==================== seq_det_param
seq_det_param/gate_families.png
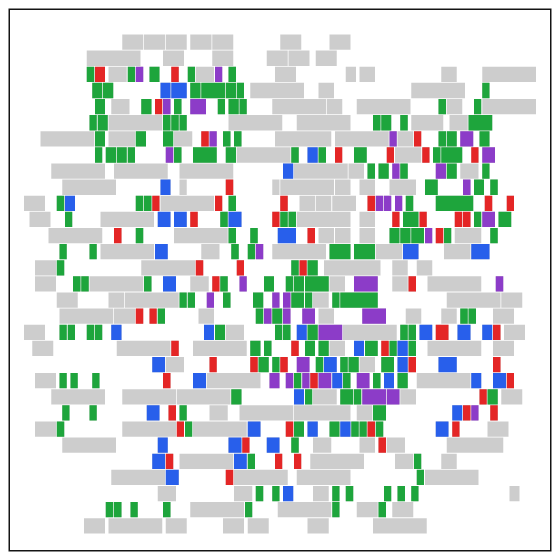

--- src/rtl/seq_det_pkg.sv ---
// Shared constants and helpers for the parametrised serial sequence detector.
package seq_det_pkg;

  localparam int   MAX_LEN_DEF = 16;
  localparam int   LEN_W_DEF   = 5;
  localparam int   DEF_LEN     = 2;
  localparam logic DEF_OVL     = 1'b1;

  // Mask with the low `len` bits set; callers truncate to their own width.
  function automatic logic [31:0] len_mask(input int unsigned len);
    logic [32:0] m;
    m = (33'd1 << len) - 33'd1;
    return m[31:0];
  endfunction

endpackage

--- src/rtl/seq_det_param_sat_counter.sv ---
// Saturating up-counter with a synchronous clear that wins over increment.
module sat_counter #(
  parameter int W = 8
) (
  input  logic         clk,
  input  logic         rst,
  input  logic         inc,
  input  logic         clr,
  output logic [W-1:0] cnt
);

  // Clear first, then count up until all-ones and hold there.
  always_ff @(posedge clk or negedge rst) begin
    if (!rst)                  cnt <= '0;
    else if (clr)              cnt <= '0;
    else if (inc && cnt != '1) cnt <= cnt + W'(1);
  end

endmodule

--- src/rtl/seq_det_param.sv ---
// Run-time configurable serial pattern detector with overlap/non-overlap
// matching, a same-cycle match flag, a registered flag and a match counter.
module seq_det_param
  import seq_det_pkg::*;
#(
  parameter int MAX_LEN = MAX_LEN_DEF,
  parameter int CNT_W   = 8,
  parameter int LEN_W   = LEN_W_DEF
) (
  input  logic               clk,
  input  logic               rst,
  input  logic               i,
  input  logic               i_vld,
  input  logic               cfg_ld,
  input  logic [MAX_LEN-1:0] cfg_pat,
  input  logic [LEN_W-1:0]   cfg_len,
  input  logic               cfg_ovl,
  input  logic               cnt_clr,
  output logic               q,
  output logic               q_r,
  output logic [CNT_W-1:0]   match_cnt,
  output logic               cfg_err
);

  logic [MAX_LEN-1:0] hist, pat, mask, cur;
  logic [LEN_W-1:0]   len, fill, len_nxt;
  logic [LEN_W:0]     fill_p1;
  logic               ovl, accept, len_bad;

  // A bit is only taken when valid and no reconfiguration is happening.
  assign accept  = i_vld & ~cfg_ld;
  assign cur     = {hist[MAX_LEN-2:0], i};
  assign mask    = MAX_LEN'(len_mask(32'(len)));
  assign fill_p1 = {1'b0, fill} + {{LEN_W{1'b0}}, 1'b1};
  // fill gate stops stale/cleared history bits from forming a false match.
  assign q       = accept & (fill_p1 >= {1'b0, len}) & (((cur ^ pat) & mask) == '0);

  // Clamp an out-of-range length into 2..MAX_LEN and flag it.
  always_comb begin
    len_nxt = cfg_len;
    len_bad = 1'b0;
    if (cfg_len < LEN_W'(2)) begin
      len_nxt = LEN_W'(2);
      len_bad = 1'b1;
    end else if (cfg_len > LEN_W'(MAX_LEN)) begin
      len_nxt = LEN_W'(MAX_LEN);
      len_bad = 1'b1;
    end
  end

  // Configuration registers; cfg_err tracks the most recent load only.
  always_ff @(posedge clk or negedge rst) begin
    if (!rst) begin
      pat     <= '0;
      len     <= LEN_W'(DEF_LEN);
      ovl     <= DEF_OVL;
      cfg_err <= 1'b0;
    end else if (cfg_ld) begin
      pat     <= cfg_pat;
      len     <= len_nxt;
      ovl     <= cfg_ovl;
      cfg_err <= len_bad;
    end
  end

  // History shift register and fill count; non-overlap match restarts fill.
  always_ff @(posedge clk or negedge rst) begin
    if (!rst) begin
      hist <= '0;
      fill <= '0;
    end else if (cfg_ld) begin
      hist <= '0;
      fill <= '0;
    end else if (accept) begin
      hist <= cur;
      if (q && !ovl)                     fill <= '0;
      else if (fill != LEN_W'(MAX_LEN))  fill <= fill + LEN_W'(1);
    end
  end

  // Registered copy of the match flag.
  always_ff @(posedge clk or negedge rst) begin
    if (!rst) q_r <= 1'b0;
    else      q_r <= q;
  end

  sat_counter #(.W(CNT_W)) u_cnt (
    .clk (clk),
    .rst (rst),
    .inc (q),
    .clr (cnt_clr),
    .cnt (match_cnt)
  );

endmodule

--- config.mk ---
export PLATFORM = sky130hd
export DESIGN_NAME = seq_det_param
export DESIGN_NICKNAME = d
export VERILOG_FILES = /design/src/rtl/seq_det_pkg.sv /design/src/rtl/seq_det_param_sat_counter.sv /design/src/rtl/seq_det_param.sv
export SDC_FILE = /design/constraint.sdc
export NUM_CORES = 1
export LEC_CHECK = 0
export ABC_AREA = 1
export ABC_CLOCK_PERIOD_IN_PS = 2900
export CORE_MARGIN = 2
export CORE_UTILIZATION = 40
export CTS_BUF_LIST = sky130_fd_sc_hd__clkbuf_16
export DETAILED_ROUTE_END_ITERATION = 8
export HOLD_SLACK_MARGIN = 0.02
export SYNTH_ARGS = -nofsm -noshare
export SYNTH_HDL_FRONTEND = slang
export SYNTH_SLANG_ARGS = --single-unit
--- constraint.sdc ---
create_clock -name clk -period 2.9 [get_ports clk]
set_input_delay 0.435 -clock clk [delete_from_list [all_inputs] [get_ports clk]]
set_output_delay 0.435 -clock clk [all_outputs]
set_load 0.005 [all_outputs]
==================== planta_enc_veda
==> config.mk <==
export PLATFORM = sky130hd
export DESIGN_NAME = planta_enc_veda
export DESIGN_NICKNAME = d
export VERILOG_FILES = /design/src/rtl/planta_enc_veda.sv
export SDC_FILE = /design/constraint.sdc
export NUM_CORES = 1
export LEC_CHECK = 0
export CAP_MARGIN = 20
export CORE_MARGIN = 2
export CORE_UTILIZATION = 61
export CTS_CLUSTER_SIZE = 8
export DETAILED_ROUTE_END_ITERATION = 6
export DONT_BUFFER_PORTS = 1
export MAX_ROUTING_LAYER = met4
export PLACE_DENSITY = 0.75
export SYNTH_ARGS = -nofsm -noshare
export SYNTH_HDL_FRONTEND = slang
export SYNTH_SLANG_ARGS = --single-unit
export TNS_END_PERCENT = 50
==> constraint.sdc <==
create_clock -name clk -period 2.2 [get_ports clk]
set_clock_uncertainty 0.1 [all_clocks]
set_input_delay 0.33 -clock clk [delete_from_list [all_inputs] [get_ports clk]]
set_output_delay 0.33 -clock clk [all_outputs]
set_load 0.05 [all_outputs]
==> src/rtl/planta_enc_veda.sv <==
// Cycle-based bottle filling/sealing station plant model: sensors from actuators, bottle counter.
// Optional watchdog on the seal step is enabled with `define PLANTA_WDOG_EN.
module planta_enc_veda #(
  parameter int ENTRY_CYC = 4,
  parameter int FILL_CYC  = 8,
  parameter int CAP_CYC   = 3,
  parameter int EXIT_CYC  = 2,
  parameter int WD_CYC    = 16,
  parameter int CNT_W     = 8
) (
  input  logic       clk,
  input  logic       reset,
  input  logic       run,
  input  logic       EV,
  input  logic       VE,
  input  logic       GC,
  output logic       PG,
  output logic       CH,
  output logic       RO,
  output logic [2:0] estado,
  output logic [7:0] contagem,
  output logic       fault
);

  typedef enum logic [2:0] {
    S_IDLE   = 3'd0,
    S_ENTRY  = 3'd1,
    S_FILL   = 3'd2,
    S_FULL   = 3'd3,
    S_CAPPED = 3'd4,
    S_EXIT   = 3'd5,
    S_DONE   = 3'd6
  } state_t;

  localparam logic [CNT_W-1:0] ENTRY_LAST = CNT_W'(ENTRY_CYC - 1);
  localparam logic [CNT_W-1:0] FILL_LAST  = CNT_W'(FILL_CYC - 1);
  localparam logic [CNT_W-1:0] CAP_LAST   = CNT_W'(CAP_CYC - 1);
  localparam logic [CNT_W-1:0] EXIT_LAST  = CNT_W'(EXIT_CYC - 1);
  localparam logic [CNT_W-1:0] WD_LIM     = CNT_W'(WD_CYC);

  state_t           state_q, state_d;
  logic [CNT_W-1:0] cnt_q, cnt_d;
  logic [7:0]       count_q, count_d;
  logic             fault_q, fault_d;
  logic             rej_q, rej_d;
  logic             pg_q, ch_q, ro_q;
  logic             pg_d, ch_d, ro_d;

  always_comb begin
    state_d = state_q;
    cnt_d   = cnt_q + 1'b1;
    count_d = count_q;
    fault_d = fault_q;
    rej_d   = rej_q;
    case (state_q)
      S_IDLE: begin
        if (run) state_d = S_ENTRY;
      end
      S_ENTRY: begin
        if (cnt_q == ENTRY_LAST) state_d = S_FILL;
      end
      S_FILL: begin
        if (cnt_q == FILL_LAST) state_d = S_FULL;
      end
      S_FULL: begin
        if (!EV) cnt_d = cnt_q;
        else if (cnt_q == CAP_LAST) state_d = S_CAPPED;
      end
      S_CAPPED: begin
        // Counter measures time spent waiting for VE; it parks at the limit.
        if (cnt_q == WD_LIM) cnt_d = cnt_q;
        if (VE) begin
          state_d = S_EXIT;
        end
`ifdef PLANTA_WDOG_EN
        else if (cnt_q == WD_LIM) begin
          state_d = S_DONE;
          fault_d = 1'b1;
          rej_d   = 1'b1;
        end
`endif
      end
      S_EXIT: begin
        if (cnt_q == EXIT_LAST) state_d = S_DONE;
      end
      S_DONE: begin
        if (GC && !rej_q && (count_q != 8'hFF)) count_d = count_q + 8'd1;
`ifdef PLANTA_WDOG_EN
        if (!GC) fault_d = 1'b1;
`endif
        rej_d   = 1'b0;
        state_d = run ? S_ENTRY : S_IDLE;
      end
      default: state_d = S_IDLE;
    endcase
    if (state_d != state_q) cnt_d = '0;
  end

  always_comb begin
    pg_d = state_d inside {S_FILL, S_FULL, S_CAPPED, S_EXIT};
    ch_d = state_d inside {S_FULL, S_CAPPED, S_EXIT};
    ro_d = (state_d == S_CAPPED);
  end

  always_ff @(posedge clk or posedge reset) begin
    if (reset) begin
      state_q <= S_IDLE;
      cnt_q   <= '0;
      count_q <= '0;
      fault_q <= 1'b0;
      rej_q   <= 1'b0;
      pg_q    <= 1'b0;
      ch_q    <= 1'b0;
      ro_q    <= 1'b0;
    end else begin
      state_q <= state_d;
      cnt_q   <= cnt_d;
      count_q <= count_d;
      fault_q <= fault_d;
      rej_q   <= rej_d;
      pg_q    <= pg_d;
      ch_q    <= ch_d;
      ro_q    <= ro_d;
    end
  end

  assign PG       = pg_q;
  assign CH       = ch_q;
  assign RO       = ro_q;
  assign estado   = state_q;
  assign contagem = count_q;
  assign fault    = fault_q;

endmodule

==================== pmem_line_adapter
===== src/rtl/lc3b_types.sv =====
// Shared LC-3b memory-system types.
// Word/line/beat typedefs and the line-adapter state encoding.
package lc3b_types;

  typedef logic [15:0]  lc3b_word;
  typedef logic [127:0] lc3b_line;
  typedef logic [2:0]   lc3b_beat;

  typedef enum logic [1:0] {
    IDLE,
    READ_BURST,
    WRITE_BURST,
    DONE
  } adapter_state_t;

endpackage


===== src/rtl/line_word_buffer.sv =====
// 128-bit line register, loadable as a whole line or one 16-bit word.
// Ports: clk, reset (async, active-high), line_load/line_in,
//        word_load/index/word_in, data (registered line).
module line_word_buffer
  import lc3b_types::*;
(
  input  logic     clk,
  input  logic     reset,
  input  logic     line_load,
  input  lc3b_line line_in,
  input  logic     word_load,
  input  lc3b_beat index,
  input  lc3b_word word_in,
  output lc3b_line data
);

  always_ff @(posedge clk or posedge reset) begin
    if (reset) begin
      data <= '0;
    end else if (line_load) begin
      data <= line_in;
    end else if (word_load) begin
      data[16*index +: 16] <= word_in;
    end
  end

endmodule


===== src/rtl/pmem_line_adapter.sv =====
// Serves whole-line cache fills/write-backs as 8-beat word bursts.
// Ports: clk, reset (async, active-high);
//   cache side: pmem_read, pmem_write, pmem_address, pmem_wdata,
//               pmem_rdata, pmem_resp;
//   memory side: mem_read, mem_write, mem_address, mem_wdata,
//                mem_rdata, mem_resp.
module pmem_line_adapter
  import lc3b_types::*;
#(
  parameter int BEATS      = 8,
  parameter int WORD_WIDTH = 16,
  parameter int LINE_WIDTH = 128
) (
  input  logic                  clk,
  input  logic                  reset,
  input  logic                  pmem_read,
  input  logic                  pmem_write,
  input  logic [15:0]           pmem_address,
  input  logic [LINE_WIDTH-1:0] pmem_wdata,
  output logic [LINE_WIDTH-1:0] pmem_rdata,
  output logic                  pmem_resp,
  output logic                  mem_read,
  output logic                  mem_write,
  output logic [15:0]           mem_address,
  output logic [WORD_WIDTH-1:0] mem_wdata,
  input  logic [WORD_WIDTH-1:0] mem_rdata,
  input  logic                  mem_resp
);

  localparam lc3b_beat LAST_BEAT = lc3b_beat'(BEATS - 1);

  adapter_state_t state_q, state_d;
  lc3b_beat       beat_q;
  logic [15:0]    base_q;
  logic           accept;
  logic           accept_write;
  logic           beat_adv;
  logic [LINE_WIDTH-1:0] wbuf_q;

  always_ff @(posedge clk or posedge reset) begin
    if (reset) state_q <= IDLE;
    else       state_q <= state_d;
  end

  always_comb begin
    state_d      = state_q;
    mem_read     = 1'b0;
    mem_write    = 1'b0;
    pmem_resp    = 1'b0;
    accept       = 1'b0;
    accept_write = 1'b0;
    beat_adv     = 1'b0;
    unique case (state_q)
      IDLE: begin
        // Read has priority; a concurrent write is simply not taken.
        if (pmem_read) begin
          accept  = 1'b1;
          state_d = READ_BURST;
        end else if (pmem_write) begin
          accept       = 1'b1;
          accept_write = 1'b1;
          state_d      = WRITE_BURST;
        end
      end
      READ_BURST: begin
        mem_read = 1'b1;
        if (mem_resp) begin
          if (beat_q == LAST_BEAT) state_d = DONE;
          else                     beat_adv = 1'b1;
        end
      end
      WRITE_BURST: begin
        mem_write = 1'b1;
        if (mem_resp) begin
          if (beat_q == LAST_BEAT) state_d = DONE;
          else                     beat_adv = 1'b1;
        end
      end
      DONE: begin
        pmem_resp = 1'b1;
        state_d   = IDLE;
      end
      default: state_d = IDLE;
    endcase
  end

  always_ff @(posedge clk or posedge reset) begin
    if (reset) begin
      base_q <= '0;
      beat_q <= '0;
    end else if (accept) begin
      base_q <= pmem_address & 16'hFFF0;
      beat_q <= '0;
    end else if (beat_adv) begin
      beat_q <= beat_q + 3'd1;
    end
  end

  assign mem_address = base_q + 16'({beat_q, 1'b0});
  assign mem_wdata   = wbuf_q[WORD_WIDTH*beat_q +: WORD_WIDTH];

  line_word_buffer u_rbuf (
    .clk       (clk),
    .reset     (reset),
    .line_load (1'b0),
    .line_in   ('0),
    .word_load (mem_read & mem_resp),
    .index     (beat_q),
    .word_in   (mem_rdata),
    .data      (pmem_rdata)
  );

  line_word_buffer u_wbuf (
    .clk       (clk),
    .reset     (reset),
    .line_load (accept_write),
    .line_in   (pmem_wdata),
    .word_load (1'b0),
    .index     (beat_q),
    .word_in   ('0),
    .data      (wbuf_q)
  );

endmodule


===== config.mk =====
export PLATFORM = sky130hd
export DESIGN_NAME = pmem_line_adapter
export DESIGN_NICKNAME = d
export VERILOG_FILES = /design/src/rtl/lc3b_types.sv /design/src/rtl/line_word_buffer.sv /design/src/rtl/pmem_line_adapter.sv
export SDC_FILE = /design/constraint.sdc
export NUM_CORES = 1
export LEC_CHECK = 0
export ABC_AREA = 1
export CELL_PAD_IN_SITES_DETAIL_PLACEMENT = 1
export CELL_PAD_IN_SITES_GLOBAL_PLACEMENT = 1
export CORE_MARGIN = 2
export CORE_UTILIZATION = 46
export DETAILED_ROUTE_END_ITERATION = 16
export DONT_BUFFER_PORTS = 1
export GPL_ROUTABILITY_DRIVEN = 1
export PLACE_DENSITY = 0.85
export SLEW_MARGIN = 20
export SYNTH_ARGS = -nofsm -noshare
export SYNTH_HDL_FRONTEND = slang
export SYNTH_SLANG_ARGS = --single-unit

===== constraint.sdc =====
create_clock -name clk -period 13.35 [get_ports clk]
set_input_delay 2.67 -clock clk [delete_from_list [all_inputs] [get_ports clk]]
set_output_delay 2.67 -clock clk [all_outputs]
set_load 0.01 [all_outputs]

planta_enc_veda/final_congestion.png
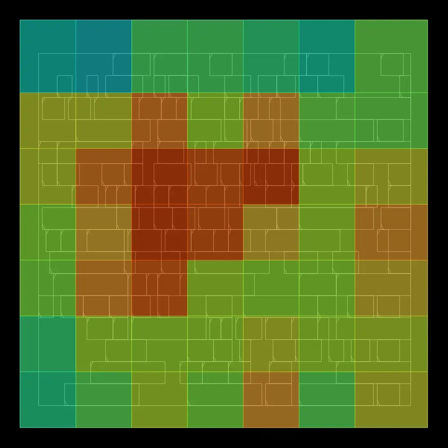
most congested layer reported by global routing: met2
wire length per cell after detailed routing: 16.4 um
GR met3 Demand/Resource: 0.0595
met1 layer usage reported by global route: 0.322

planta_enc_veda/metal_stack.png
Only two layers are drawn.
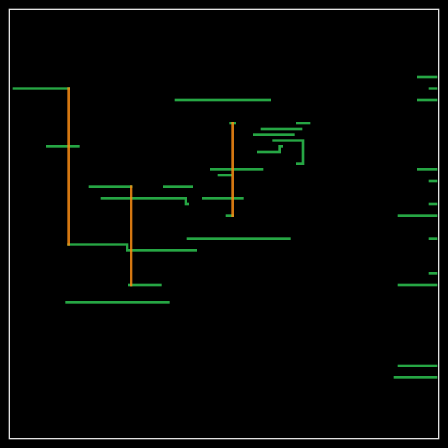
Key: green = met3 [wire length 145 um]; orange = met4 [wire length 40.8 um]

==> run summary, planta_enc_veda <==
The following summarizes the physical implementation.

Clock network
According to the CTS report, the clock sink count is 22. The number of hold buffers added after CTS was 1.

Detailed routing
The detailed-route DRC error count is 0. The count of nets left with antenna violations after detail routing is 0. Detailed routing placed a total of about 140 um of wire on met3.

Cells and area
The final-layout clock buffer total is 4. The layout report lists the clock-cell share of area as 0.0243. Per the layout report, the design carries 7 non-clock inverters. According to the cell report, the number of logic gates is around 97. The number of flip-flops and latches is 22. The top logic cell by instance count in the layout is sky130_fd_sc_hd__dfrtp_1.

Hold path
The classification of the worst-slack hold path is input port to flop.

STA
Setup repair after global routing left no endpoint under its margin.

Synthesis
The synthesized net count is roughly 140. The largest combinational cell category by area is simple AND/OR/NAND/NOR gates.

Outcome
The run finished with clean final reports.

Place
After detailed placement, the design holds a cell count of 170. The sum of net half-perimeters after detailed placement is around 2100 um.

Critical path
The critical path arrival is between 2000 and 2500 ps.

Power and ir drop
Per report_power, the Combinational row totals about 0.00076 W.
planta_enc_veda: critical path, stage by stage, from the launching register on:
cell	delay [ps]
sky130_fd_sc_hd__dfrtp_1	450
sky130_fd_sc_hd__or4_4	610
sky130_fd_sc_hd__nor4_4	370
sky130_fd_sc_hd__a21oi_1	150
sky130_fd_sc_hd__nor4bb_1	310
planta_enc_veda: worst min-delay path by stage:
stage	startpoint	endpoint	depth (start not counted)
after floorplan	reset	CH	1
after global placement	reset	estado[2]	1
after detailed placement	reset	RO	1
after CTS	EV	cnt_q[1]	3
after global routing	EV	cnt_q[1]	3
final	EV	cnt_q[1]	3
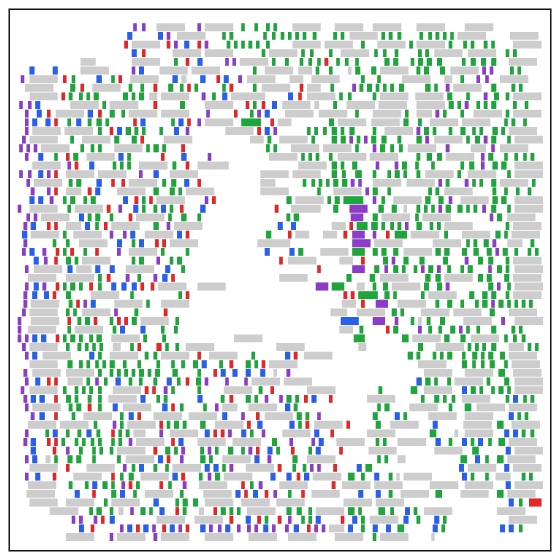
pmem_line_adapter/gate_families.png
Key: red = inverters [cells 150, most used inv_1]; blue = inverting AOI/OAI gates [cells 169, most used a21oi_1, where widely spread]; green = NAND gates [cells 700, most used nand2_1, where widely spread]; purple = NOR gates [cells 186, most used nor2_1, where widely spread]

==> run summary, pmem_line_adapter <==
The following summarizes the physical implementation.

Outcome
The run finished with clean final reports.

Global route
Per the GRT log, the top usage layer is met2. The number of global-route vias before repair was 11.2k. The first global-routing pass estimated between 60000 and 70000 um of wire.

Floorplanning
The horizontal die dimension is roughly 170 um. The boundary pin count is around 330.

Cells and area
The number of filler cells placed in the layout is 3307. 0 antenna diodes ended up in the layout. The share of cell area taken by multi-input logic gates is 0.348. The combinational cell area excluding buffers and inverters is between 0.004 and 0.005 sq mm. By instance count after routing, the leading logic cell types are sky130_fd_sc_hd__nand2_1 (476), sky130_fd_sc_hd__dfrtp_1 (271), sky130_fd_sc_hd__nand3_1 (197).

Hold path
In the hold timing report, the worst path depth is 2. For hold timing, the worst endpoint is u_wbuf.data[74].

Synthesis
The average instance in the mapped netlist occupies ~8.0 sq um. The largest combinational cell category by area is simple AND/OR/NAND/NOR gates. Per the post-synthesis report, the number of cells in the design is around 1.6k. The complex-gate fraction of the synthesized area is 0.0676. By count the netlist is led by sky130_fd_sc_hd__nand2_1 (476), sky130_fd_sc_hd__dfrtp_1 (273), sky130_fd_sc_hd__nand3_1 (198). In this run, the synthesized area fraction spent on adder and majority cells is recorded as 0.0118. The cell with the most instances after synthesis is sky130_fd_sc_hd__nand2_1. Sorting the Yosys area breakdown by cell type puts at the top sky130_fd_sc_hd__dfrtp_1. Per the synthesis report, the simple-gate share of the synthesized area is 0.296.

STA
The clock tree skew after final layout is 13.0 ps. Hold is met by between 500 and 600 ps. The number of max-slew violations in the final report is 0.

Detailed routing
The routed length on met1 is around 15000 um. The routed wire length is just under 40000 um.

Power and ir drop
The power report attributes to the combinational group a share of 0.311. The power report attributes to the clock group a share of 0.283.

Clock network
The TritonCTS clock tree is done.
==> pmem_line_adapter: worst max-delay path by stage <==
stage,endpoint,slack [ps]
after floorplan,base_q[10],3160
after global placement,mem_wdata[9],7400
after detailed placement,mem_wdata[9],7420
after CTS,mem_wdata[9],6790
after global routing,mem_wdata[13],6600
final,mem_wdata[9],6790
==> pmem_line_adapter: state kept, by name, indices dropped and copies added, names as in the netlist <==
name / flops
u_rbuf.data: 128
u_wbuf.data: 128
base_q: 12
beat_q: 3
state_q: 2
seq_det_param/metal_stack.png
Only two layers are drawn.
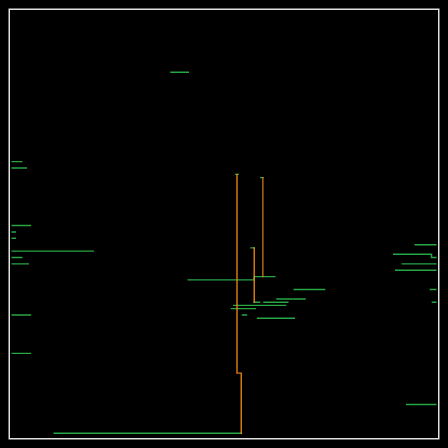
Key: green = met3 [wire length 186 um]; orange = met4 [wire length 88.6 um]
GRT Util Overall: 0.190
number of vias after detailed routing: 2723
wire length per cell after detailed routing: 13.0 um
final wirelength: 7380 um

seq_det_param/drive_strength.png
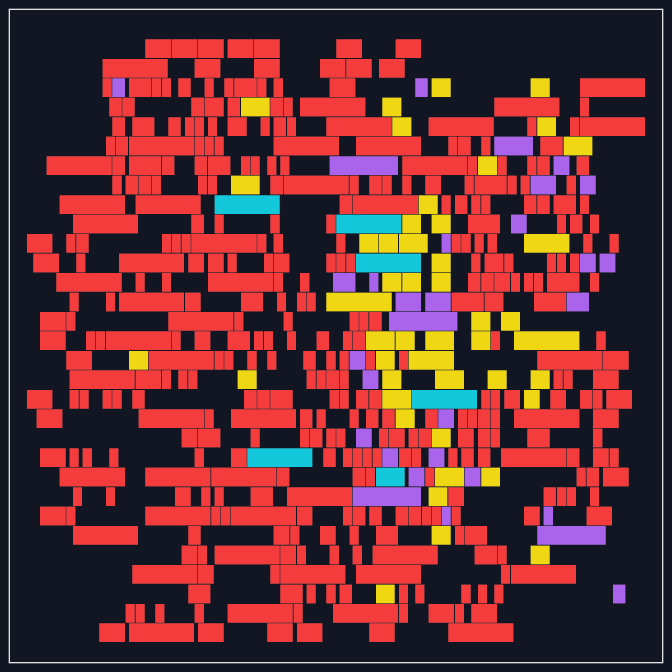
Key: cyan = drive 6 and up [cells 6, share 1.3%]; yellow = drive 3 to 4 [cells 46, share 9.8%]; purple = drive 2 [cells 30, share 6.4%]; red = drive 1 or less [cells 388, share 83%]

About seq_det_param/gate_families.png:
Key: green = NAND gates [cells 172, most used nand2_1, where widely spread]; red = inverters [cells 59, most used inv_1]; purple = NOR gates [cells 38, most used nor2_1]; blue = inverting AOI/OAI gates [cells 45, most used o22ai_1]
combinational share of cell area: 0.392
tally of non-filler cells in the final layout: 569
highest-count logic cell in the final layout: sky130_fd_sc_hd__nand2_1

==> run summary, seq_det_param <==
The following summarizes the physical implementation.

Critical path
The launching point of the worst reg2reg path is len[3]. The cell sequence reported for the critical path is nor2_4, nand2_2, inv_2, nand3_2, ha_4, a21oi_2, nor2_1, nand3_1, nor2_1, nand3_1, nor2_2, buf_4, and3_4, clkbuf_2.

Job
In this run the maximum-capacitance check reported violations numbering 0.

Power and ir drop
For this design the ratio of total power to cell area is 443 mW/mm^2. The total leakage power is ~2.0 nW. The worst VDD IR drop from the latest analysis is between 0.2 and 0.25 mV. The power consumed by the clock network is around 0.00057 W.

Outcome
The flow ran to the end, and the final reports show no timing, DRC or antenna violations.

Global route
The total overflow left after global routing is 0.

Clock network
The post-CTS clock slew at the launch and capture registers of the worst setup and hold paths is about 70 ps.

STA
The final-report hold violation count is 0. The number of max-slew violations in the final report is 0.

Place
The pre-CTS setup check shows a worst slack of -7.61 ps.

Cells and area
Leaving out fill and tap cells, the most frequent cells in the layout are sky130_fd_sc_hd__nand2_1 (113), sky130_fd_sc_hd__inv_1 (53), sky130_fd_sc_hd__dfrtp_1 (48). The final-layout clock buffer total is 5.

Floorplanning
The count of standard-cell rows is 31.

Synthesis
Synthesis produced between 400 and 500 cells. The area fraction in and, or, nand and nor cells after synthesis is 0.316.
[seq_det_param: synthesized netlist by cell type, drive strengths merged]
cell	count
nand2	122
inv	57
dfrtp	50
nand3	45
nor2	35
o22ai	18
o21ai	17
xor2	14
ha	9
a21oi	6
clkbuf	6
nand4	4
buf	3
clkinv	2
dfstp	2
nor3	2
xnor2	2
a211oi	1
a31oi	1
and3	1
nand3b	1
nor3b	1
o21bai	1
o32ai	1
[seq_det_param: state kept, by name (all words and copies together) (netlist names)]
register and count:
hist 15, cfg_err 1, ovl 1, fill 5
q_r 1, u_cnt.cnt 8, pat 16, len 5

==================== reg4_rr_arbiter
reg4_rr_arbiter/final_congestion.png
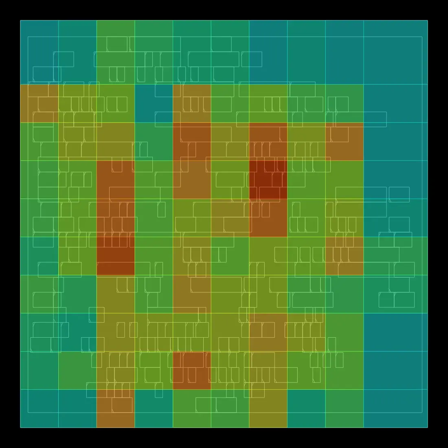

`src/rtl/reg4_rr_arbiter.sv`:
```
// Round-robin arbiter and write sequencer for one shared register.
// A single owner at a time may load the register. Each accepted write is acknowledged
// with a one-cycle pulse. An owner that holds the grant for HOLD_MAX cycles is
// released by force.
module reg4_rr_arbiter #(
    parameter int unsigned NREQ     = 4,
    parameter int unsigned WIDTH    = 4,
    parameter int unsigned HOLD_MAX = 8
) (
    input  logic                    CLK,
    input  logic                    CLR_B,
    input  logic [NREQ-1:0]         REQ,
    input  logic [NREQ-1:0]         WE,
    input  logic [NREQ*WIDTH-1:0]   WDATA,
    output logic [NREQ-1:0]         GNT,
    output logic [NREQ-1:0]         ACK,
    output logic [WIDTH-1:0]        Q,
    output logic                    BUSY,
    output logic [2:0]              OWNER
);

    localparam int unsigned IW = (NREQ > 1) ? $clog2(NREQ) : 1;
    localparam int unsigned HW = $clog2(HOLD_MAX + 1);

    typedef enum logic [1:0] {StIdle, StGrant, StRelease} state_e;

    state_e            state_q, state_d;
    logic [HW-1:0]     hold_q, hold_d;
    logic [IW-1:0]     ptr_q, ptr_d;
    logic [IW-1:0]     owner_q, owner_d;
    logic [NREQ-1:0]   gnt_q, gnt_d;
    logic [NREQ-1:0]   ack_q, ack_d;
    logic [WIDTH-1:0]  q_q, q_d;

    logic              pick_found;
    logic [IW-1:0]     pick_idx;
    int unsigned       scan;
    logic              hold_expired;
    logic              owner_req;
    logic              owner_we;

    assign hold_expired = (hold_q == HW'(HOLD_MAX));
    assign owner_req    = REQ[owner_q];
    assign owner_we     = WE[owner_q];

    // Search upward from the round-robin pointer, wrapping, for the first active request.
    always_comb begin
        pick_found = 1'b0;
        pick_idx   = '0;
        scan       = 0;
        for (int unsigned k = 0; k < NREQ; k++) begin
            scan = int'(ptr_q) + k;
            if (scan >= NREQ) begin
                scan = scan - NREQ;
            end
            if (!pick_found && REQ[scan[IW-1:0]]) begin
                pick_found = 1'b1;
                pick_idx   = scan[IW-1:0];
            end
        end
    end

    // FSM state register.
    always_ff @(posedge CLK or negedge CLR_B) begin
        if (!CLR_B) begin
            state_q <= StIdle;
        end else begin
            state_q <= state_d;
        end
    end

    // FSM next-state: a grant ends on request drop or when the hold limit is reached.
    always_comb begin
        state_d = state_q;
        unique case (state_q)
            StIdle:    if (pick_found) state_d = StGrant;
            StGrant:   if (!owner_req || hold_expired) state_d = StRelease;
            StRelease: state_d = StIdle;
            default:   state_d = StIdle;
        endcase
    end

    // Next values for grant, acknowledge, register, hold count and pointer.
    always_comb begin
        gnt_d   = gnt_q;
        ack_d   = '0;
        q_d     = q_q;
        owner_d = owner_q;
        hold_d  = hold_q;
        ptr_d   = ptr_q;
        unique case (state_q)
            StIdle: begin
                if (pick_found) begin
                    gnt_d   = NREQ'(1) << pick_idx;
                    owner_d = pick_idx;
                    hold_d  = HW'(1);
                end
            end
            StGrant: begin
                if (owner_req) begin
                    // A write in the final forced-release cycle is still honoured.
                    if (owner_we) begin
                        q_d   = WDATA[int'(owner_q)*WIDTH +: WIDTH];
                        ack_d = NREQ'(1) << owner_q;
                    end
                    if (hold_expired) begin
                        gnt_d = '0;
                    end else begin
                        hold_d = hold_q + HW'(1);
                    end
                end else begin
                    gnt_d = '0;
                end
            end
            StRelease: begin
                // The previous owner becomes lowest priority.
                ptr_d = (int'(owner_q) == NREQ - 1) ? '0 : owner_q + IW'(1);
            end
            default: begin
                gnt_d = '0;
            end
        endcase
    end

    // Datapath registers; reset aborts any grant without an acknowledge.
    always_ff @(posedge CLK or negedge CLR_B) begin
        if (!CLR_B) begin
            gnt_q   <= '0;
            ack_q   <= '0;
            q_q     <= '0;
            owner_q <= '0;
            hold_q  <= '0;
            ptr_q   <= '0;
        end else begin
            gnt_q   <= gnt_d;
            ack_q   <= ack_d;
            q_q     <= q_d;
            owner_q <= owner_d;
            hold_q  <= hold_d;
            ptr_q   <= ptr_d;
        end
    end

    assign GNT   = gnt_q;
    assign ACK   = ack_q;
    assign Q     = q_q;
    assign BUSY  = |gnt_q;
    assign OWNER = 3'(owner_q);

endmodule

```
`config.mk`:
```
export PLATFORM = sky130hd
export DESIGN_NAME = reg4_rr_arbiter
export DESIGN_NICKNAME = d
export VERILOG_FILES = /design/src/rtl/reg4_rr_arbiter.sv
export SDC_FILE = /design/constraint.sdc
export NUM_CORES = 1
export LEC_CHECK = 0
export ABC_AREA = 1
export CELL_PAD_IN_SITES_DETAIL_PLACEMENT = 0
export CELL_PAD_IN_SITES_GLOBAL_PLACEMENT = 1
export CORE_MARGIN = 1
export CORE_UTILIZATION = 30
export CTS_CLUSTER_DIAMETER = 120
export DETAILED_ROUTE_END_ITERATION = 7
export PLACE_DENSITY = 0.69
export SETUP_SLACK_MARGIN = 0.05
export SYNTH_ARGS = -nofsm -noshare
export SYNTH_HDL_FRONTEND = slang
export SYNTH_SLANG_ARGS = --single-unit
```
`constraint.sdc`:
```
create_clock -name CLK -period 1.9 [get_ports CLK]
set_input_delay 0.19 -clock CLK [delete_from_list [all_inputs] [get_ports CLK]]
set_output_delay 0.19 -clock CLK [all_outputs]
set_load 0.03 [all_outputs]
```
==================== count_wrap_monitor_flat
### src/rtl/count_pkg.sv
// ============================================================================
// Module      : count_pkg
// Description : Shared types and defaults for the count wrap monitor slice.
// Revision    : 1.0 - initial release
// ============================================================================
`default_nettype none

package count_pkg;

    localparam int c_cnt_w   = 4;
    localparam int c_epoch_w = 8;

    typedef enum logic [1:0] {
        ST_INIT = 2'd0,
        ST_IDLE = 2'd1,
        ST_UP   = 2'd2,
        ST_DOWN = 2'd3
    } state_e;

    typedef enum logic [1:0] {
        STEP_HOLD = 2'd0,
        STEP_UP   = 2'd1,
        STEP_DOWN = 2'd2,
        STEP_JUMP = 2'd3
    } step_e;

endpackage

`default_nettype wire

### src/rtl/count_wrap_monitor_if.sv
// ============================================================================
// Module      : count_wrap_monitor_if
// Description : Counter sample/clear inputs and monitor result bundle.
// Revision    : 1.0 - initial release
// ============================================================================
`default_nettype none

interface count_wrap_monitor_if
    import count_pkg::*;
#(
    parameter int CNT_W   = c_cnt_w,
    parameter int EPOCH_W = c_epoch_w
);
    logic [CNT_W-1:0]         count_in;
    logic                     clr;
    logic                     ovf_pulse;
    logic                     unf_pulse;
    logic                     dir;
    logic                     dir_valid;
    logic [EPOCH_W-1:0]       epoch;
    logic [EPOCH_W+CNT_W-1:0] ext_count;
    logic                     stalled;
    logic                     jump_err;

    modport master (
        output count_in, clr,
        input  ovf_pulse, unf_pulse, dir, dir_valid, epoch, ext_count, stalled, jump_err
    );

    modport slave (
        input  count_in, clr,
        output ovf_pulse, unf_pulse, dir, dir_valid, epoch, ext_count, stalled, jump_err
    );

endinterface

`default_nettype wire

### src/rtl/count_wrap_monitor_sat_epoch_acc.sv
// ============================================================================
// Module      : sat_epoch_acc
// Description : Signed two's-complement +/-1 accumulator, saturating, sync clear.
// Revision    : 1.0 - initial release
// ============================================================================
`default_nettype none

module sat_epoch_acc #(
    parameter int W = 8
) (
    input  logic         clk,
    input  logic         rst,
    input  logic         clr,
    input  logic         inc,
    input  logic         dec,
    output logic [W-1:0] acc
);
    localparam logic [W-1:0] c_max = {1'b0, {(W-1){1'b1}}};
    localparam logic [W-1:0] c_min = {1'b1, {(W-1){1'b0}}};

    logic [W-1:0] r_acc;

    always_ff @(posedge clk) begin
        if (!rst || clr) begin
            r_acc <= '0;
        end else if (inc && (r_acc != c_max)) begin
            r_acc <= r_acc + W'(1);
        end else if (dec && (r_acc != c_min)) begin
            r_acc <= r_acc - W'(1);
        end
    end

    assign acc = r_acc;

endmodule

`default_nettype wire

### src/rtl/count_wrap_monitor.sv
// ============================================================================
// Module      : count_wrap_monitor
// Description : Classifies counter steps, flags wraps, stalls and jumps.
// Revision    : 1.0 - initial release
// ============================================================================
`default_nettype none

module count_wrap_monitor
    import count_pkg::*;
#(
    parameter int CNT_W       = c_cnt_w,
    parameter int EPOCH_W     = c_epoch_w,
    parameter int STALL_LIMIT = 8
) (
    input  logic                clk,
    input  logic                rst,
    count_wrap_monitor_if.slave mon
);
    localparam logic [1:0]       c_s_init    = ST_INIT;
    localparam logic [1:0]       c_s_idle    = ST_IDLE;
    localparam logic [1:0]       c_s_up      = ST_UP;
    localparam logic [1:0]       c_s_down    = ST_DOWN;
    localparam logic [CNT_W-1:0] c_cnt_max   = '1;
    localparam logic [CNT_W-1:0] c_cnt_one   = CNT_W'(1);
    localparam logic [7:0]       c_stall_lim = 8'(STALL_LIMIT);

    logic [1:0]         r_state;
    logic [CNT_W-1:0]   r_prev;
    logic [CNT_W-1:0]   w_delta;
    step_e              w_step;
    logic               w_active;
    logic               w_ovf;
    logic               w_unf;
    logic [7:0]         r_stall_cnt;
    logic [7:0]         w_stall_nxt;
    logic               r_ovf;
    logic               r_unf;
    logic               r_dir;
    logic               r_dir_valid;
    logic               r_stalled;
    logic               r_jump_err;
    logic [EPOCH_W-1:0] w_epoch;

    assign w_delta = mon.count_in - r_prev;

    always_comb begin
        w_step = STEP_JUMP;
        if (w_delta == '0) begin
            w_step = STEP_HOLD;
        end else if (w_delta == c_cnt_one) begin
            w_step = STEP_UP;
        end else if (w_delta == c_cnt_max) begin
            w_step = STEP_DOWN;
        end
    end

    // The capture cycle after reset/clear compares against a stale prev, so it is ignored.
    assign w_active = rst && !mon.clr && (r_state != c_s_init);
    assign w_ovf    = w_active && (w_step == STEP_UP)   && (r_prev == c_cnt_max);
    assign w_unf    = w_active && (w_step == STEP_DOWN) && (r_prev == '0);

    assign w_stall_nxt = (w_step != STEP_HOLD)          ? 8'd0 :
                         (r_stall_cnt == c_stall_lim)   ? r_stall_cnt :
                                                          r_stall_cnt + 8'd1;

    always_ff @(posedge clk) begin
        if (!rst || mon.clr) begin
            r_state     <= c_s_init;
            r_prev      <= rst ? mon.count_in : '0;
            r_stall_cnt <= 8'd0;
            r_ovf       <= 1'b0;
            r_unf       <= 1'b0;
            r_dir       <= 1'b0;
            r_dir_valid <= 1'b0;
            r_stalled   <= 1'b0;
            r_jump_err  <= 1'b0;
        end else begin
            r_prev <= mon.count_in;
            r_ovf  <= w_ovf;
            r_unf  <= w_unf;
            if (r_state == c_s_init) begin
                r_state <= c_s_idle;
            end else begin
                r_stall_cnt <= w_stall_nxt;
                r_stalled   <= (w_stall_nxt == c_stall_lim);
                if (w_step == STEP_JUMP) begin
                    r_jump_err <= 1'b1;
                end
                if (w_step == STEP_UP) begin
                    r_state     <= c_s_up;
                    r_dir       <= 1'b1;
                    r_dir_valid <= 1'b1;
                end else if (w_step == STEP_DOWN) begin
                    r_state     <= c_s_down;
                    r_dir       <= 1'b0;
                    r_dir_valid <= 1'b1;
                end
            end
        end
    end

    sat_epoch_acc #(
        .W (EPOCH_W)
    ) u_epoch (
        .clk (clk),
        .rst (rst),
        .clr (mon.clr),
        .inc (w_ovf),
        .dec (w_unf),
        .acc (w_epoch)
    );

    assign mon.ovf_pulse = r_ovf;
    assign mon.unf_pulse = r_unf;
    assign mon.dir       = r_dir;
    assign mon.dir_valid = r_dir_valid;
    assign mon.epoch     = w_epoch;
    assign mon.ext_count = {w_epoch, r_prev};
    assign mon.stalled   = r_stalled;
    assign mon.jump_err  = r_jump_err;

endmodule

`default_nettype wire

### src/flat_wrapper.sv
// flat-port wrapper written by rule: the top's interface ports become plain ports
module count_wrap_monitor_flat import count_pkg::*;
#(
    parameter int CNT_W       = c_cnt_w,
    parameter int EPOCH_W     = c_epoch_w,
    parameter int STALL_LIMIT = 8
)
  (clk, rst, mon_count_in, mon_clr, mon_ovf_pulse, mon_unf_pulse, mon_dir, mon_dir_valid, mon_epoch, mon_ext_count, mon_stalled, mon_jump_err);
  count_wrap_monitor_if #(.CNT_W(CNT_W), .EPOCH_W(EPOCH_W)) mon_i ();
  input  logic clk;
  input  logic rst;
  input wire logic [$bits(mon_i.count_in)-1:0] mon_count_in;
  input wire logic [$bits(mon_i.clr)-1:0] mon_clr;
  output wire logic [$bits(mon_i.ovf_pulse)-1:0] mon_ovf_pulse;
  output wire logic [$bits(mon_i.unf_pulse)-1:0] mon_unf_pulse;
  output wire logic [$bits(mon_i.dir)-1:0] mon_dir;
  output wire logic [$bits(mon_i.dir_valid)-1:0] mon_dir_valid;
  output wire logic [$bits(mon_i.epoch)-1:0] mon_epoch;
  output wire logic [$bits(mon_i.ext_count)-1:0] mon_ext_count;
  output wire logic [$bits(mon_i.stalled)-1:0] mon_stalled;
  output wire logic [$bits(mon_i.jump_err)-1:0] mon_jump_err;
  assign mon_i.count_in = mon_count_in;
  assign mon_i.clr = mon_clr;
  assign mon_ovf_pulse = mon_i.ovf_pulse;
  assign mon_unf_pulse = mon_i.unf_pulse;
  assign mon_dir = mon_i.dir;
  assign mon_dir_valid = mon_i.dir_valid;
  assign mon_epoch = mon_i.epoch;
  assign mon_ext_count = mon_i.ext_count;
  assign mon_stalled = mon_i.stalled;
  assign mon_jump_err = mon_i.jump_err;
  count_wrap_monitor #(.CNT_W(CNT_W), .EPOCH_W(EPOCH_W), .STALL_LIMIT(STALL_LIMIT)) u_core (.clk(clk), .rst(rst), .mon(mon_i));
endmodule
### config.mk
export PLATFORM = sky130hd
export DESIGN_NAME = count_wrap_monitor_flat
export DESIGN_NICKNAME = d
export VERILOG_FILES = /design/src/rtl/count_pkg.sv /design/src/rtl/count_wrap_monitor_if.sv /design/src/rtl/count_wrap_monitor_sat_epoch_acc.sv /design/src/rtl/count_wrap_monitor.sv /design/src/flat_wrapper.sv
export SDC_FILE = /design/constraint.sdc
export NUM_CORES = 1
export LEC_CHECK = 0
export CAP_MARGIN = 20
export CORE_ASPECT_RATIO = 0.7
export CORE_MARGIN = 3
export CORE_UTILIZATION = 35
export DETAILED_ROUTE_END_ITERATION = 12
export GPL_TIMING_DRIVEN = 0
export PLACE_DENSITY_LB_ADDON = 0.12
export SLEW_MARGIN = 15
export SYNTH_ARGS = -nofsm -noshare
export SYNTH_HDL_FRONTEND = slang
export SYNTH_SLANG_ARGS = --single-unit
### constraint.sdc
create_clock -name clk -period 5.7 [get_ports clk]
set_input_delay 1.14 -clock clk [delete_from_list [all_inputs] [get_ports clk]]
set_output_delay 1.14 -clock clk [all_outputs]
set_load 0.005 [all_outputs]
==================== rc4_byte_serializer
$ cat src/rtl/rc4_byte_serializer.sv
// rc4_byte_serializer
//   Buffers 32-bit RC4 ciphertext words in a small circular FIFO and emits
//   them one byte per handshake, least-significant byte first
//   (byte0 = [7:0] ... byte3 = [31:24]).
//
// Parameters
//   DEPTH       ciphertext word FIFO depth (power of two, 2..16)
//
// Ports
//   clk         single clock, rising-edge
//   rst         synchronous active-high reset
//   ctxt_in     ciphertext word from the RC4 stage
//   ctxt_valid  ctxt_in holds a word to accept
//   ctxt_ready  a word can be accepted this cycle (FIFO not full)
//   out_byte    serialized ciphertext byte (8'h00 when idle)
//   out_valid   out_byte is valid
//   out_ready   downstream consumes out_byte this cycle
//   fifo_count  words held in the FIFO, not counting the word being sent
//   out_parity  XOR of out_byte bits; only present when the build
//               defines macro RC4SER_PARITY_EN
module rc4_byte_serializer #(
  parameter int DEPTH = 4
) (
  input  logic                      clk,
  input  logic                      rst,
  input  logic [31:0]               ctxt_in,
  input  logic                      ctxt_valid,
  output logic                      ctxt_ready,
  output logic [7:0]                out_byte,
  output logic                      out_valid,
  input  logic                      out_ready,
  output logic [$clog2(DEPTH):0]    fifo_count
`ifdef RC4SER_PARITY_EN
  ,
  output logic                      out_parity
`endif
);

  localparam int PW = $clog2(DEPTH);
  localparam int CW = PW + 1;

  typedef enum logic {
    IDLE = 1'b0,
    SEND = 1'b1
  } state_t;

  // Word storage; no reset needed because the pointers and count define
  // which entries are meaningful.
  logic [31:0]   mem_q [DEPTH];

  state_t        state_q, state_d;
  logic [PW-1:0] wr_ptr_q, wr_ptr_d;
  logic [PW-1:0] rd_ptr_q, rd_ptr_d;
  logic [CW-1:0] count_q, count_d;
  logic [31:0]   sr_q, sr_d;
  logic [1:0]    idx_q, idx_d;
  logic [7:0]    out_byte_q, out_byte_d;
  logic          out_valid_q, out_valid_d;
`ifdef RC4SER_PARITY_EN
  logic          out_parity_q, out_parity_d;
`endif

  logic          push;
  logic          pop;

  // Readiness depends only on the registered count, so a pop on the same
  // edge does not make room for a push in that cycle.
  assign ctxt_ready = (count_q != CW'(DEPTH));
  assign fifo_count = count_q;
  assign out_byte   = out_byte_q;
  assign out_valid  = out_valid_q;
`ifdef RC4SER_PARITY_EN
  assign out_parity = out_parity_q;
`endif

  always_comb begin
    push     = ctxt_valid && ctxt_ready;
    pop      = 1'b0;
    state_d  = state_q;
    sr_d     = sr_q;
    idx_d    = idx_q;

    if (state_q == IDLE) begin
      if (count_q != '0) begin
        pop     = 1'b1;
        sr_d    = mem_q[rd_ptr_q];
        idx_d   = 2'd0;
        state_d = SEND;
      end
    end else begin
      if (out_ready) begin
        if (idx_q != 2'd3) begin
          sr_d  = {8'h00, sr_q[31:8]};
          idx_d = idx_q + 2'd1;
        end else if (count_q != '0) begin
          // Reload straight from the FIFO so words run back to back.
          pop   = 1'b1;
          sr_d  = mem_q[rd_ptr_q];
          idx_d = 2'd0;
        end else begin
          state_d = IDLE;
        end
      end
    end

    // Power-of-two depth lets the pointers wrap by plain overflow.
    wr_ptr_d = push ? (wr_ptr_q + PW'(1)) : wr_ptr_q;
    rd_ptr_d = pop  ? (rd_ptr_q + PW'(1)) : rd_ptr_q;
    count_d  = count_q + CW'(push) - CW'(pop);

    // Outputs are registered from the next-state values so they line up
    // with the state they describe.
    out_valid_d = (state_d == SEND);
    out_byte_d  = out_valid_d ? sr_d[7:0] : 8'h00;
`ifdef RC4SER_PARITY_EN
    out_parity_d = out_valid_d ? (^sr_d[7:0]) : 1'b0;
`endif
  end

  always_ff @(posedge clk) begin
    if (!rst && push) begin
      mem_q[wr_ptr_q] <= ctxt_in;
    end
  end

  always_ff @(posedge clk) begin
    if (rst) begin
      state_q      <= IDLE;
      wr_ptr_q     <= '0;
      rd_ptr_q     <= '0;
      count_q      <= '0;
      idx_q        <= 2'd0;
      out_byte_q   <= 8'h00;
      out_valid_q  <= 1'b0;
`ifdef RC4SER_PARITY_EN
      out_parity_q <= 1'b0;
`endif
    end else begin
      state_q      <= state_d;
      wr_ptr_q     <= wr_ptr_d;
      rd_ptr_q     <= rd_ptr_d;
      count_q      <= count_d;
      idx_q        <= idx_d;
      out_byte_q   <= out_byte_d;
      out_valid_q  <= out_valid_d;
`ifdef RC4SER_PARITY_EN
      out_parity_q <= out_parity_d;
`endif
    end
    // Shift register is datapath only; its contents are ignored in IDLE.
    sr_q <= sr_d;
  end

endmodule

$ cat config.mk
export PLATFORM = sky130hd
export DESIGN_NAME = rc4_byte_serializer
export DESIGN_NICKNAME = d
export VERILOG_FILES = /design/src/rtl/rc4_byte_serializer.sv
export SDC_FILE = /design/constraint.sdc
export NUM_CORES = 1
export LEC_CHECK = 0
export CAP_MARGIN = 20
export CORE_MARGIN = 8
export CORE_UTILIZATION = 50
export DETAILED_ROUTE_END_ITERATION = 12
export PLACE_DENSITY = 0.79
export SYNTH_ARGS = -nofsm -noshare
export SYNTH_HDL_FRONTEND = slang
export SYNTH_SLANG_ARGS = --single-unit
$ cat constraint.sdc
create_clock -name clk -period 7 [get_ports clk]
set_input_delay 1.4 -clock clk [delete_from_list [all_inputs] [get_ports clk]]
set_output_delay 1.4 -clock clk [all_outputs]
set_load 0.02 [all_outputs]
==================== regfile
===== src/rtl/regfile_pkg.sv =====
// Shared definitions for the register file: write-source priority encoding
// and default sizing constants.
package regfile_pkg;

    // Listed from highest to lowest write priority; SRC_NONE means no update.
    typedef enum logic [2:0] {
        SRC_ALU,
        SRC_DATA,
        SRC_ADDR,
        SRC_STEP,
        SRC_NONE
    } wr_src_e;

    localparam int DEFAULT_WIDTH = 8;
    localparam int DEFAULT_NREGS = 4;

endpackage


===== src/rtl/regfile_wr_arb.sv =====
// Per-register write arbiter: picks the highest-priority request, produces the
// register's next value, and flags when two or more sources collide.
module regfile_wr_arb
    import regfile_pkg::*;
#(
    parameter int WIDTH = DEFAULT_WIDTH
) (
    input  logic [WIDTH-1:0] cur_i,
    input  logic             alu_req_i,
    input  logic [WIDTH-1:0] alu_val_i,
    input  logic             data_req_i,
    input  logic [WIDTH-1:0] data_val_i,
    input  logic             addr_req_i,
    input  logic [WIDTH-1:0] addr_val_i,
    input  logic             inc_i,
    input  logic             dec_i,
    output wr_src_e          src_o,
    output logic [WIDTH-1:0] next_o,
    output logic             collision_o
);

    // inc and dec together cancel out and are not a request at all.
    logic       stepReq;
    logic [2:0] nReq;

    assign stepReq = inc_i ^ dec_i;
    assign nReq    = 3'(alu_req_i) + 3'(data_req_i) + 3'(addr_req_i) + 3'(stepReq);
    assign collision_o = (nReq >= 3'd2);

    always_comb begin
        src_o  = SRC_NONE;
        next_o = cur_i;
        if (alu_req_i) begin
            src_o  = SRC_ALU;
            next_o = alu_val_i;
        end else if (data_req_i) begin
            src_o  = SRC_DATA;
            next_o = data_val_i;
        end else if (addr_req_i) begin
            src_o  = SRC_ADDR;
            next_o = addr_val_i;
        end else if (stepReq) begin
            src_o  = SRC_STEP;
            next_o = inc_i ? cur_i + WIDTH'(1) : cur_i - WIDTH'(1);
        end
    end

endmodule


===== src/rtl/regfile.sv =====
// Multi-port register file with prioritized writes and a sticky collision flag.
// Define REGFILE_BYPASS_EN to forward same-cycle winning writes to all read ports.
module regfile
    import regfile_pkg::*;
#(
    parameter  int WIDTH = DEFAULT_WIDTH,
    parameter  int NREGS = DEFAULT_NREGS,
    localparam int SELW  = $clog2(NREGS)
) (
    input  logic             clk,
    input  logic             rst,
    input  logic             rd_data_en,
    input  logic [SELW-1:0]  rd_data_sel,
    output logic [WIDTH-1:0] out_data,
    input  logic             wr_data_en,
    input  logic [SELW-1:0]  wr_data_sel,
    input  logic [WIDTH-1:0] in_data,
    input  logic             rd_addr_en,
    input  logic [SELW-1:0]  rd_addr_sel,
    output logic [WIDTH-1:0] out_addr,
    input  logic             wr_addr_en,
    input  logic [SELW-1:0]  wr_addr_sel,
    input  logic [WIDTH-1:0] in_addr,
    input  logic [SELW-1:0]  alu_a_sel,
    input  logic [SELW-1:0]  alu_b_sel,
    output logic [WIDTH-1:0] alu_a_bus,
    output logic [WIDTH-1:0] alu_b_bus,
    input  logic             alu_w,
    input  logic [SELW-1:0]  alu_w_sel,
    input  logic [WIDTH-1:0] alu_out_bus,
    input  logic             inc,
    input  logic             dec,
    input  logic [SELW-1:0]  step_sel,
    output logic             conflict,
    input  logic             clr_conflict
);

    logic [NREGS-1:0][WIDTH-1:0] regs_q;
    logic [NREGS-1:0][WIDTH-1:0] next_d;
    logic [NREGS-1:0][WIDTH-1:0] view;
    logic [NREGS-1:0]            collision;
    wr_src_e                     src [NREGS];
    logic                        conflict_q;
    logic                        conflict_d;

    // Selects >= NREGS never match an index, so they neither write nor read.
    for (genvar i = 0; i < NREGS; i++) begin : g_reg
        localparam logic [SELW-1:0] IDX = SELW'(i);

        regfile_wr_arb #(.WIDTH(WIDTH)) u_arb (
            .cur_i       (regs_q[i]),
            .alu_req_i   (alu_w && (alu_w_sel == IDX)),
            .alu_val_i   (alu_out_bus),
            .data_req_i  (wr_data_en && (wr_data_sel == IDX)),
            .data_val_i  (in_data),
            .addr_req_i  (wr_addr_en && (wr_addr_sel == IDX)),
            .addr_val_i  (in_addr),
            .inc_i       (inc && (step_sel == IDX)),
            .dec_i       (dec && (step_sel == IDX)),
            .src_o       (src[i]),
            .next_o      (next_d[i]),
            .collision_o (collision[i])
        );
    end

    // A fresh collision outranks a clear request in the same cycle.
    assign conflict_d = (|collision) | (conflict_q & ~clr_conflict);
    assign conflict   = conflict_q;

    always_ff @(posedge clk) begin
        if (rst) begin
            regs_q     <= '0;
            conflict_q <= 1'b0;
        end else begin
            for (int i = 0; i < NREGS; i++) begin
                if (src[i] != SRC_NONE) begin
                    regs_q[i] <= next_d[i];
                end
            end
            conflict_q <= conflict_d;
        end
    end

`ifdef REGFILE_BYPASS_EN
    // Reset cancels every write, so nothing is forwarded while it is high.
    always_comb begin
        for (int i = 0; i < NREGS; i++) begin
            view[i] = (!rst && (src[i] != SRC_NONE)) ? next_d[i] : regs_q[i];
        end
    end
`else
    assign view = regs_q;
`endif

    function automatic logic [WIDTH-1:0] readMux(input logic [SELW-1:0] sel,
                                                 input logic [NREGS-1:0][WIDTH-1:0] v);
        readMux = '0;
        for (int i = 0; i < NREGS; i++) begin
            if (sel == SELW'(i)) begin
                readMux = v[i];
            end
        end
    endfunction

    always_comb begin
        out_data  = rd_data_en ? readMux(rd_data_sel, view) : '0;
        out_addr  = rd_addr_en ? readMux(rd_addr_sel, view) : '0;
        alu_a_bus = readMux(alu_a_sel, view);
        alu_b_bus = readMux(alu_b_sel, view);
    end

endmodule

===== config.mk =====
export PLATFORM = sky130hd
export DESIGN_NAME = regfile
export DESIGN_NICKNAME = d
export VERILOG_FILES = /design/src/rtl/regfile_pkg.sv /design/src/rtl/regfile_wr_arb.sv /design/src/rtl/regfile.sv
export SDC_FILE = /design/constraint.sdc
export NUM_CORES = 1
export LEC_CHECK = 0
export CORE_MARGIN = 3
export CORE_UTILIZATION = 54
export DETAILED_ROUTE_END_ITERATION = 12
export PLACE_DENSITY = 0.85
export SLEW_MARGIN = 10
export SYNTH_ARGS = -nofsm -noshare
export SYNTH_HDL_FRONTEND = slang
export SYNTH_SLANG_ARGS = --single-unit

===== constraint.sdc =====
create_clock -name clk -period 3.1 [get_ports clk]
set_clock_uncertainty 0.2 [all_clocks]
set_input_delay 0.31 -clock clk [delete_from_list [all_inputs] [get_ports clk]]
set_output_delay 0.31 -clock clk [all_outputs]
set_load 0.01 [all_outputs]

count_wrap_monitor_flat/gate_families.png
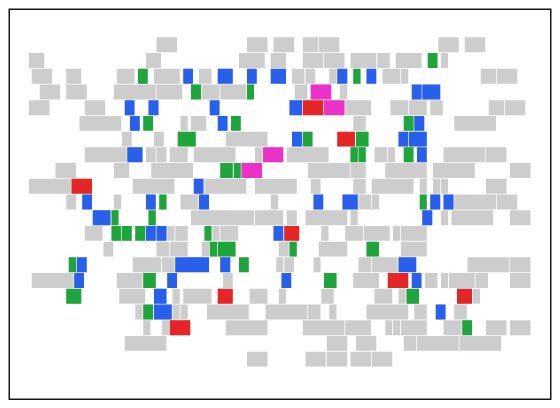
Key: red = AND-OR and OR-AND gates [cells 8]; magenta = multiplexers [cells 4, most used mux2i_1]; green = NAND gates [cells 36, most used nand3_1]; blue = inverting AOI/OAI gates [cells 44, most used a21oi_1]

count_wrap_monitor_flat/drive_strength.png
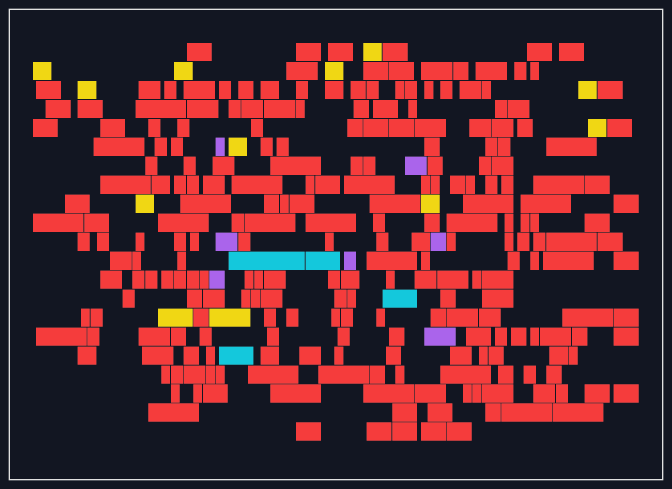
Key: yellow = drive 3 to 4 [cells 12, share 4.5%]; red = drive 1 or less [cells 244, share 91%]; purple = drive 2 [cells 7, share 2.6%]; cyan = drive 6 and up [cells 4, share 1.5%]
min setup slack post-route: 404 ps
number of ordinary and repair buffers in the finished layout: 49
synth-to-layout area growth: 26.7%
cell area after layout: 0.00237 sq mm

==> run summary, count_wrap_monitor_flat <==
The following summarizes the physical implementation.

Critical path
The data required time of the worst path is 5910 ps. The timing report lists the critical path depth as 19 cells. Counting stages on the worst path, the most repeated cell is sky130_fd_sc_hd__ha_1.

Clock network
Counting the buffers created by CTS gives 3. The TritonCTS clock tree is done. The number of hold buffers added after CTS was 0.

Detailed routing
The detailed-route DRC error count is 0.

STA
The final critical-path share of the clock period is 0.929. The final-layout setup total negative slack is 0 ps. From the final report, the count of setup violators was given as 0.

Outcome
The flow ran to the end, and the final reports show no timing, DRC or antenna violations.

Job
The OpenROAD warning count is 31. The number of violations of the max-capacitance limit is 0.

Power and ir drop
Cell internal power was estimated by the tool at around 0.00032 W. For the clock group, total power comes out at 0.000158 W.

Floorplanning
The count of standard-cell rows is 21.

Cells and area
Per the cell usage report, the commonest logic cells after layout are sky130_fd_sc_hd__clkdlybuf4s50_1 (32), sky130_fd_sc_hd__dfxtp_1 (28), sky130_fd_sc_hd__a21oi_1 (22).

Synthesis
When the netlist entered floorplanning its net count stood at approximately 250.
## count_wrap_monitor_flat: area by class of cell
class                      count  area share
clock inverter                 1      0.0126
sequential                    28       0.236
clock buffer                   3      0.0174
multi-input combinational    173       0.499
timing repair buffer          34       0.141
tap                           69      0.0364
buffer                        15      0.0369
inverter                      13      0.0205
## count_wrap_monitor_flat: tightest hold or removal path, delay by kind of cell (launching register included)
family	cells	cell delay, ps
DFF	1	330
AOI/OAI and AO/OA	1	60
and+or+nand+nor	1	60
reg4_rr_arbiter/drive_strength.png
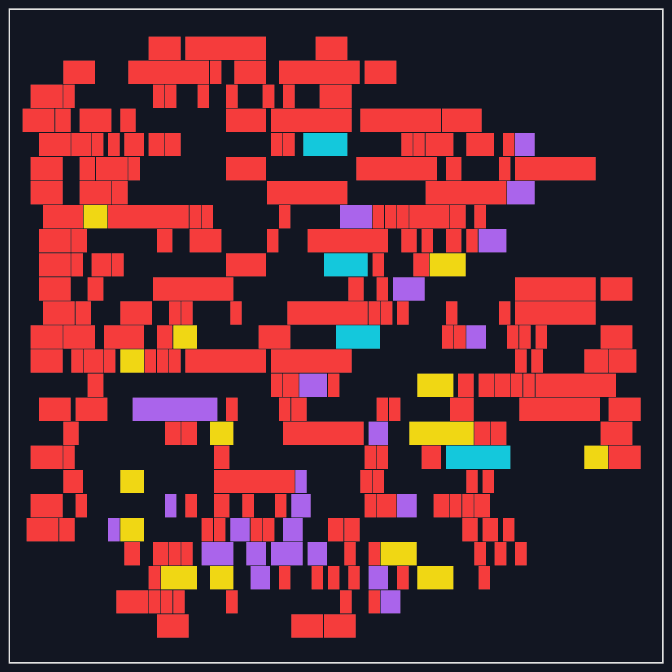
Key: yellow = drive 3 to 4 [cells 14, share 5.5%]; red = drive 1 or less [cells 215, share 84%]; purple = drive 2 [cells 23, share 9.0%]; cyan = drive 6 and up [cells 4, share 1.6%]

Notes on reg4_rr_arbiter/final_congestion.png above:
GRT Util Overall: 0.149
GR met3 Demand/Resource: 0.0398
most congested layer reported by global routing: met2
Core Util, Final: 0.434
wire length per cell after detailed routing: 11.1 um

==> run summary, reg4_rr_arbiter <==
The following summarizes the physical implementation.

Synthesis
The mapped netlist covers around 0.0015 sq mm. The average footprint of a synthesized cell is between 7 and 8 sq um. The number of warnings issued by yosys is 0.

Of the total synthesized cell area, the portion taken by full adders, half adders and majority gates is 0.0487. The number of cells produced by synthesis is 209.

Detailed routing
In the final routing, the length of wire on met1 measures about 1700 um. The detailed-route DRC error count is 0.

Place
In this run the tool buffered the top-level ports with 40 buffer cells.

Cells and area
The signed area change from the synthesized netlist to the final layout is 36.4%. The fraction of final layout cells with drive strength greater than 1 is 0.160. The fraction of area in clock buffers and inverters is 0.0196. The dominant kind of cell by area is logic gates. The share of cell area taken by multi-input logic gates is 0.415.

Outcome
The flow ran to the end, and the final reports show no timing, DRC or antenna violations.

Critical path
The internal reg-to-reg setup slack is 250 ps. The startpoint identified for the worst register-to-register timing path is ptr_q[0]. The critical path goes through clkdlybuf4s50_1.

STA puts the critical path data required time at 1710 ps.

Power and ir drop
The power consumed by the clock network is roughly 0.00029 W.

Clock network
The clock tree root buffer cell is sky130_fd_sc_hd__clkbuf_8. The number of buffers inserted during clock tree synthesis is 3.

STA
The minimum hold slack is 279 ps.

Floorplanning
According to the floorplan report, the die width is between 70 and 80 um. The boundary pin count is between 40 and 50. The placeable core area is ~0.0048 sq mm.
==> reg4_rr_arbiter: state kept, by name (all words and copies together), names as in the netlist <==
| signal | count |
|---|---|
| ptr_q | 2 |
| Q | 4 |
| GNT | 4 |
| ACK | 4 |
| owner_q | 2 |
| hold_q | 4 |
| state_q | 2 |
==> reg4_rr_arbiter: metrics by stage <==
step / setup WS, ps / utilization
finish: 179 / 0.434
global placement: 155 / 0.425
global route: 113 / 0.434
floorplan: 320 / -
CTS: 115 / 0.433
detailed placement: 162 / 0.425
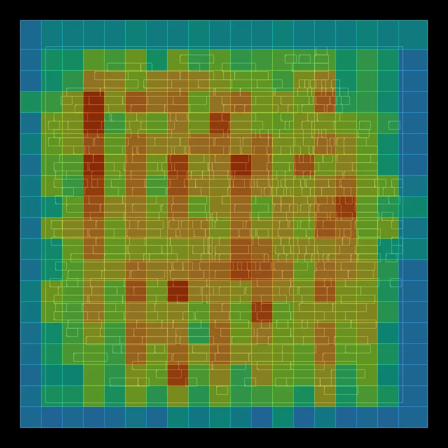
rc4_byte_serializer/final_congestion.png
Core Util, Final: 0.591
GR met3 Demand/Resource: 0.0429
wire length per cell after detailed routing: 19.8 um
met2 track demand over resource: 0.230
GRT Util Overall: 0.145

==> run summary, rc4_byte_serializer <==
The following summarizes the physical implementation.

Critical path
The capture point of the worst register-to-register path is recorded as fifo_count[2]. The timing report shows that the slowest cell on the worst path is sky130_fd_sc_hd__clkdlybuf4s50_1. Of all nets on the critical path, the largest fanout is 34. The critical path starts at out_ready.

The launching point of the worst reg2reg path is idx_q[0]. By startpoint and endpoint, the worst setup path is classified as input port to flop. The capturing instance or port of the critical path is fifo_count[2].

Synthesis
In this run the mean area of a mapped cell was between 15 and 20 sq um. The number of library cell types mapped by synthesis is 31. The yosys-reported design area after synthesis is a little under 0.007 sq mm. The async set-or-reset flop fraction in the synthesized netlist is 0.

Global route
The routing usage on met1 is 0.181. The wire length of the first global-routing pass is between 15000 and 20000 um.

Place
Setup slack on the worst path after placement came out at about 2600 ps. In this run, placement finished with an instance count of between 500 and 600.

STA
The final report lists the setup-violating endpoint count as 0. The number of max-slew violations in the final report is 0. In the final timing run, aggregate negative setup slack is 0 ps.

Detailed routing
Once iteration 0 of detailed routing completed, the report listed between 200 and 300 DRC markers. Detailed routing placed a total of about 6000 um of wire on met2.

Outcome
The run finished with clean final reports.

Cells and area
The final instance area is just over 0.008 sq mm. The proportion of final cell area spent on non-clock buffers is 0.0662. In the final layout, the share of cells above drive strength 1 is 0.172.

Of all the cell area in the finished design, the clock network holds 0.0672.

Power and ir drop
The design draws roughly 0.0031 W.

Job
Across the run, the number of max-cap violations was 0.

Clock network
The number of gates resized after cts is 0.

Floorplanning
The placeable core area is roughly 0.014 sq mm.
rc4_byte_serializer: state kept, by name (all words and copies together), names as in the netlist, named ones only:
name / count
out_valid: 1
idx_q: 2
mem_q: 128
fifo_count: 3
wr_ptr_q: 2
sr_q: 32
rd_ptr_q: 2
out_byte: 8
rc4_byte_serializer: power breakdown:
| part | total, W | switching [W] | internal, W |
|---|---|---|---|
| Sequential | 0.00150 | 0.000125 | 0.00137 |
| Clock | 0.000874 | 0.000384 | 0.000489 |
| Combinational | 0.000707 | 0.000346 | 0.000361 |
regfile/final_congestion.png
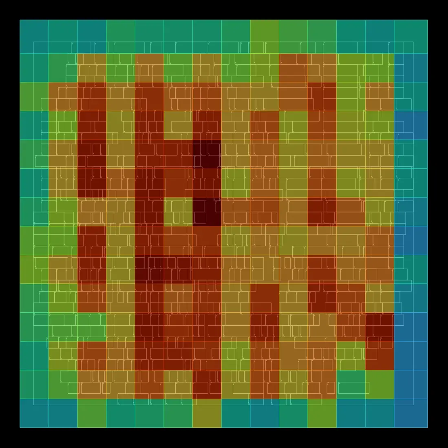
GR met3 Demand/Resource: 0.0739
met1 layer usage reported by global route: 0.436

regfile/metal_stack.png
Only two layers are drawn.
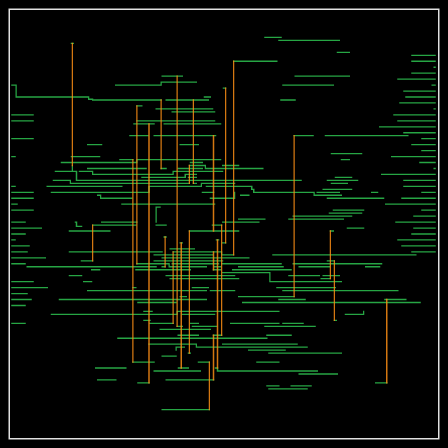
Key: orange = met4 [wire length 614 um]; green = met3 [wire length 1950 um]
final wirelength: 15900 um
number of vias after detailed routing: 5063
GRT Util Overall: 0.327
wire length per cell after detailed routing: 21.4 um

==> run summary, regfile <==
The following summarizes the physical implementation.

Power and ir drop
The share of power burned in registers is 0.278. The power density over the cells is ~380 mW/mm^2. The dominant power group in this design is combinational logic. The switching part of the total is 0.418.

Combinational power for this build is 0.00120 W.

Synthesis
The gate-level netlist out of Yosys references around 63 unique cell types. Of the total synthesized cell area, the portion taken by AND-OR and OR-AND cells is 0.278. Sorting the synthesized cells by how often they occur yields sky130_fd_sc_hd__nor2_1 (51), sky130_fd_sc_hd__nand2_1 (48), sky130_fd_sc_hd__a21oi_1 (45). Of the total synthesized cell area, the portion taken by full adders, half adders and majority gates is 0.128.

Clock network
The TritonCTS clock tree is done. CTS added clock buffers totalling 5. Post-CTS repair ended up resizing 0 cells.

The number of clock sinks is 33.

STA
After layout, the minimum clock period comes to ~2900 ps. Setup repair after global routing left no endpoint under its margin. The tightest hold path in the finished design has a slack of ~370 ps.

Job
In this run the maximum-capacitance check reported violations numbering 0.

Detailed routing
The detail-routed via count per cell is approximately 6.8. The detailed router reports a met3 wire length of between 1500 and 2000 um.

Cells and area
The fraction of the core area covered by cells at the end of the flow is 0.716. The register with the most flip-flops in the layout has 32 of them. The fraction of final cell area spent on clock buffers and inverters in this run is 0.0152.

The share of cell area taken by multi-input logic gates is 0.649. The signed area change from the synthesized netlist to the final layout is 24.9%.

Critical path
The cell sequence reported for the critical path is clkdlybuf4s50_1, buf_4, nor2_1, nand2_1, fa_1, a211oi_1, o21bai_1, a21oi_1, xnor2_1, a2111oi_0, o41ai_1.

Outcome
The run finished with clean final reports.

Global route
The pin count of the biggest net entering global routing is 21.
-- regfile: cell usage in the layout, fill, tap and decap left out, types with 25 or more instances in the layout --
cell,instances
sky130_fd_sc_hd__buf_4,30
sky130_fd_sc_hd__mux4_2,32
sky130_fd_sc_hd__o211ai_1,26
sky130_fd_sc_hd__nand2_1,48
sky130_fd_sc_hd__o21ai_0,25
sky130_fd_sc_hd__nor2_1,51
sky130_fd_sc_hd__clkdlybuf4s50_1,82
sky130_fd_sc_hd__dfxtp_1,33
sky130_fd_sc_hd__a21oi_1,45
sky130_fd_sc_hd__ha_1,40

==================== mux_nway_pipe
mux_nway_pipe/gate_families.png
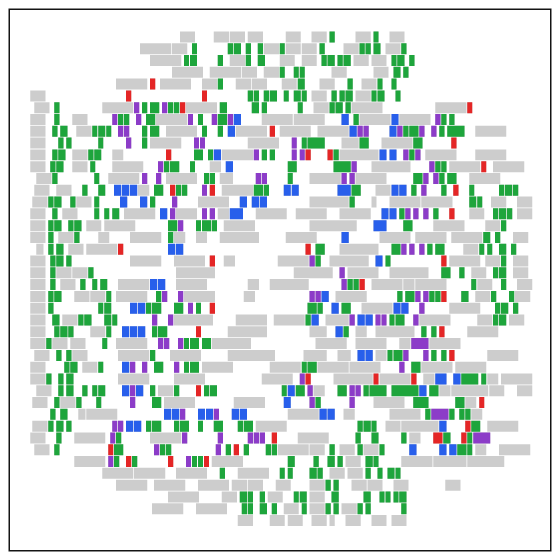

$ cat src/rtl/mux_pkg.sv
// Shared types and the operand-select helper for the pipelined N-way mux.
package mux_pkg;

  typedef enum logic [1:0] {EMPTY, ONE, TWO} skid_state_t;

  // Upper bounds for the select helper; instances must stay within them.
  localparam int MUX_MAX_W  = 64;
  localparam int MUX_MAX_N  = 16;
  localparam int MUX_MAX_SW = 4;

  // Returns operand 'sel', or zero when sel is not below the live operand count.
  function automatic logic [MUX_MAX_W-1:0] mux_sel(
    input logic [MUX_MAX_N-1:0][MUX_MAX_W-1:0] data,
    input logic [MUX_MAX_SW-1:0]               sel,
    input logic [MUX_MAX_SW:0]                 num
  );
    if ({1'b0, sel} < num) return data[sel];
    return '0;
  endfunction

endpackage

$ cat src/rtl/pipe_skid_buf.sv
// Generic 2-entry skid buffer: registered ready, order-preserving, flushable.
module pipe_skid_buf
  import mux_pkg::*;
#(
  parameter int W = 33
)(
  input  logic         i_clk,
  input  logic         i_rst_n,
  input  logic [W-1:0] i_data,
  input  logic         i_valid,
  output logic         o_ready,
  input  logic         i_flush,
  output logic [W-1:0] o_data,
  output logic         o_valid,
  input  logic         i_ready
);

  skid_state_t  r_state;
  logic [W-1:0] r_main;
  logic [W-1:0] r_skid;
  logic         r_valid;
  logic         r_ready;
  logic         w_acc;
  logic         w_emit;

  assign w_acc  = i_valid & r_ready;
  assign w_emit = r_valid & i_ready;

  // r_main always drives the output; r_skid only parks the beat that
  // arrived while the output was stalled.
  always_ff @(posedge i_clk) begin
    if (!i_rst_n) begin
      r_state <= EMPTY;
      r_main  <= '0;
      r_skid  <= '0;
      r_valid <= 1'b0;
      r_ready <= 1'b0;
    end else if (i_flush) begin
      r_state <= EMPTY;
      r_valid <= 1'b0;
      r_ready <= 1'b1;
    end else begin
      case (r_state)
        EMPTY: begin
          r_ready <= 1'b1;
          if (w_acc) begin
            r_main  <= i_data;
            r_valid <= 1'b1;
            r_state <= ONE;
          end
        end
        ONE: begin
          if (w_acc && !w_emit) begin
            r_skid  <= i_data;
            r_ready <= 1'b0;
            r_state <= TWO;
          end else if (w_emit && !w_acc) begin
            r_valid <= 1'b0;
            r_state <= EMPTY;
          end else if (w_acc) begin
            r_main  <= i_data;
          end
        end
        TWO: begin
          if (w_emit) begin
            r_main  <= r_skid;
            r_ready <= 1'b1;
            r_state <= ONE;
          end
        end
        default: begin
          r_valid <= 1'b0;
          r_ready <= 1'b1;
          r_state <= EMPTY;
        end
      endcase
    end
  end

  assign o_ready = r_ready;
  assign o_valid = r_valid;
  assign o_data  = r_main;

endmodule

$ cat src/rtl/mux_nway_pipe.sv
// N-way operand select with range check, registered behind a 2-entry skid buffer.
module mux_nway_pipe
  import mux_pkg::*;
#(
  parameter int WIDTH      = 32,
  parameter int NUM_INPUTS = 4,
  parameter int SEL_W      = $clog2(NUM_INPUTS)
)(
  input  logic                        clk__i,
  input  logic                        rst_n__i,
  input  logic [NUM_INPUTS*WIDTH-1:0] data__i,
  input  logic [SEL_W-1:0]            select__i,
  input  logic                        valid__i,
  output logic                        ready__o,
  input  logic                        flush__i,
  output logic [WIDTH-1:0]            data__o,
  output logic                        valid__o,
  input  logic                        ready__i,
  output logic                        sel_err__o
);

  localparam logic [MUX_MAX_SW:0] NUM_L = NUM_INPUTS[MUX_MAX_SW:0];

  logic [MUX_MAX_N-1:0][MUX_MAX_W-1:0] w_ops;
  logic [MUX_MAX_SW-1:0]               w_sel;
  logic [WIDTH-1:0]                    w_mux;
  logic                                w_bad;
  logic                                w_acc;
  logic [WIDTH:0]                      w_buf_dout;
  logic                                w_unused_err;
  logic                                r_sel_err;

  for (genvar k = 0; k < MUX_MAX_N; k++) begin : g_ops
    if (k < NUM_INPUTS) begin : g_live
      assign w_ops[k] = MUX_MAX_W'(data__i[k*WIDTH +: WIDTH]);
    end else begin : g_pad
      assign w_ops[k] = '0;
    end
  end

  // A power-of-two operand count leaves no out-of-range select codes.
  if ((1 << SEL_W) == NUM_INPUTS) begin : g_full_range
    assign w_bad = 1'b0;
  end else begin : g_part_range
    assign w_bad = (select__i >= NUM_INPUTS[SEL_W-1:0]);
  end

  assign w_sel = MUX_MAX_SW'(select__i);
  assign w_mux = WIDTH'(mux_sel(w_ops, w_sel, NUM_L));
  assign w_acc = valid__i & ready__o;

  // Error bit travels with its beat so the payload is self-describing.
  pipe_skid_buf #(
    .W (WIDTH + 1)
  ) u_skid (
    .i_clk   (clk__i),
    .i_rst_n (rst_n__i),
    .i_data  ({w_bad, w_mux}),
    .i_valid (valid__i),
    .o_ready (ready__o),
    .i_flush (flush__i),
    .o_data  (w_buf_dout),
    .o_valid (valid__o),
    .i_ready (ready__i)
  );

  // Pulse tracks acceptance, not emission, so it fires even if the beat parks.
  always_ff @(posedge clk__i) begin
    if (!rst_n__i) r_sel_err <= 1'b0;
    else           r_sel_err <= w_acc & w_bad & ~flush__i;
  end

  assign data__o      = w_buf_dout[WIDTH-1:0];
  assign w_unused_err = w_buf_dout[WIDTH];
  assign sel_err__o   = r_sel_err;

endmodule
$ cat config.mk
export PLATFORM = sky130hd
export DESIGN_NAME = mux_nway_pipe
export DESIGN_NICKNAME = d
export VERILOG_FILES = /design/src/rtl/mux_pkg.sv /design/src/rtl/pipe_skid_buf.sv /design/src/rtl/mux_nway_pipe.sv
export SDC_FILE = /design/constraint.sdc
export NUM_CORES = 1
export LEC_CHECK = 0
export ABC_AREA = 1
export ABC_CLOCK_PERIOD_IN_PS = 1450
export CORE_MARGIN = 4
export CORE_UTILIZATION = 30
export CTS_CLUSTER_SIZE = 30
export DETAILED_ROUTE_END_ITERATION = 12
export HOLD_SLACK_MARGIN = 0.06
export PLACE_DENSITY = 0.64
export SLEW_MARGIN = 25
export SYNTH_ARGS = -nofsm -noshare
export SYNTH_HDL_FRONTEND = slang
export SYNTH_SLANG_ARGS = --single-unit
$ cat constraint.sdc
create_clock -name clk__i -period 1.45 [get_ports clk__i]
set_clock_uncertainty 0.1 [all_clocks]
set_input_delay 0.145 -clock clk__i [delete_from_list [all_inputs] [get_ports clk__i]]
set_output_delay 0.145 -clock clk__i [all_outputs]
set_load 0.05 [all_outputs]
==================== controller_wr_gen2
`src/rtl/controller_wr_gen2.sv`:
```
// rtl/controller_wr_gen2.sv - async FIFO write-side controller: pointers, rdptr sync, full/almost_full/level
// Optional sticky overflow flag with ovf_clr is built when CTRL_WR_OVF_EN is defined.
module controller_wr_gen2 #(
  parameter int PTRWIDTH     = 4,
  parameter int SYNC_STAGES  = 2,
  parameter int AFULL_THRESH = 2**PTRWIDTH-2
) (
  input  logic              wclk,
  input  logic              reset_L,
  input  logic              push,
  input  logic [PTRWIDTH:0] rdptr_gray,
`ifdef CTRL_WR_OVF_EN
  input  logic              ovf_clr,
  output logic              overflow,
`endif
  output logic              wr_en,
  output logic [PTRWIDTH-1:0] waddr,
  output logic [PTRWIDTH:0] wrptr_bin,
  output logic [PTRWIDTH:0] wrptr_gray,
  output logic              full,
  output logic              almost_full,
  output logic [PTRWIDTH:0] wr_level
);

  typedef logic [PTRWIDTH:0] ptr_t;

  localparam ptr_t AF_THR = ptr_t'(AFULL_THRESH);

  ptr_t wrptr_bin_q, wrptr_bin_d;
  ptr_t wrptr_gray_q, wrptr_gray_d;
  ptr_t sync_q [SYNC_STAGES];
  ptr_t rd_bin;
  ptr_t level_q, level_d;
  logic full_q, full_d;
  logic afull_q, afull_d;

  function automatic ptr_t gray2bin(input ptr_t g);
    ptr_t b;
    b[PTRWIDTH] = g[PTRWIDTH];
    for (int i = PTRWIDTH-1; i >= 0; i--) begin
      b[i] = b[i+1] ^ g[i];
    end
    return b;
  endfunction

  // Flags look at the post-write pointer so the filling write sets full at its own edge.
  always_comb begin
    wr_en        = push & ~full_q;
    wrptr_bin_d  = wrptr_bin_q + ptr_t'(wr_en);
    wrptr_gray_d = wrptr_bin_d ^ (wrptr_bin_d >> 1);
    rd_bin       = gray2bin(sync_q[SYNC_STAGES-1]);
    level_d      = wrptr_bin_d - rd_bin;
    full_d       = (wrptr_bin_d[PTRWIDTH] != rd_bin[PTRWIDTH]) &&
                   (wrptr_bin_d[PTRWIDTH-1:0] == rd_bin[PTRWIDTH-1:0]);
    afull_d      = (level_d >= AF_THR);
  end

  always_ff @(posedge wclk or negedge reset_L) begin
    if (!reset_L) begin
      wrptr_bin_q  <= '0;
      wrptr_gray_q <= '0;
      level_q      <= '0;
      full_q       <= 1'b0;
      afull_q      <= 1'b0;
    end else begin
      wrptr_bin_q  <= wrptr_bin_d;
      wrptr_gray_q <= wrptr_gray_d;
      level_q      <= level_d;
      full_q       <= full_d;
      afull_q      <= afull_d;
    end
  end

  always_ff @(posedge wclk or negedge reset_L) begin
    if (!reset_L) begin
      for (int i = 0; i < SYNC_STAGES; i++) sync_q[i] <= '0;
    end else begin
      sync_q[0] <= rdptr_gray;
      for (int i = 1; i < SYNC_STAGES; i++) sync_q[i] <= sync_q[i-1];
    end
  end

`ifdef CTRL_WR_OVF_EN
  logic overflow_q;

  // A new overflow in the same cycle as ovf_clr wins.
  always_ff @(posedge wclk or negedge reset_L) begin
    if (!reset_L)              overflow_q <= 1'b0;
    else if (push && full_q)   overflow_q <= 1'b1;
    else if (ovf_clr)          overflow_q <= 1'b0;
  end

  assign overflow = overflow_q;
`endif

  assign waddr       = wrptr_bin_q[PTRWIDTH-1:0];
  assign wrptr_bin   = wrptr_bin_q;
  assign wrptr_gray  = wrptr_gray_q;
  assign full        = full_q;
  assign almost_full = afull_q;
  assign wr_level    = level_q;

endmodule

```
`config.mk`:
```
export PLATFORM = sky130hd
export DESIGN_NAME = controller_wr_gen2
export DESIGN_NICKNAME = d
export VERILOG_FILES = /design/src/rtl/controller_wr_gen2.sv
export SDC_FILE = /design/constraint.sdc
export NUM_CORES = 1
export LEC_CHECK = 0
export ABC_CLOCK_PERIOD_IN_PS = 2430
export CAP_MARGIN = 10
export CORE_MARGIN = 1
export CORE_UTILIZATION = 42
export DETAILED_ROUTE_END_ITERATION = 8
export PLACE_DENSITY = 0.81
export SKIP_LAST_GASP = 1
export SLEW_MARGIN = 5
export SYNTH_ARGS = -nofsm -noshare
export SYNTH_HDL_FRONTEND = slang
export SYNTH_SLANG_ARGS = --single-unit
```
`constraint.sdc`:
```
create_clock -name wclk -period 2.43 [get_ports wclk]
set_input_delay 0.6075 -clock wclk [delete_from_list [all_inputs] [get_ports wclk]]
set_output_delay 0.6075 -clock wclk [all_outputs]
set_load 0.005 [all_outputs]
```
==================== ren_iss_dispatch_flat
### src/rtl/ren_iss_dispatch_if.sv
// Rename-to-issue dispatch bus: Rename handshake, IQ/LSQ push pairs, freeze/flush and occupancy.
// The master modport is the dispatch buffer; the slave modport is the surrounding pipeline.
interface ren_iss_dispatch_if #(
  parameter int RENISS_WIDTH = 151,
  parameter int ADDR_WIDTH   = 2
);
  logic                    FREEZE;
  logic                    FLUSH;
  logic                    REN_valid_IN;
  logic [RENISS_WIDTH-1:0] REN_data_IN;
  logic                    REN_stall_OUT;
  logic                    IQ_full_IN;
  logic                    LSQ_full_IN;
  logic                    IQ_pushReq_OUT;
  logic [RENISS_WIDTH-1:0] IQ_pushData_OUT;
  logic                    LSQ_pushReq_OUT;
  logic [RENISS_WIDTH-1:0] LSQ_pushData_OUT;
  logic [ADDR_WIDTH:0]     count_OUT;

  modport master (
    input  FREEZE, FLUSH, REN_valid_IN, REN_data_IN, IQ_full_IN, LSQ_full_IN,
    output REN_stall_OUT, IQ_pushReq_OUT, IQ_pushData_OUT,
           LSQ_pushReq_OUT, LSQ_pushData_OUT, count_OUT
  );

  modport slave (
    output FREEZE, FLUSH, REN_valid_IN, REN_data_IN, IQ_full_IN, LSQ_full_IN,
    input  REN_stall_OUT, IQ_pushReq_OUT, IQ_pushData_OUT,
           LSQ_pushReq_OUT, LSQ_pushData_OUT, count_OUT
  );
endinterface

### src/rtl/ren_iss_dispatch.sv
// In-order dispatch buffer between Rename and issue: small circular FIFO whose head
// is routed to the LSQ (loads/stores) or the IQ (everything else).
module ren_iss_dispatch #(
  parameter int RENISS_WIDTH = 151,
  parameter int ADDR_WIDTH   = 2,
  parameter int MEMREAD_BIT  = 39,
  parameter int MEMWRITE_BIT = 40
) (
  input  logic                CLK,
  input  logic                RESET,
  ren_iss_dispatch_if.master  bus
);
  localparam int                  DEPTH    = 1 << ADDR_WIDTH;
  localparam logic [ADDR_WIDTH:0] CNT_FULL = (ADDR_WIDTH+1)'(DEPTH);

  logic [RENISS_WIDTH-1:0] mem_q [DEPTH];
  logic [ADDR_WIDTH-1:0]   head_q, head_d;
  logic [ADDR_WIDTH-1:0]   tail_q, tail_d;
  logic [ADDR_WIDTH:0]     count_q, count_d;

  logic [RENISS_WIDTH-1:0] head_entry;
  logic                    empty, full, is_mem, accept, dispatch_ok, iq_req, lsq_req, pop;

  always_comb begin
    head_entry  = mem_q[head_q];
    is_mem      = head_entry[MEMREAD_BIT] | head_entry[MEMWRITE_BIT];
    empty       = (count_q == '0);
    full        = (count_q == CNT_FULL);
    // no full-bypass: a same-cycle pop never frees a slot for the incoming entry
    accept      = bus.REN_valid_IN & ~full & ~bus.FREEZE & ~bus.FLUSH;
    dispatch_ok = ~empty & ~bus.FREEZE & ~bus.FLUSH;
    iq_req      = dispatch_ok & ~is_mem & ~bus.IQ_full_IN;
    lsq_req     = dispatch_ok &  is_mem & ~bus.LSQ_full_IN;
    pop         = iq_req | lsq_req;

    head_d  = head_q;
    tail_d  = tail_q;
    count_d = count_q;
    if (bus.FLUSH) begin
      head_d  = '0;
      tail_d  = '0;
      count_d = '0;
    end else begin
      if (pop)    head_d = head_q + 1'b1;
      if (accept) tail_d = tail_q + 1'b1;
      if (accept && !pop)      count_d = count_q + 1'b1;
      else if (pop && !accept) count_d = count_q - 1'b1;
    end
  end

  always_ff @(posedge CLK or negedge RESET) begin
    if (!RESET) begin
      head_q  <= '0;
      tail_q  <= '0;
      count_q <= '0;
    end else begin
      head_q  <= head_d;
      tail_q  <= tail_d;
      count_q <= count_d;
    end
  end

  // storage contents are don't-care after reset, so it carries no reset
  always_ff @(posedge CLK) begin
    if (accept) mem_q[tail_q] <= bus.REN_data_IN;
  end

  // stall is gated by reset so a freeze held through reset does not leak out
  assign bus.REN_stall_OUT    = RESET & (full | bus.FREEZE);
  assign bus.IQ_pushReq_OUT   = iq_req;
  assign bus.LSQ_pushReq_OUT  = lsq_req;
  assign bus.IQ_pushData_OUT  = iq_req  ? head_entry : '0;
  assign bus.LSQ_pushData_OUT = lsq_req ? head_entry : '0;
  assign bus.count_OUT        = count_q;
endmodule

### src/flat_wrapper.sv
// flat-port wrapper written by rule: the top's interface ports become plain ports
module ren_iss_dispatch_flat 
#(
  parameter int RENISS_WIDTH = 151,
  parameter int ADDR_WIDTH   = 2,
  parameter int MEMREAD_BIT  = 39,
  parameter int MEMWRITE_BIT = 40
)
  (CLK, RESET, bus_FREEZE, bus_FLUSH, bus_REN_valid_IN, bus_REN_data_IN, bus_IQ_full_IN, bus_LSQ_full_IN, bus_REN_stall_OUT, bus_IQ_pushReq_OUT, bus_IQ_pushData_OUT, bus_LSQ_pushReq_OUT, bus_LSQ_pushData_OUT, bus_count_OUT);
  ren_iss_dispatch_if #(.RENISS_WIDTH(RENISS_WIDTH), .ADDR_WIDTH(ADDR_WIDTH)) bus_i ();
  input  logic CLK;
  input  logic RESET;
  input wire logic [$bits(bus_i.FREEZE)-1:0] bus_FREEZE;
  input wire logic [$bits(bus_i.FLUSH)-1:0] bus_FLUSH;
  input wire logic [$bits(bus_i.REN_valid_IN)-1:0] bus_REN_valid_IN;
  input wire logic [$bits(bus_i.REN_data_IN)-1:0] bus_REN_data_IN;
  input wire logic [$bits(bus_i.IQ_full_IN)-1:0] bus_IQ_full_IN;
  input wire logic [$bits(bus_i.LSQ_full_IN)-1:0] bus_LSQ_full_IN;
  output wire logic [$bits(bus_i.REN_stall_OUT)-1:0] bus_REN_stall_OUT;
  output wire logic [$bits(bus_i.IQ_pushReq_OUT)-1:0] bus_IQ_pushReq_OUT;
  output wire logic [$bits(bus_i.IQ_pushData_OUT)-1:0] bus_IQ_pushData_OUT;
  output wire logic [$bits(bus_i.LSQ_pushReq_OUT)-1:0] bus_LSQ_pushReq_OUT;
  output wire logic [$bits(bus_i.LSQ_pushData_OUT)-1:0] bus_LSQ_pushData_OUT;
  output wire logic [$bits(bus_i.count_OUT)-1:0] bus_count_OUT;
  assign bus_i.FREEZE = bus_FREEZE;
  assign bus_i.FLUSH = bus_FLUSH;
  assign bus_i.REN_valid_IN = bus_REN_valid_IN;
  assign bus_i.REN_data_IN = bus_REN_data_IN;
  assign bus_i.IQ_full_IN = bus_IQ_full_IN;
  assign bus_i.LSQ_full_IN = bus_LSQ_full_IN;
  assign bus_REN_stall_OUT = bus_i.REN_stall_OUT;
  assign bus_IQ_pushReq_OUT = bus_i.IQ_pushReq_OUT;
  assign bus_IQ_pushData_OUT = bus_i.IQ_pushData_OUT;
  assign bus_LSQ_pushReq_OUT = bus_i.LSQ_pushReq_OUT;
  assign bus_LSQ_pushData_OUT = bus_i.LSQ_pushData_OUT;
  assign bus_count_OUT = bus_i.count_OUT;
  ren_iss_dispatch #(.RENISS_WIDTH(RENISS_WIDTH), .ADDR_WIDTH(ADDR_WIDTH), .MEMREAD_BIT(MEMREAD_BIT), .MEMWRITE_BIT(MEMWRITE_BIT)) u_core (.CLK(CLK), .RESET(RESET), .bus(bus_i));
endmodule
### config.mk
export PLATFORM = sky130hd
export DESIGN_NAME = ren_iss_dispatch_flat
export DESIGN_NICKNAME = d
export VERILOG_FILES = /design/src/rtl/ren_iss_dispatch_if.sv /design/src/rtl/ren_iss_dispatch.sv /design/src/flat_wrapper.sv
export SDC_FILE = /design/constraint.sdc
export NUM_CORES = 1
export LEC_CHECK = 0
export ABC_AREA = 1
export CAP_MARGIN = 10
export CORE_MARGIN = 3
export CORE_UTILIZATION = 30
export CTS_CLUSTER_DIAMETER = 30
export DETAILED_ROUTE_END_ITERATION = 7
export GPL_TIMING_DRIVEN = 0
export SYNTH_ARGS = -nofsm -noshare
export SYNTH_HDL_FRONTEND = slang
export SYNTH_SLANG_ARGS = --single-unit
### constraint.sdc
create_clock -name CLK -period 8.15 [get_ports CLK]
set_input_delay 0.815 -clock CLK [delete_from_list [all_inputs] [get_ports CLK]]
set_output_delay 0.815 -clock CLK [all_outputs]
set_load 0.005 [all_outputs]
==================== cam_capture
## src/rtl/cam_capture.sv

```systemverilog
// Camera front-end: generates xclk, synchronises the sensor bus into clk, assembles
// multi-byte pixels and produces decimated, linearly addressed SRAM writes per frame.
module cam_capture #(
  parameter int DW         = 8,
  parameter int BPP        = 2,
  parameter int XW         = 10,
  parameter int YW         = 9,
  parameter int AW         = 12,
  parameter int XCLK_DIV   = 4,
  parameter int DEC_LOG2   = 0,
  parameter int CONTINUOUS = 0
) (
  input  logic              clk,
  input  logic              res,
  input  logic              capture,
  input  logic              apclk,
  input  logic              ahref,
  input  logic              avsync,
  input  logic [DW-1:0]     adata,
  output logic              xclk,
  output logic              wr_en,
  output logic [DW*BPP-1:0] wr_data,
  output logic [AW-1:0]     wr_addr,
  output logic [XW-1:0]     pix_x,
  output logic [YW-1:0]     pix_y,
  output logic              frame_start,
  output logic              frame_done,
  output logic              busy
);

  localparam int PW = DW * BPP;
  localparam int CW = (XCLK_DIV > 1) ? $clog2(XCLK_DIV) : 1;
  localparam int BW = (BPP > 1) ? $clog2(BPP) : 1;

  typedef enum logic [1:0] {IDLE, ARMED, ACTIVE} state_t;

  state_t          state_reg, state_next;
  logic            frame_start_next, frame_done_next;
  logic [CW-1:0]   div_cnt_reg;
  logic [2:0]      pclk_sync_reg, href_sync_reg, vsync_sync_reg;
  logic [DW-1:0]   data_s1_reg, data_s2_reg;
  logic [PW-1:0]   pix_reg, pix_shift;
  logic [BW-1:0]   byte_cnt_reg;
  logic [XW-1:0]   x_reg;
  logic [YW-1:0]   y_reg;
  logic [AW-1:0]   addr_reg;
  logic            line_pix_reg;
  logic            pclk_rise, href_s, href_fall, vs_rise, vs_fall;
  logic            sample, pix_done, dec_ok, emit;

  // xclk divider free-runs in every state
  always_ff @(posedge clk or posedge res) begin
    if (res) begin
      div_cnt_reg <= '0;
      xclk        <= 1'b0;
    end else if (div_cnt_reg == CW'(XCLK_DIV - 1)) begin
      div_cnt_reg <= '0;
      xclk        <= ~xclk;
    end else begin
      div_cnt_reg <= div_cnt_reg + 1'b1;
    end
  end

  always_ff @(posedge clk or posedge res) begin
    if (res) begin
      pclk_sync_reg  <= '0;
      href_sync_reg  <= '0;
      vsync_sync_reg <= '0;
      data_s1_reg    <= '0;
      data_s2_reg    <= '0;
    end else begin
      pclk_sync_reg  <= {pclk_sync_reg[1:0], apclk};
      href_sync_reg  <= {href_sync_reg[1:0], ahref};
      vsync_sync_reg <= {vsync_sync_reg[1:0], avsync};
      data_s1_reg    <= adata;
      data_s2_reg    <= data_s1_reg;
    end
  end

  assign pclk_rise = pclk_sync_reg[1] & ~pclk_sync_reg[2];
  assign href_s    = href_sync_reg[1];
  assign href_fall = ~href_sync_reg[1] & href_sync_reg[2];
  assign vs_rise   = vsync_sync_reg[1] & ~vsync_sync_reg[2];
  assign vs_fall   = ~vsync_sync_reg[1] & vsync_sync_reg[2];

  // First byte of a pixel ends up in the MSBs after BPP shifts
  generate
    if (BPP == 1) begin : g_single_byte
      assign pix_shift = data_s2_reg;
    end else begin : g_multi_byte
      assign pix_shift = {pix_reg[PW-DW-1:0], data_s2_reg};
    end
    if (DEC_LOG2 == 0) begin : g_no_dec
      assign dec_ok = 1'b1;
    end else begin : g_dec
      assign dec_ok = (x_reg[DEC_LOG2-1:0] == '0) && (y_reg[DEC_LOG2-1:0] == '0);
    end
  endgenerate

  assign sample   = pclk_rise & href_s;
  assign pix_done = sample && (byte_cnt_reg == BW'(BPP - 1));
  // A pixel completing on the same cycle as the frame-ending vsync edge is dropped
  assign emit     = pix_done && (state_reg == ACTIVE) && !vs_rise && dec_ok;
  assign busy     = (state_reg != IDLE);

  always_ff @(posedge clk or posedge res) begin
    if (res) begin
      state_reg   <= IDLE;
      frame_start <= 1'b0;
      frame_done  <= 1'b0;
    end else begin
      state_reg   <= state_next;
      frame_start <= frame_start_next;
      frame_done  <= frame_done_next;
    end
  end

  always_comb begin
    state_next       = state_reg;
    frame_start_next = 1'b0;
    frame_done_next  = 1'b0;
    case (state_reg)
      IDLE: begin
        if (capture) state_next = ARMED;
      end
      ARMED: begin
        // In continuous mode a single capture pulse keeps the block armed
        if (!capture && (CONTINUOUS == 0)) begin
          state_next = IDLE;
        end else if (vs_fall) begin
          state_next       = ACTIVE;
          frame_start_next = 1'b1;
        end
      end
      ACTIVE: begin
        if (vs_rise) begin
          frame_done_next = 1'b1;
          state_next      = ((CONTINUOUS != 0) || capture) ? ARMED : IDLE;
        end
      end
      default: state_next = IDLE;
    endcase
  end

  always_ff @(posedge clk or posedge res) begin
    if (res) begin
      wr_en        <= 1'b0;
      wr_data      <= '0;
      wr_addr      <= '0;
      pix_x        <= '0;
      pix_y        <= '0;
      pix_reg      <= '0;
      byte_cnt_reg <= '0;
      x_reg        <= '0;
      y_reg        <= '0;
      addr_reg     <= '0;
      line_pix_reg <= 1'b0;
    end else begin
      wr_en <= 1'b0;
      if (emit) begin
        wr_en   <= 1'b1;
        wr_data <= pix_shift;
        wr_addr <= addr_reg;
        pix_x   <= x_reg;
        pix_y   <= y_reg;
      end
      if (sample) pix_reg <= pix_shift;

      if (frame_start_next) begin
        byte_cnt_reg <= '0;
        x_reg        <= '0;
        y_reg        <= '0;
        addr_reg     <= '0;
        line_pix_reg <= 1'b0;
      end else if (href_fall) begin
        byte_cnt_reg <= '0;
        x_reg        <= '0;
        line_pix_reg <= 1'b0;
        if (line_pix_reg && (y_reg != '1)) y_reg <= y_reg + 1'b1;
      end else if (frame_done_next) begin
        byte_cnt_reg <= '0;
      end else if (sample) begin
        if (pix_done) begin
          byte_cnt_reg <= '0;
          line_pix_reg <= 1'b1;
          if (x_reg != '1) x_reg <= x_reg + 1'b1;
          if (emit) addr_reg <= addr_reg + 1'b1;
        end else begin
          byte_cnt_reg <= byte_cnt_reg + 1'b1;
        end
      end
    end
  end

endmodule

```

## config.mk

```make
export PLATFORM = sky130hd
export DESIGN_NAME = cam_capture
export DESIGN_NICKNAME = d
export VERILOG_FILES = /design/src/rtl/cam_capture.sv
export SDC_FILE = /design/constraint.sdc
export NUM_CORES = 1
export LEC_CHECK = 0
export CAP_MARGIN = 25
export CORE_UTILIZATION = 55
export DETAILED_ROUTE_END_ITERATION = 16
export PLACE_DENSITY = 0.85
export SYNTH_ARGS = -nofsm -noshare
export SYNTH_HDL_FRONTEND = slang
export SYNTH_SLANG_ARGS = --single-unit
```

## constraint.sdc

```tcl
create_clock -name clk -period 5.52 [get_ports clk]
set_input_delay 0.828 -clock clk [delete_from_list [all_inputs] [get_ports clk]]
set_output_delay 0.828 -clock clk [all_outputs]
set_load 0.02 [all_outputs]
```

controller_wr_gen2/drive_strength.png
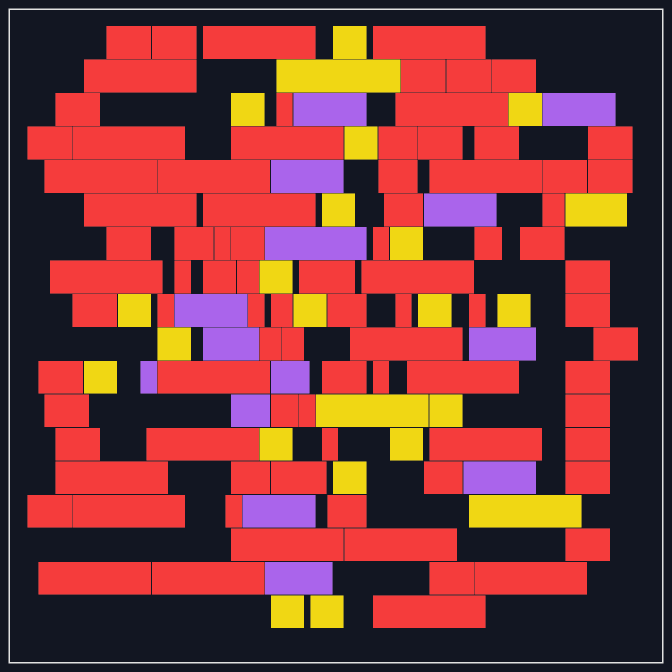
Key: red = drive 1 or less [cells 86, share 70%]; yellow = drive 3 to 4 [cells 23, share 19%]; purple = drive 2 [cells 14, share 11%]
synth-to-layout area growth: 47.1%
number of ordinary and repair buffers in the finished layout: 45
min setup slack post-route: -15.0 ps

==> run summary, controller_wr_gen2 <==
The following summarizes the physical implementation.

Outcome
The final reports fail on negative setup slack. The run finished, with violations left.

Global route
For this run, the total global-route usage over all layers was measured as 0.176. The global routing met3 resource utilization is 0.0345. The initial antenna violation count is 0.

Critical path
The kind of critical path is input port to flop. The worst setup path is captured at a flop. The worst register-to-register path depth is 9. The top cell family by delay on the critical path is adder cells.

Floorplanning
The horizontal die dimension is 53.0 um. The floorplan step defined a die boundary enclosing between 0.002 and 0.003 sq mm.

Synthesis
When the netlist entered floorplanning its net count stood at roughly 95. The number of cells produced by synthesis is 80. The most instantiated flip-flop cell in the synthesis netlist is sky130_fd_sc_hd__dfrtp_1. The area fraction in and, or, nand and nor cells after synthesis is 0.0619.

The post-synth design cell area is 0.00109 sq mm. Per the synth stats, the proportion of register bits with asynchronous set or reset is 1.00.

STA
The count of final setup violators is 1. The final timing report gives a worst setup slack of -15.0 ps.

Clock network
Per the CTS log, the root buffer master is sky130_fd_sc_hd__clkbuf_4. Clock-pin slew was measured on the worst setup and hold paths at 130 ps. The CTS report gives the tree buffer count as 3.

The post-CTS setup buffer count is 3.

Cells and area
The number of filler cells placed in the layout is approximately 190.

Job
The number of warnings reported in the stage logs is 28. Per the run summary, max-cap violations total 0.

Hold path
The cell depth of the worst min-delay path is 0.

Power and ir drop
The share of total power in combinational logic is 0.630.

Detailed routing
Per the log, the first TritonRoute iteration ended with a DRC count of 3.
-- controller_wr_gen2: area by class of cell --
type | count | area, sq um | share of cell area
Timing Repair Buffer | 45 | 410 | 0.256
Multi-Input combinational cell | 40 | 450 | 0.281
Tap cell | 30 | 37.5 | 0.0234
Clock buffer | 3 | 22.5 | 0.0140
Sequential cell | 26 | 651 | 0.405
Inverter | 9 | 33.8 | 0.0210
-- controller_wr_gen2: sequential cells by signal (all words and copies together) (netlist names) --
register	cells
sync_q	9
wrptr_bin	5
wrptr_gray	4
almost_full	1
wr_level	5
rd_bin	1
full	1
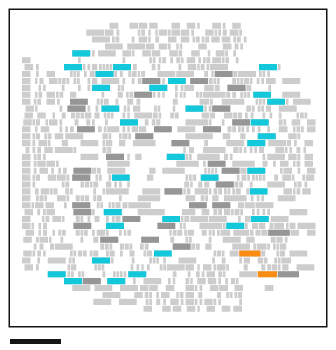
mux_nway_pipe/registers.png
Bar = 20 um.
Key: orange = `u_skid.r_state` [flops 2]; cyan = `u_skid.o_data` [flops 32]
Another 34 sequential cells are not colored.

mux_nway_pipe/metal_stack.png
Only two layers are drawn.
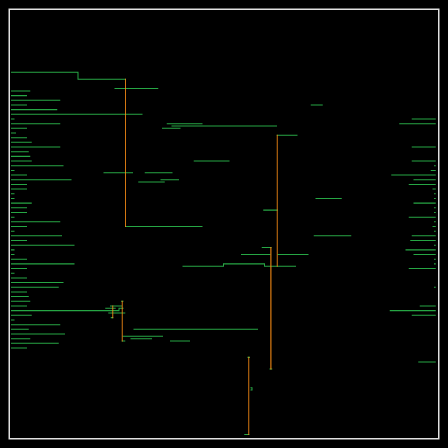
Key: orange = met4 [wire length 154 um]; green = met3 [wire length 888 um]
wire length per cell after detailed routing: 13.9 um
number of vias after detailed routing: 4880

## Picture notes: mux_nway_pipe/gate_families.png
Key: blue = inverting AOI/OAI gates [cells 71, most used a21oi_1]; purple = NOR gates [cells 99, most used nor2_1]; green = NAND gates [cells 369, most used nand2_1, where widely spread]; red = inverters [cells 39, most used inv_1]
tally of non-filler cells in the final layout: 1054
combinational share of cell area: 0.337
highest-count logic cell in the final layout: sky130_fd_sc_hd__nand2_1

==> run summary, mux_nway_pipe <==
The following summarizes the physical implementation.

Synthesis
The area share of xor/xnor cells in the synthesized design is 0. The cell total in the yosys stat output is approximately 700. The cell with the most instances after synthesis is sky130_fd_sc_hd__nand2_1. The count of library flops with an enable pin is 0. The average footprint of a synthesized cell is 5.82 sq um. Sorting the synthesized cells by how often they occur yields sky130_fd_sc_hd__nand2_1 (268), sky130_fd_sc_hd__nor2_1 (96), sky130_fd_sc_hd__dfxtp_1 (68).

Global route
Entering global routing, the biggest net connects about 67 pins. After global routing the overflow that remains totals 0.

Outcome
The flow ran to the end, and the final reports show no timing, DRC or antenna violations.

Floorplanning
In this run the standard cell core region covers 0.0133 sq mm. The boundary pin count is around 170.

Cells and area
The share of the final layout cell area in sequential cells is 0.192.

Power and ir drop
The fraction of power consumed by the clock network is 0.419. In the power breakdown, the internal column shows 0.00438 W.

STA
Once routing completed, OpenROAD measured the worst setup slack at 10.3 ps. The minimum clock period after layout is between 1000 and 1500 ps.

Clock network
The number of hold buffers added after CTS was 0.

Critical path
The buffer-and-inverter tally for the worst setup path is 2.

Detailed routing
The routed wire length is 14600 um. The number of DRC markers in iteration 0 is 236.
==> mux_nway_pipe: final timing paths <==
| kind | from | end | slack, ps | depth (start not counted) |
|---|---|---|---|---|
| setup / recovery | u_skid.r_state[1] | u_skid.o_data[4] | 10 | 9 |
| hold reg to reg | u_skid.o_valid | u_skid.o_valid | 410 | 2 |
| hold / removal | rst_n__i | u_skid.o_data[5] | 190 | 4 |
| setup reg to reg | u_skid.r_state[1] | u_skid.o_data[4] | 10 | 9 |
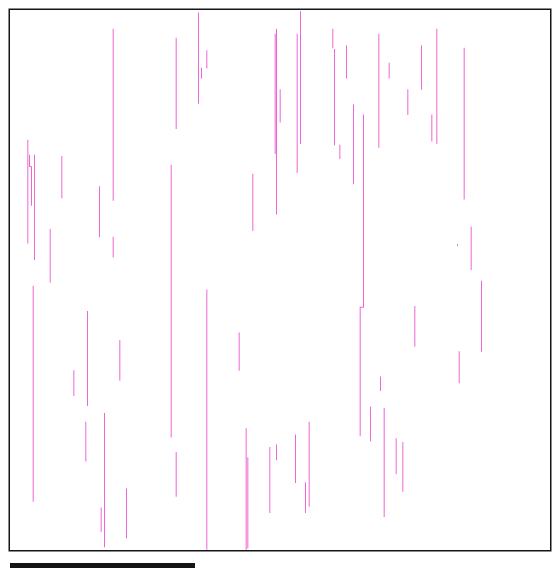
ren_iss_dispatch_flat/met4.png
Bar = 100 um.
The layer carries 2510 um of wire. The wires run mostly vertical. 33 nets have wire on it. The layer holds 3.2% of the routed length. The longest straight run is 147 um.
final wirelength: 78500 um
number of vias after detailed routing: 17.7k

==> run summary, ren_iss_dispatch_flat <==
The following summarizes the physical implementation.

Critical path
For this run, the slowest stage of the critical path takes roughly 490 ps. By instance count, the cell type seen most on the critical path is sky130_fd_sc_hd__buf_2. The endpoint class of the critical path is an output pin. The arrival time of data at the worst endpoint is listed as ~3500 ps.

Global route
The initial antenna violation count is 12. The global-route total usage across every layer is 0.179. For this run, global-route usage on met3 was measured as 0.0417.

Synthesis
Before any placement, the netlist area is recorded as 0.0245 sq mm. In this run, the synthesized area fraction spent on adder and majority cells is recorded as 0.00287. The average footprint of a synthesized cell is ~13 sq um.

The complex-gate fraction of the synthesized area is 0.0926. The synthesis log from Yosys contains 0 warnings. The number of library cell types mapped by synthesis is 23. The largest combinational cell category by area is simple AND/OR/NAND/NOR gates.

The area fraction in and, or, nand and nor cells after synthesis is 0.124.

Cells and area
Per the layout area report, the register area comes to approximately 0.018 sq mm. The multi-input logic cell count is 1112. The final-layout clock buffer total is between 100 and 150.

The layout report gives the register share of total cell area as 0.524. 10 antenna diodes ended up in the layout.

Outcome
The run finished with clean final reports.

Clock network
The number of clock sinks is just over 600. Per the repair_timing log after CTS, setup buffers inserted total 0. The clock passes through at most 3 buffers.

Detailed routing
Before antenna repair, the detailed router went through 7 iterations.
-- ren_iss_dispatch_flat: Yosys cell counts, drive strengths merged --
cell type,number
o21ai,3
a21boi,1
inv,20
clkbuf,48
nand2,478
nand4,4
edfxtp,604
ha,4
nor2,312
fa,1
xnor2,1
nand3,7
a21oi,150
a32o,149
dfrtp,7
buf,86
conb,1
-- ren_iss_dispatch_flat: report_power, final --
part | internal (W) | switching (W) | leakage, nW
logic | 0.000382 | 0.000565 | 4.83
clock network | 0.00298 | 0.00169 | 1.85
registers | 0.00354 | 0.0000233 | 5.55
total | 0.00690 | 0.00228 | 12.2
cam_capture/final_congestion.png
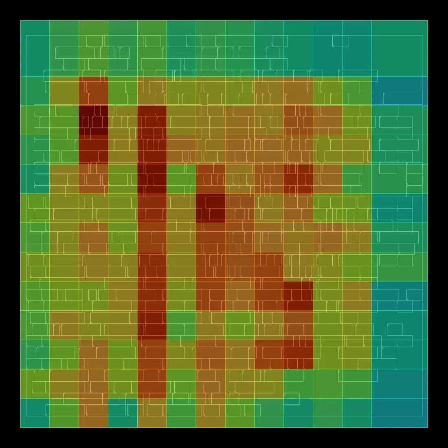
Core Util, Final: 0.738
most congested layer reported by global routing: met2

==> run summary, cam_capture <==
The following summarizes the physical implementation.

Synthesis
At floorplan, the net count of the design was reported as between 300 and 400. The cell total in the yosys stat output is between 300 and 400. In this run, the synthesized area fraction spent on AND-OR/OR-AND gates is recorded as 0.0656. The netlist uses 51 different library cells.

Outcome
The flow ran to the end, and the final reports show no timing, DRC or antenna violations.

STA
The minimum hold slack is around 350 ps. The final-report hold violation count is 0. The final-layout setup total negative slack is 0 ps.

Critical path
Per the post-run analysis, buffers plus inverters along the critical path come to 1. The launching point of the worst reg2reg path is y_reg[0]. The maximum fanout along the worst path is 6.

Clock network
The clock tree synthesis step divided the H-tree into 4 levels. In this run, post-CTS repair resized a total of 0 instances. The post-CTS clock slew at the launch and capture registers of the worst setup and hold paths is 60 ps.

Cells and area
Among logic cells in the layout, the one with the most instances is sky130_fd_sc_hd__dfrtp_1. The fraction of area in clock buffers and inverters is 0.0985. The area used by sequential logic in the layout is roughly 0.003 sq mm. Per the layout area report, the sequential fraction of cell area is 0.489.

Place
The standard cell area after detailed placement is 0.00558 sq mm. The number of input and output port buffers inserted is approximately 65. The sum of net half-perimeters after detailed placement is about 5800 um.

Power and ir drop
In the power breakdown, the internal column shows 0.00173 W.

Detailed routing
The count of nets left with antenna violations after detail routing is 0. The routed wire length is roughly 9700 um. The script parses the final routing iteration and logs DRC violations as 0.

Global route
The number of global-route vias before repair was 3240.

Hold path
The start point of the worst min-delay path is vsync_sync_reg[0].
## cam_capture: per-stage QoR
step,util,worst slack [ps]
final,0.738,2910
after global routing,0.738,2850
after CTS,0.738,2890
after detailed placement,0.665,2880
after global placement,0.665,2980
after floorplan,-,1480
## cam_capture: per-layer routing
metal / track usage / vias up / wire length, um
met3: 0.0569 / 21 / 597
met1: 0.313 / 1626 / 4040
met5: 0 / - / 0
met4: 0.109 / 0 / 199
li1: - / 1444 / -
met2: 0.367 / 143 / 4870


==> notes/layouts.md <==
Pictures saved along the way, in no particular order.

Cells by drive strength.
Plate I
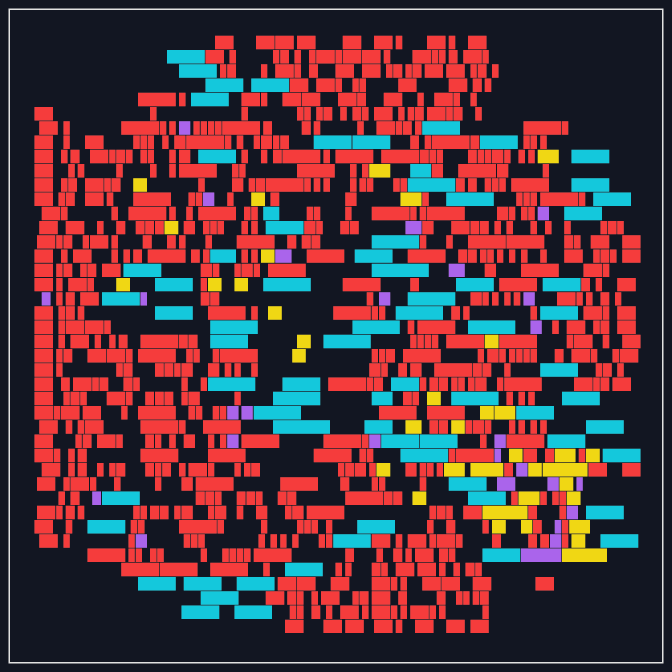
Plate II
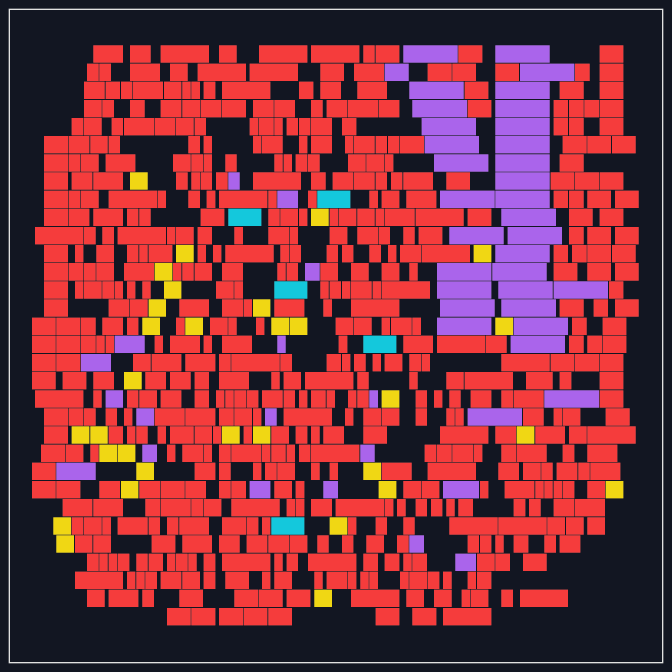
Plate III
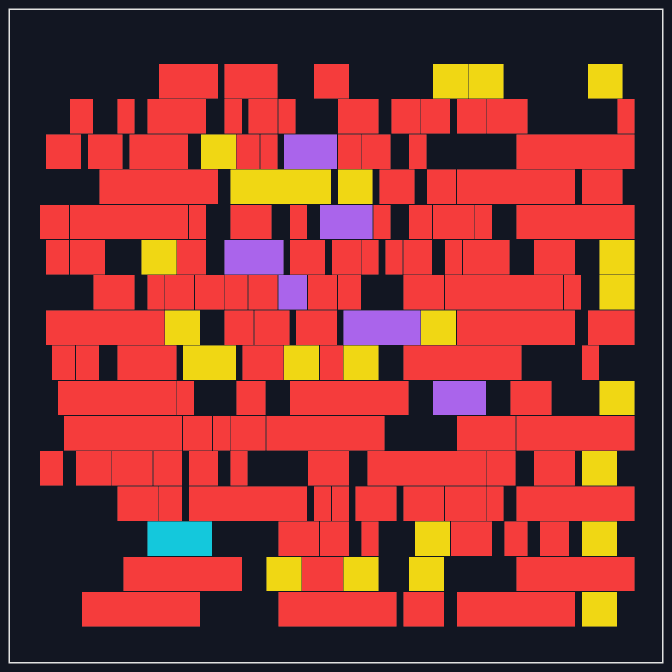
Plate I: mux_nway_pipe
Plate III: planta_enc_veda
Plate II: regfile
The one with the fewest cells is Plate III.
The one with the most cells is Plate I.


==> notes/layouts.md <==
Pictures saved along the way, in no particular order.

Track usage over the die.
shot_01.png
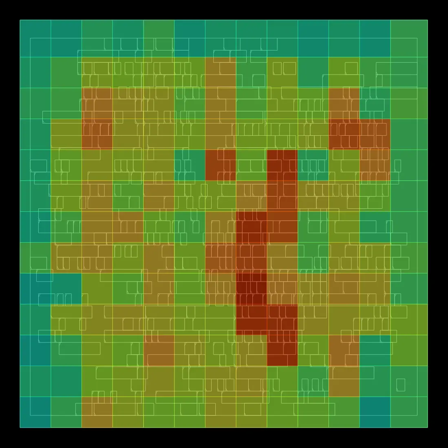
shot_02.png
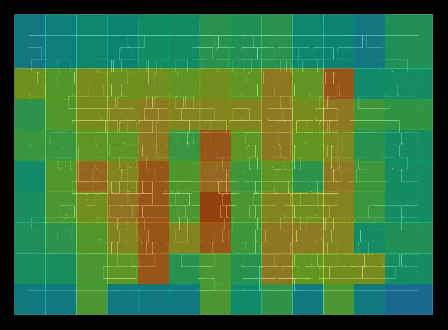
shot_03.png
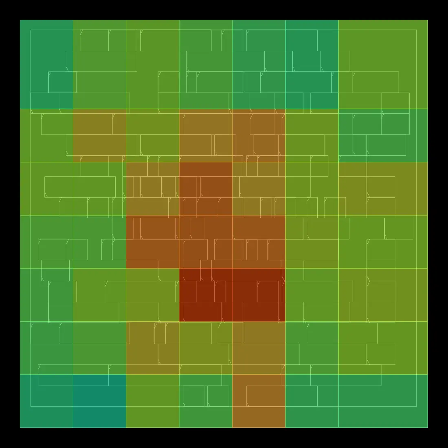
shot_04.png
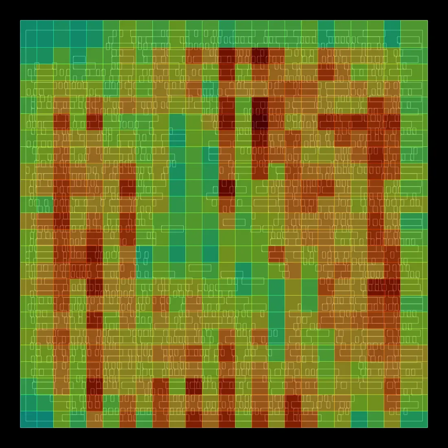
shot_05.png
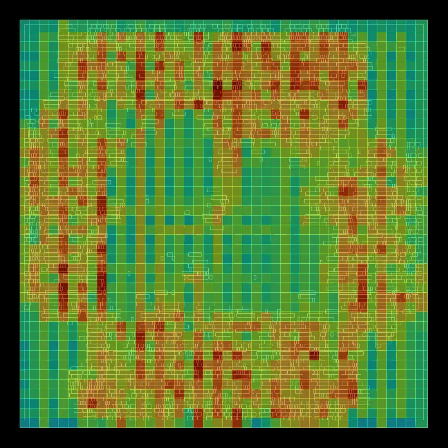
shot_06.png
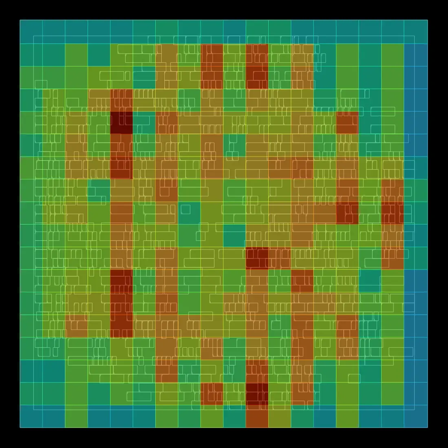
- highest track usage: shot_04.png
- highest utilization: shot_03.png
shot_02.png is count_wrap_monitor_flat.
shot_04.png is pmem_line_adapter.
shot_03.png is controller_wr_gen2.
shot_06.png is mux_nway_pipe.
shot_01.png is seq_det_param.
shot_05.png is ren_iss_dispatch_flat.

Power and IR drop assume default switching activity.
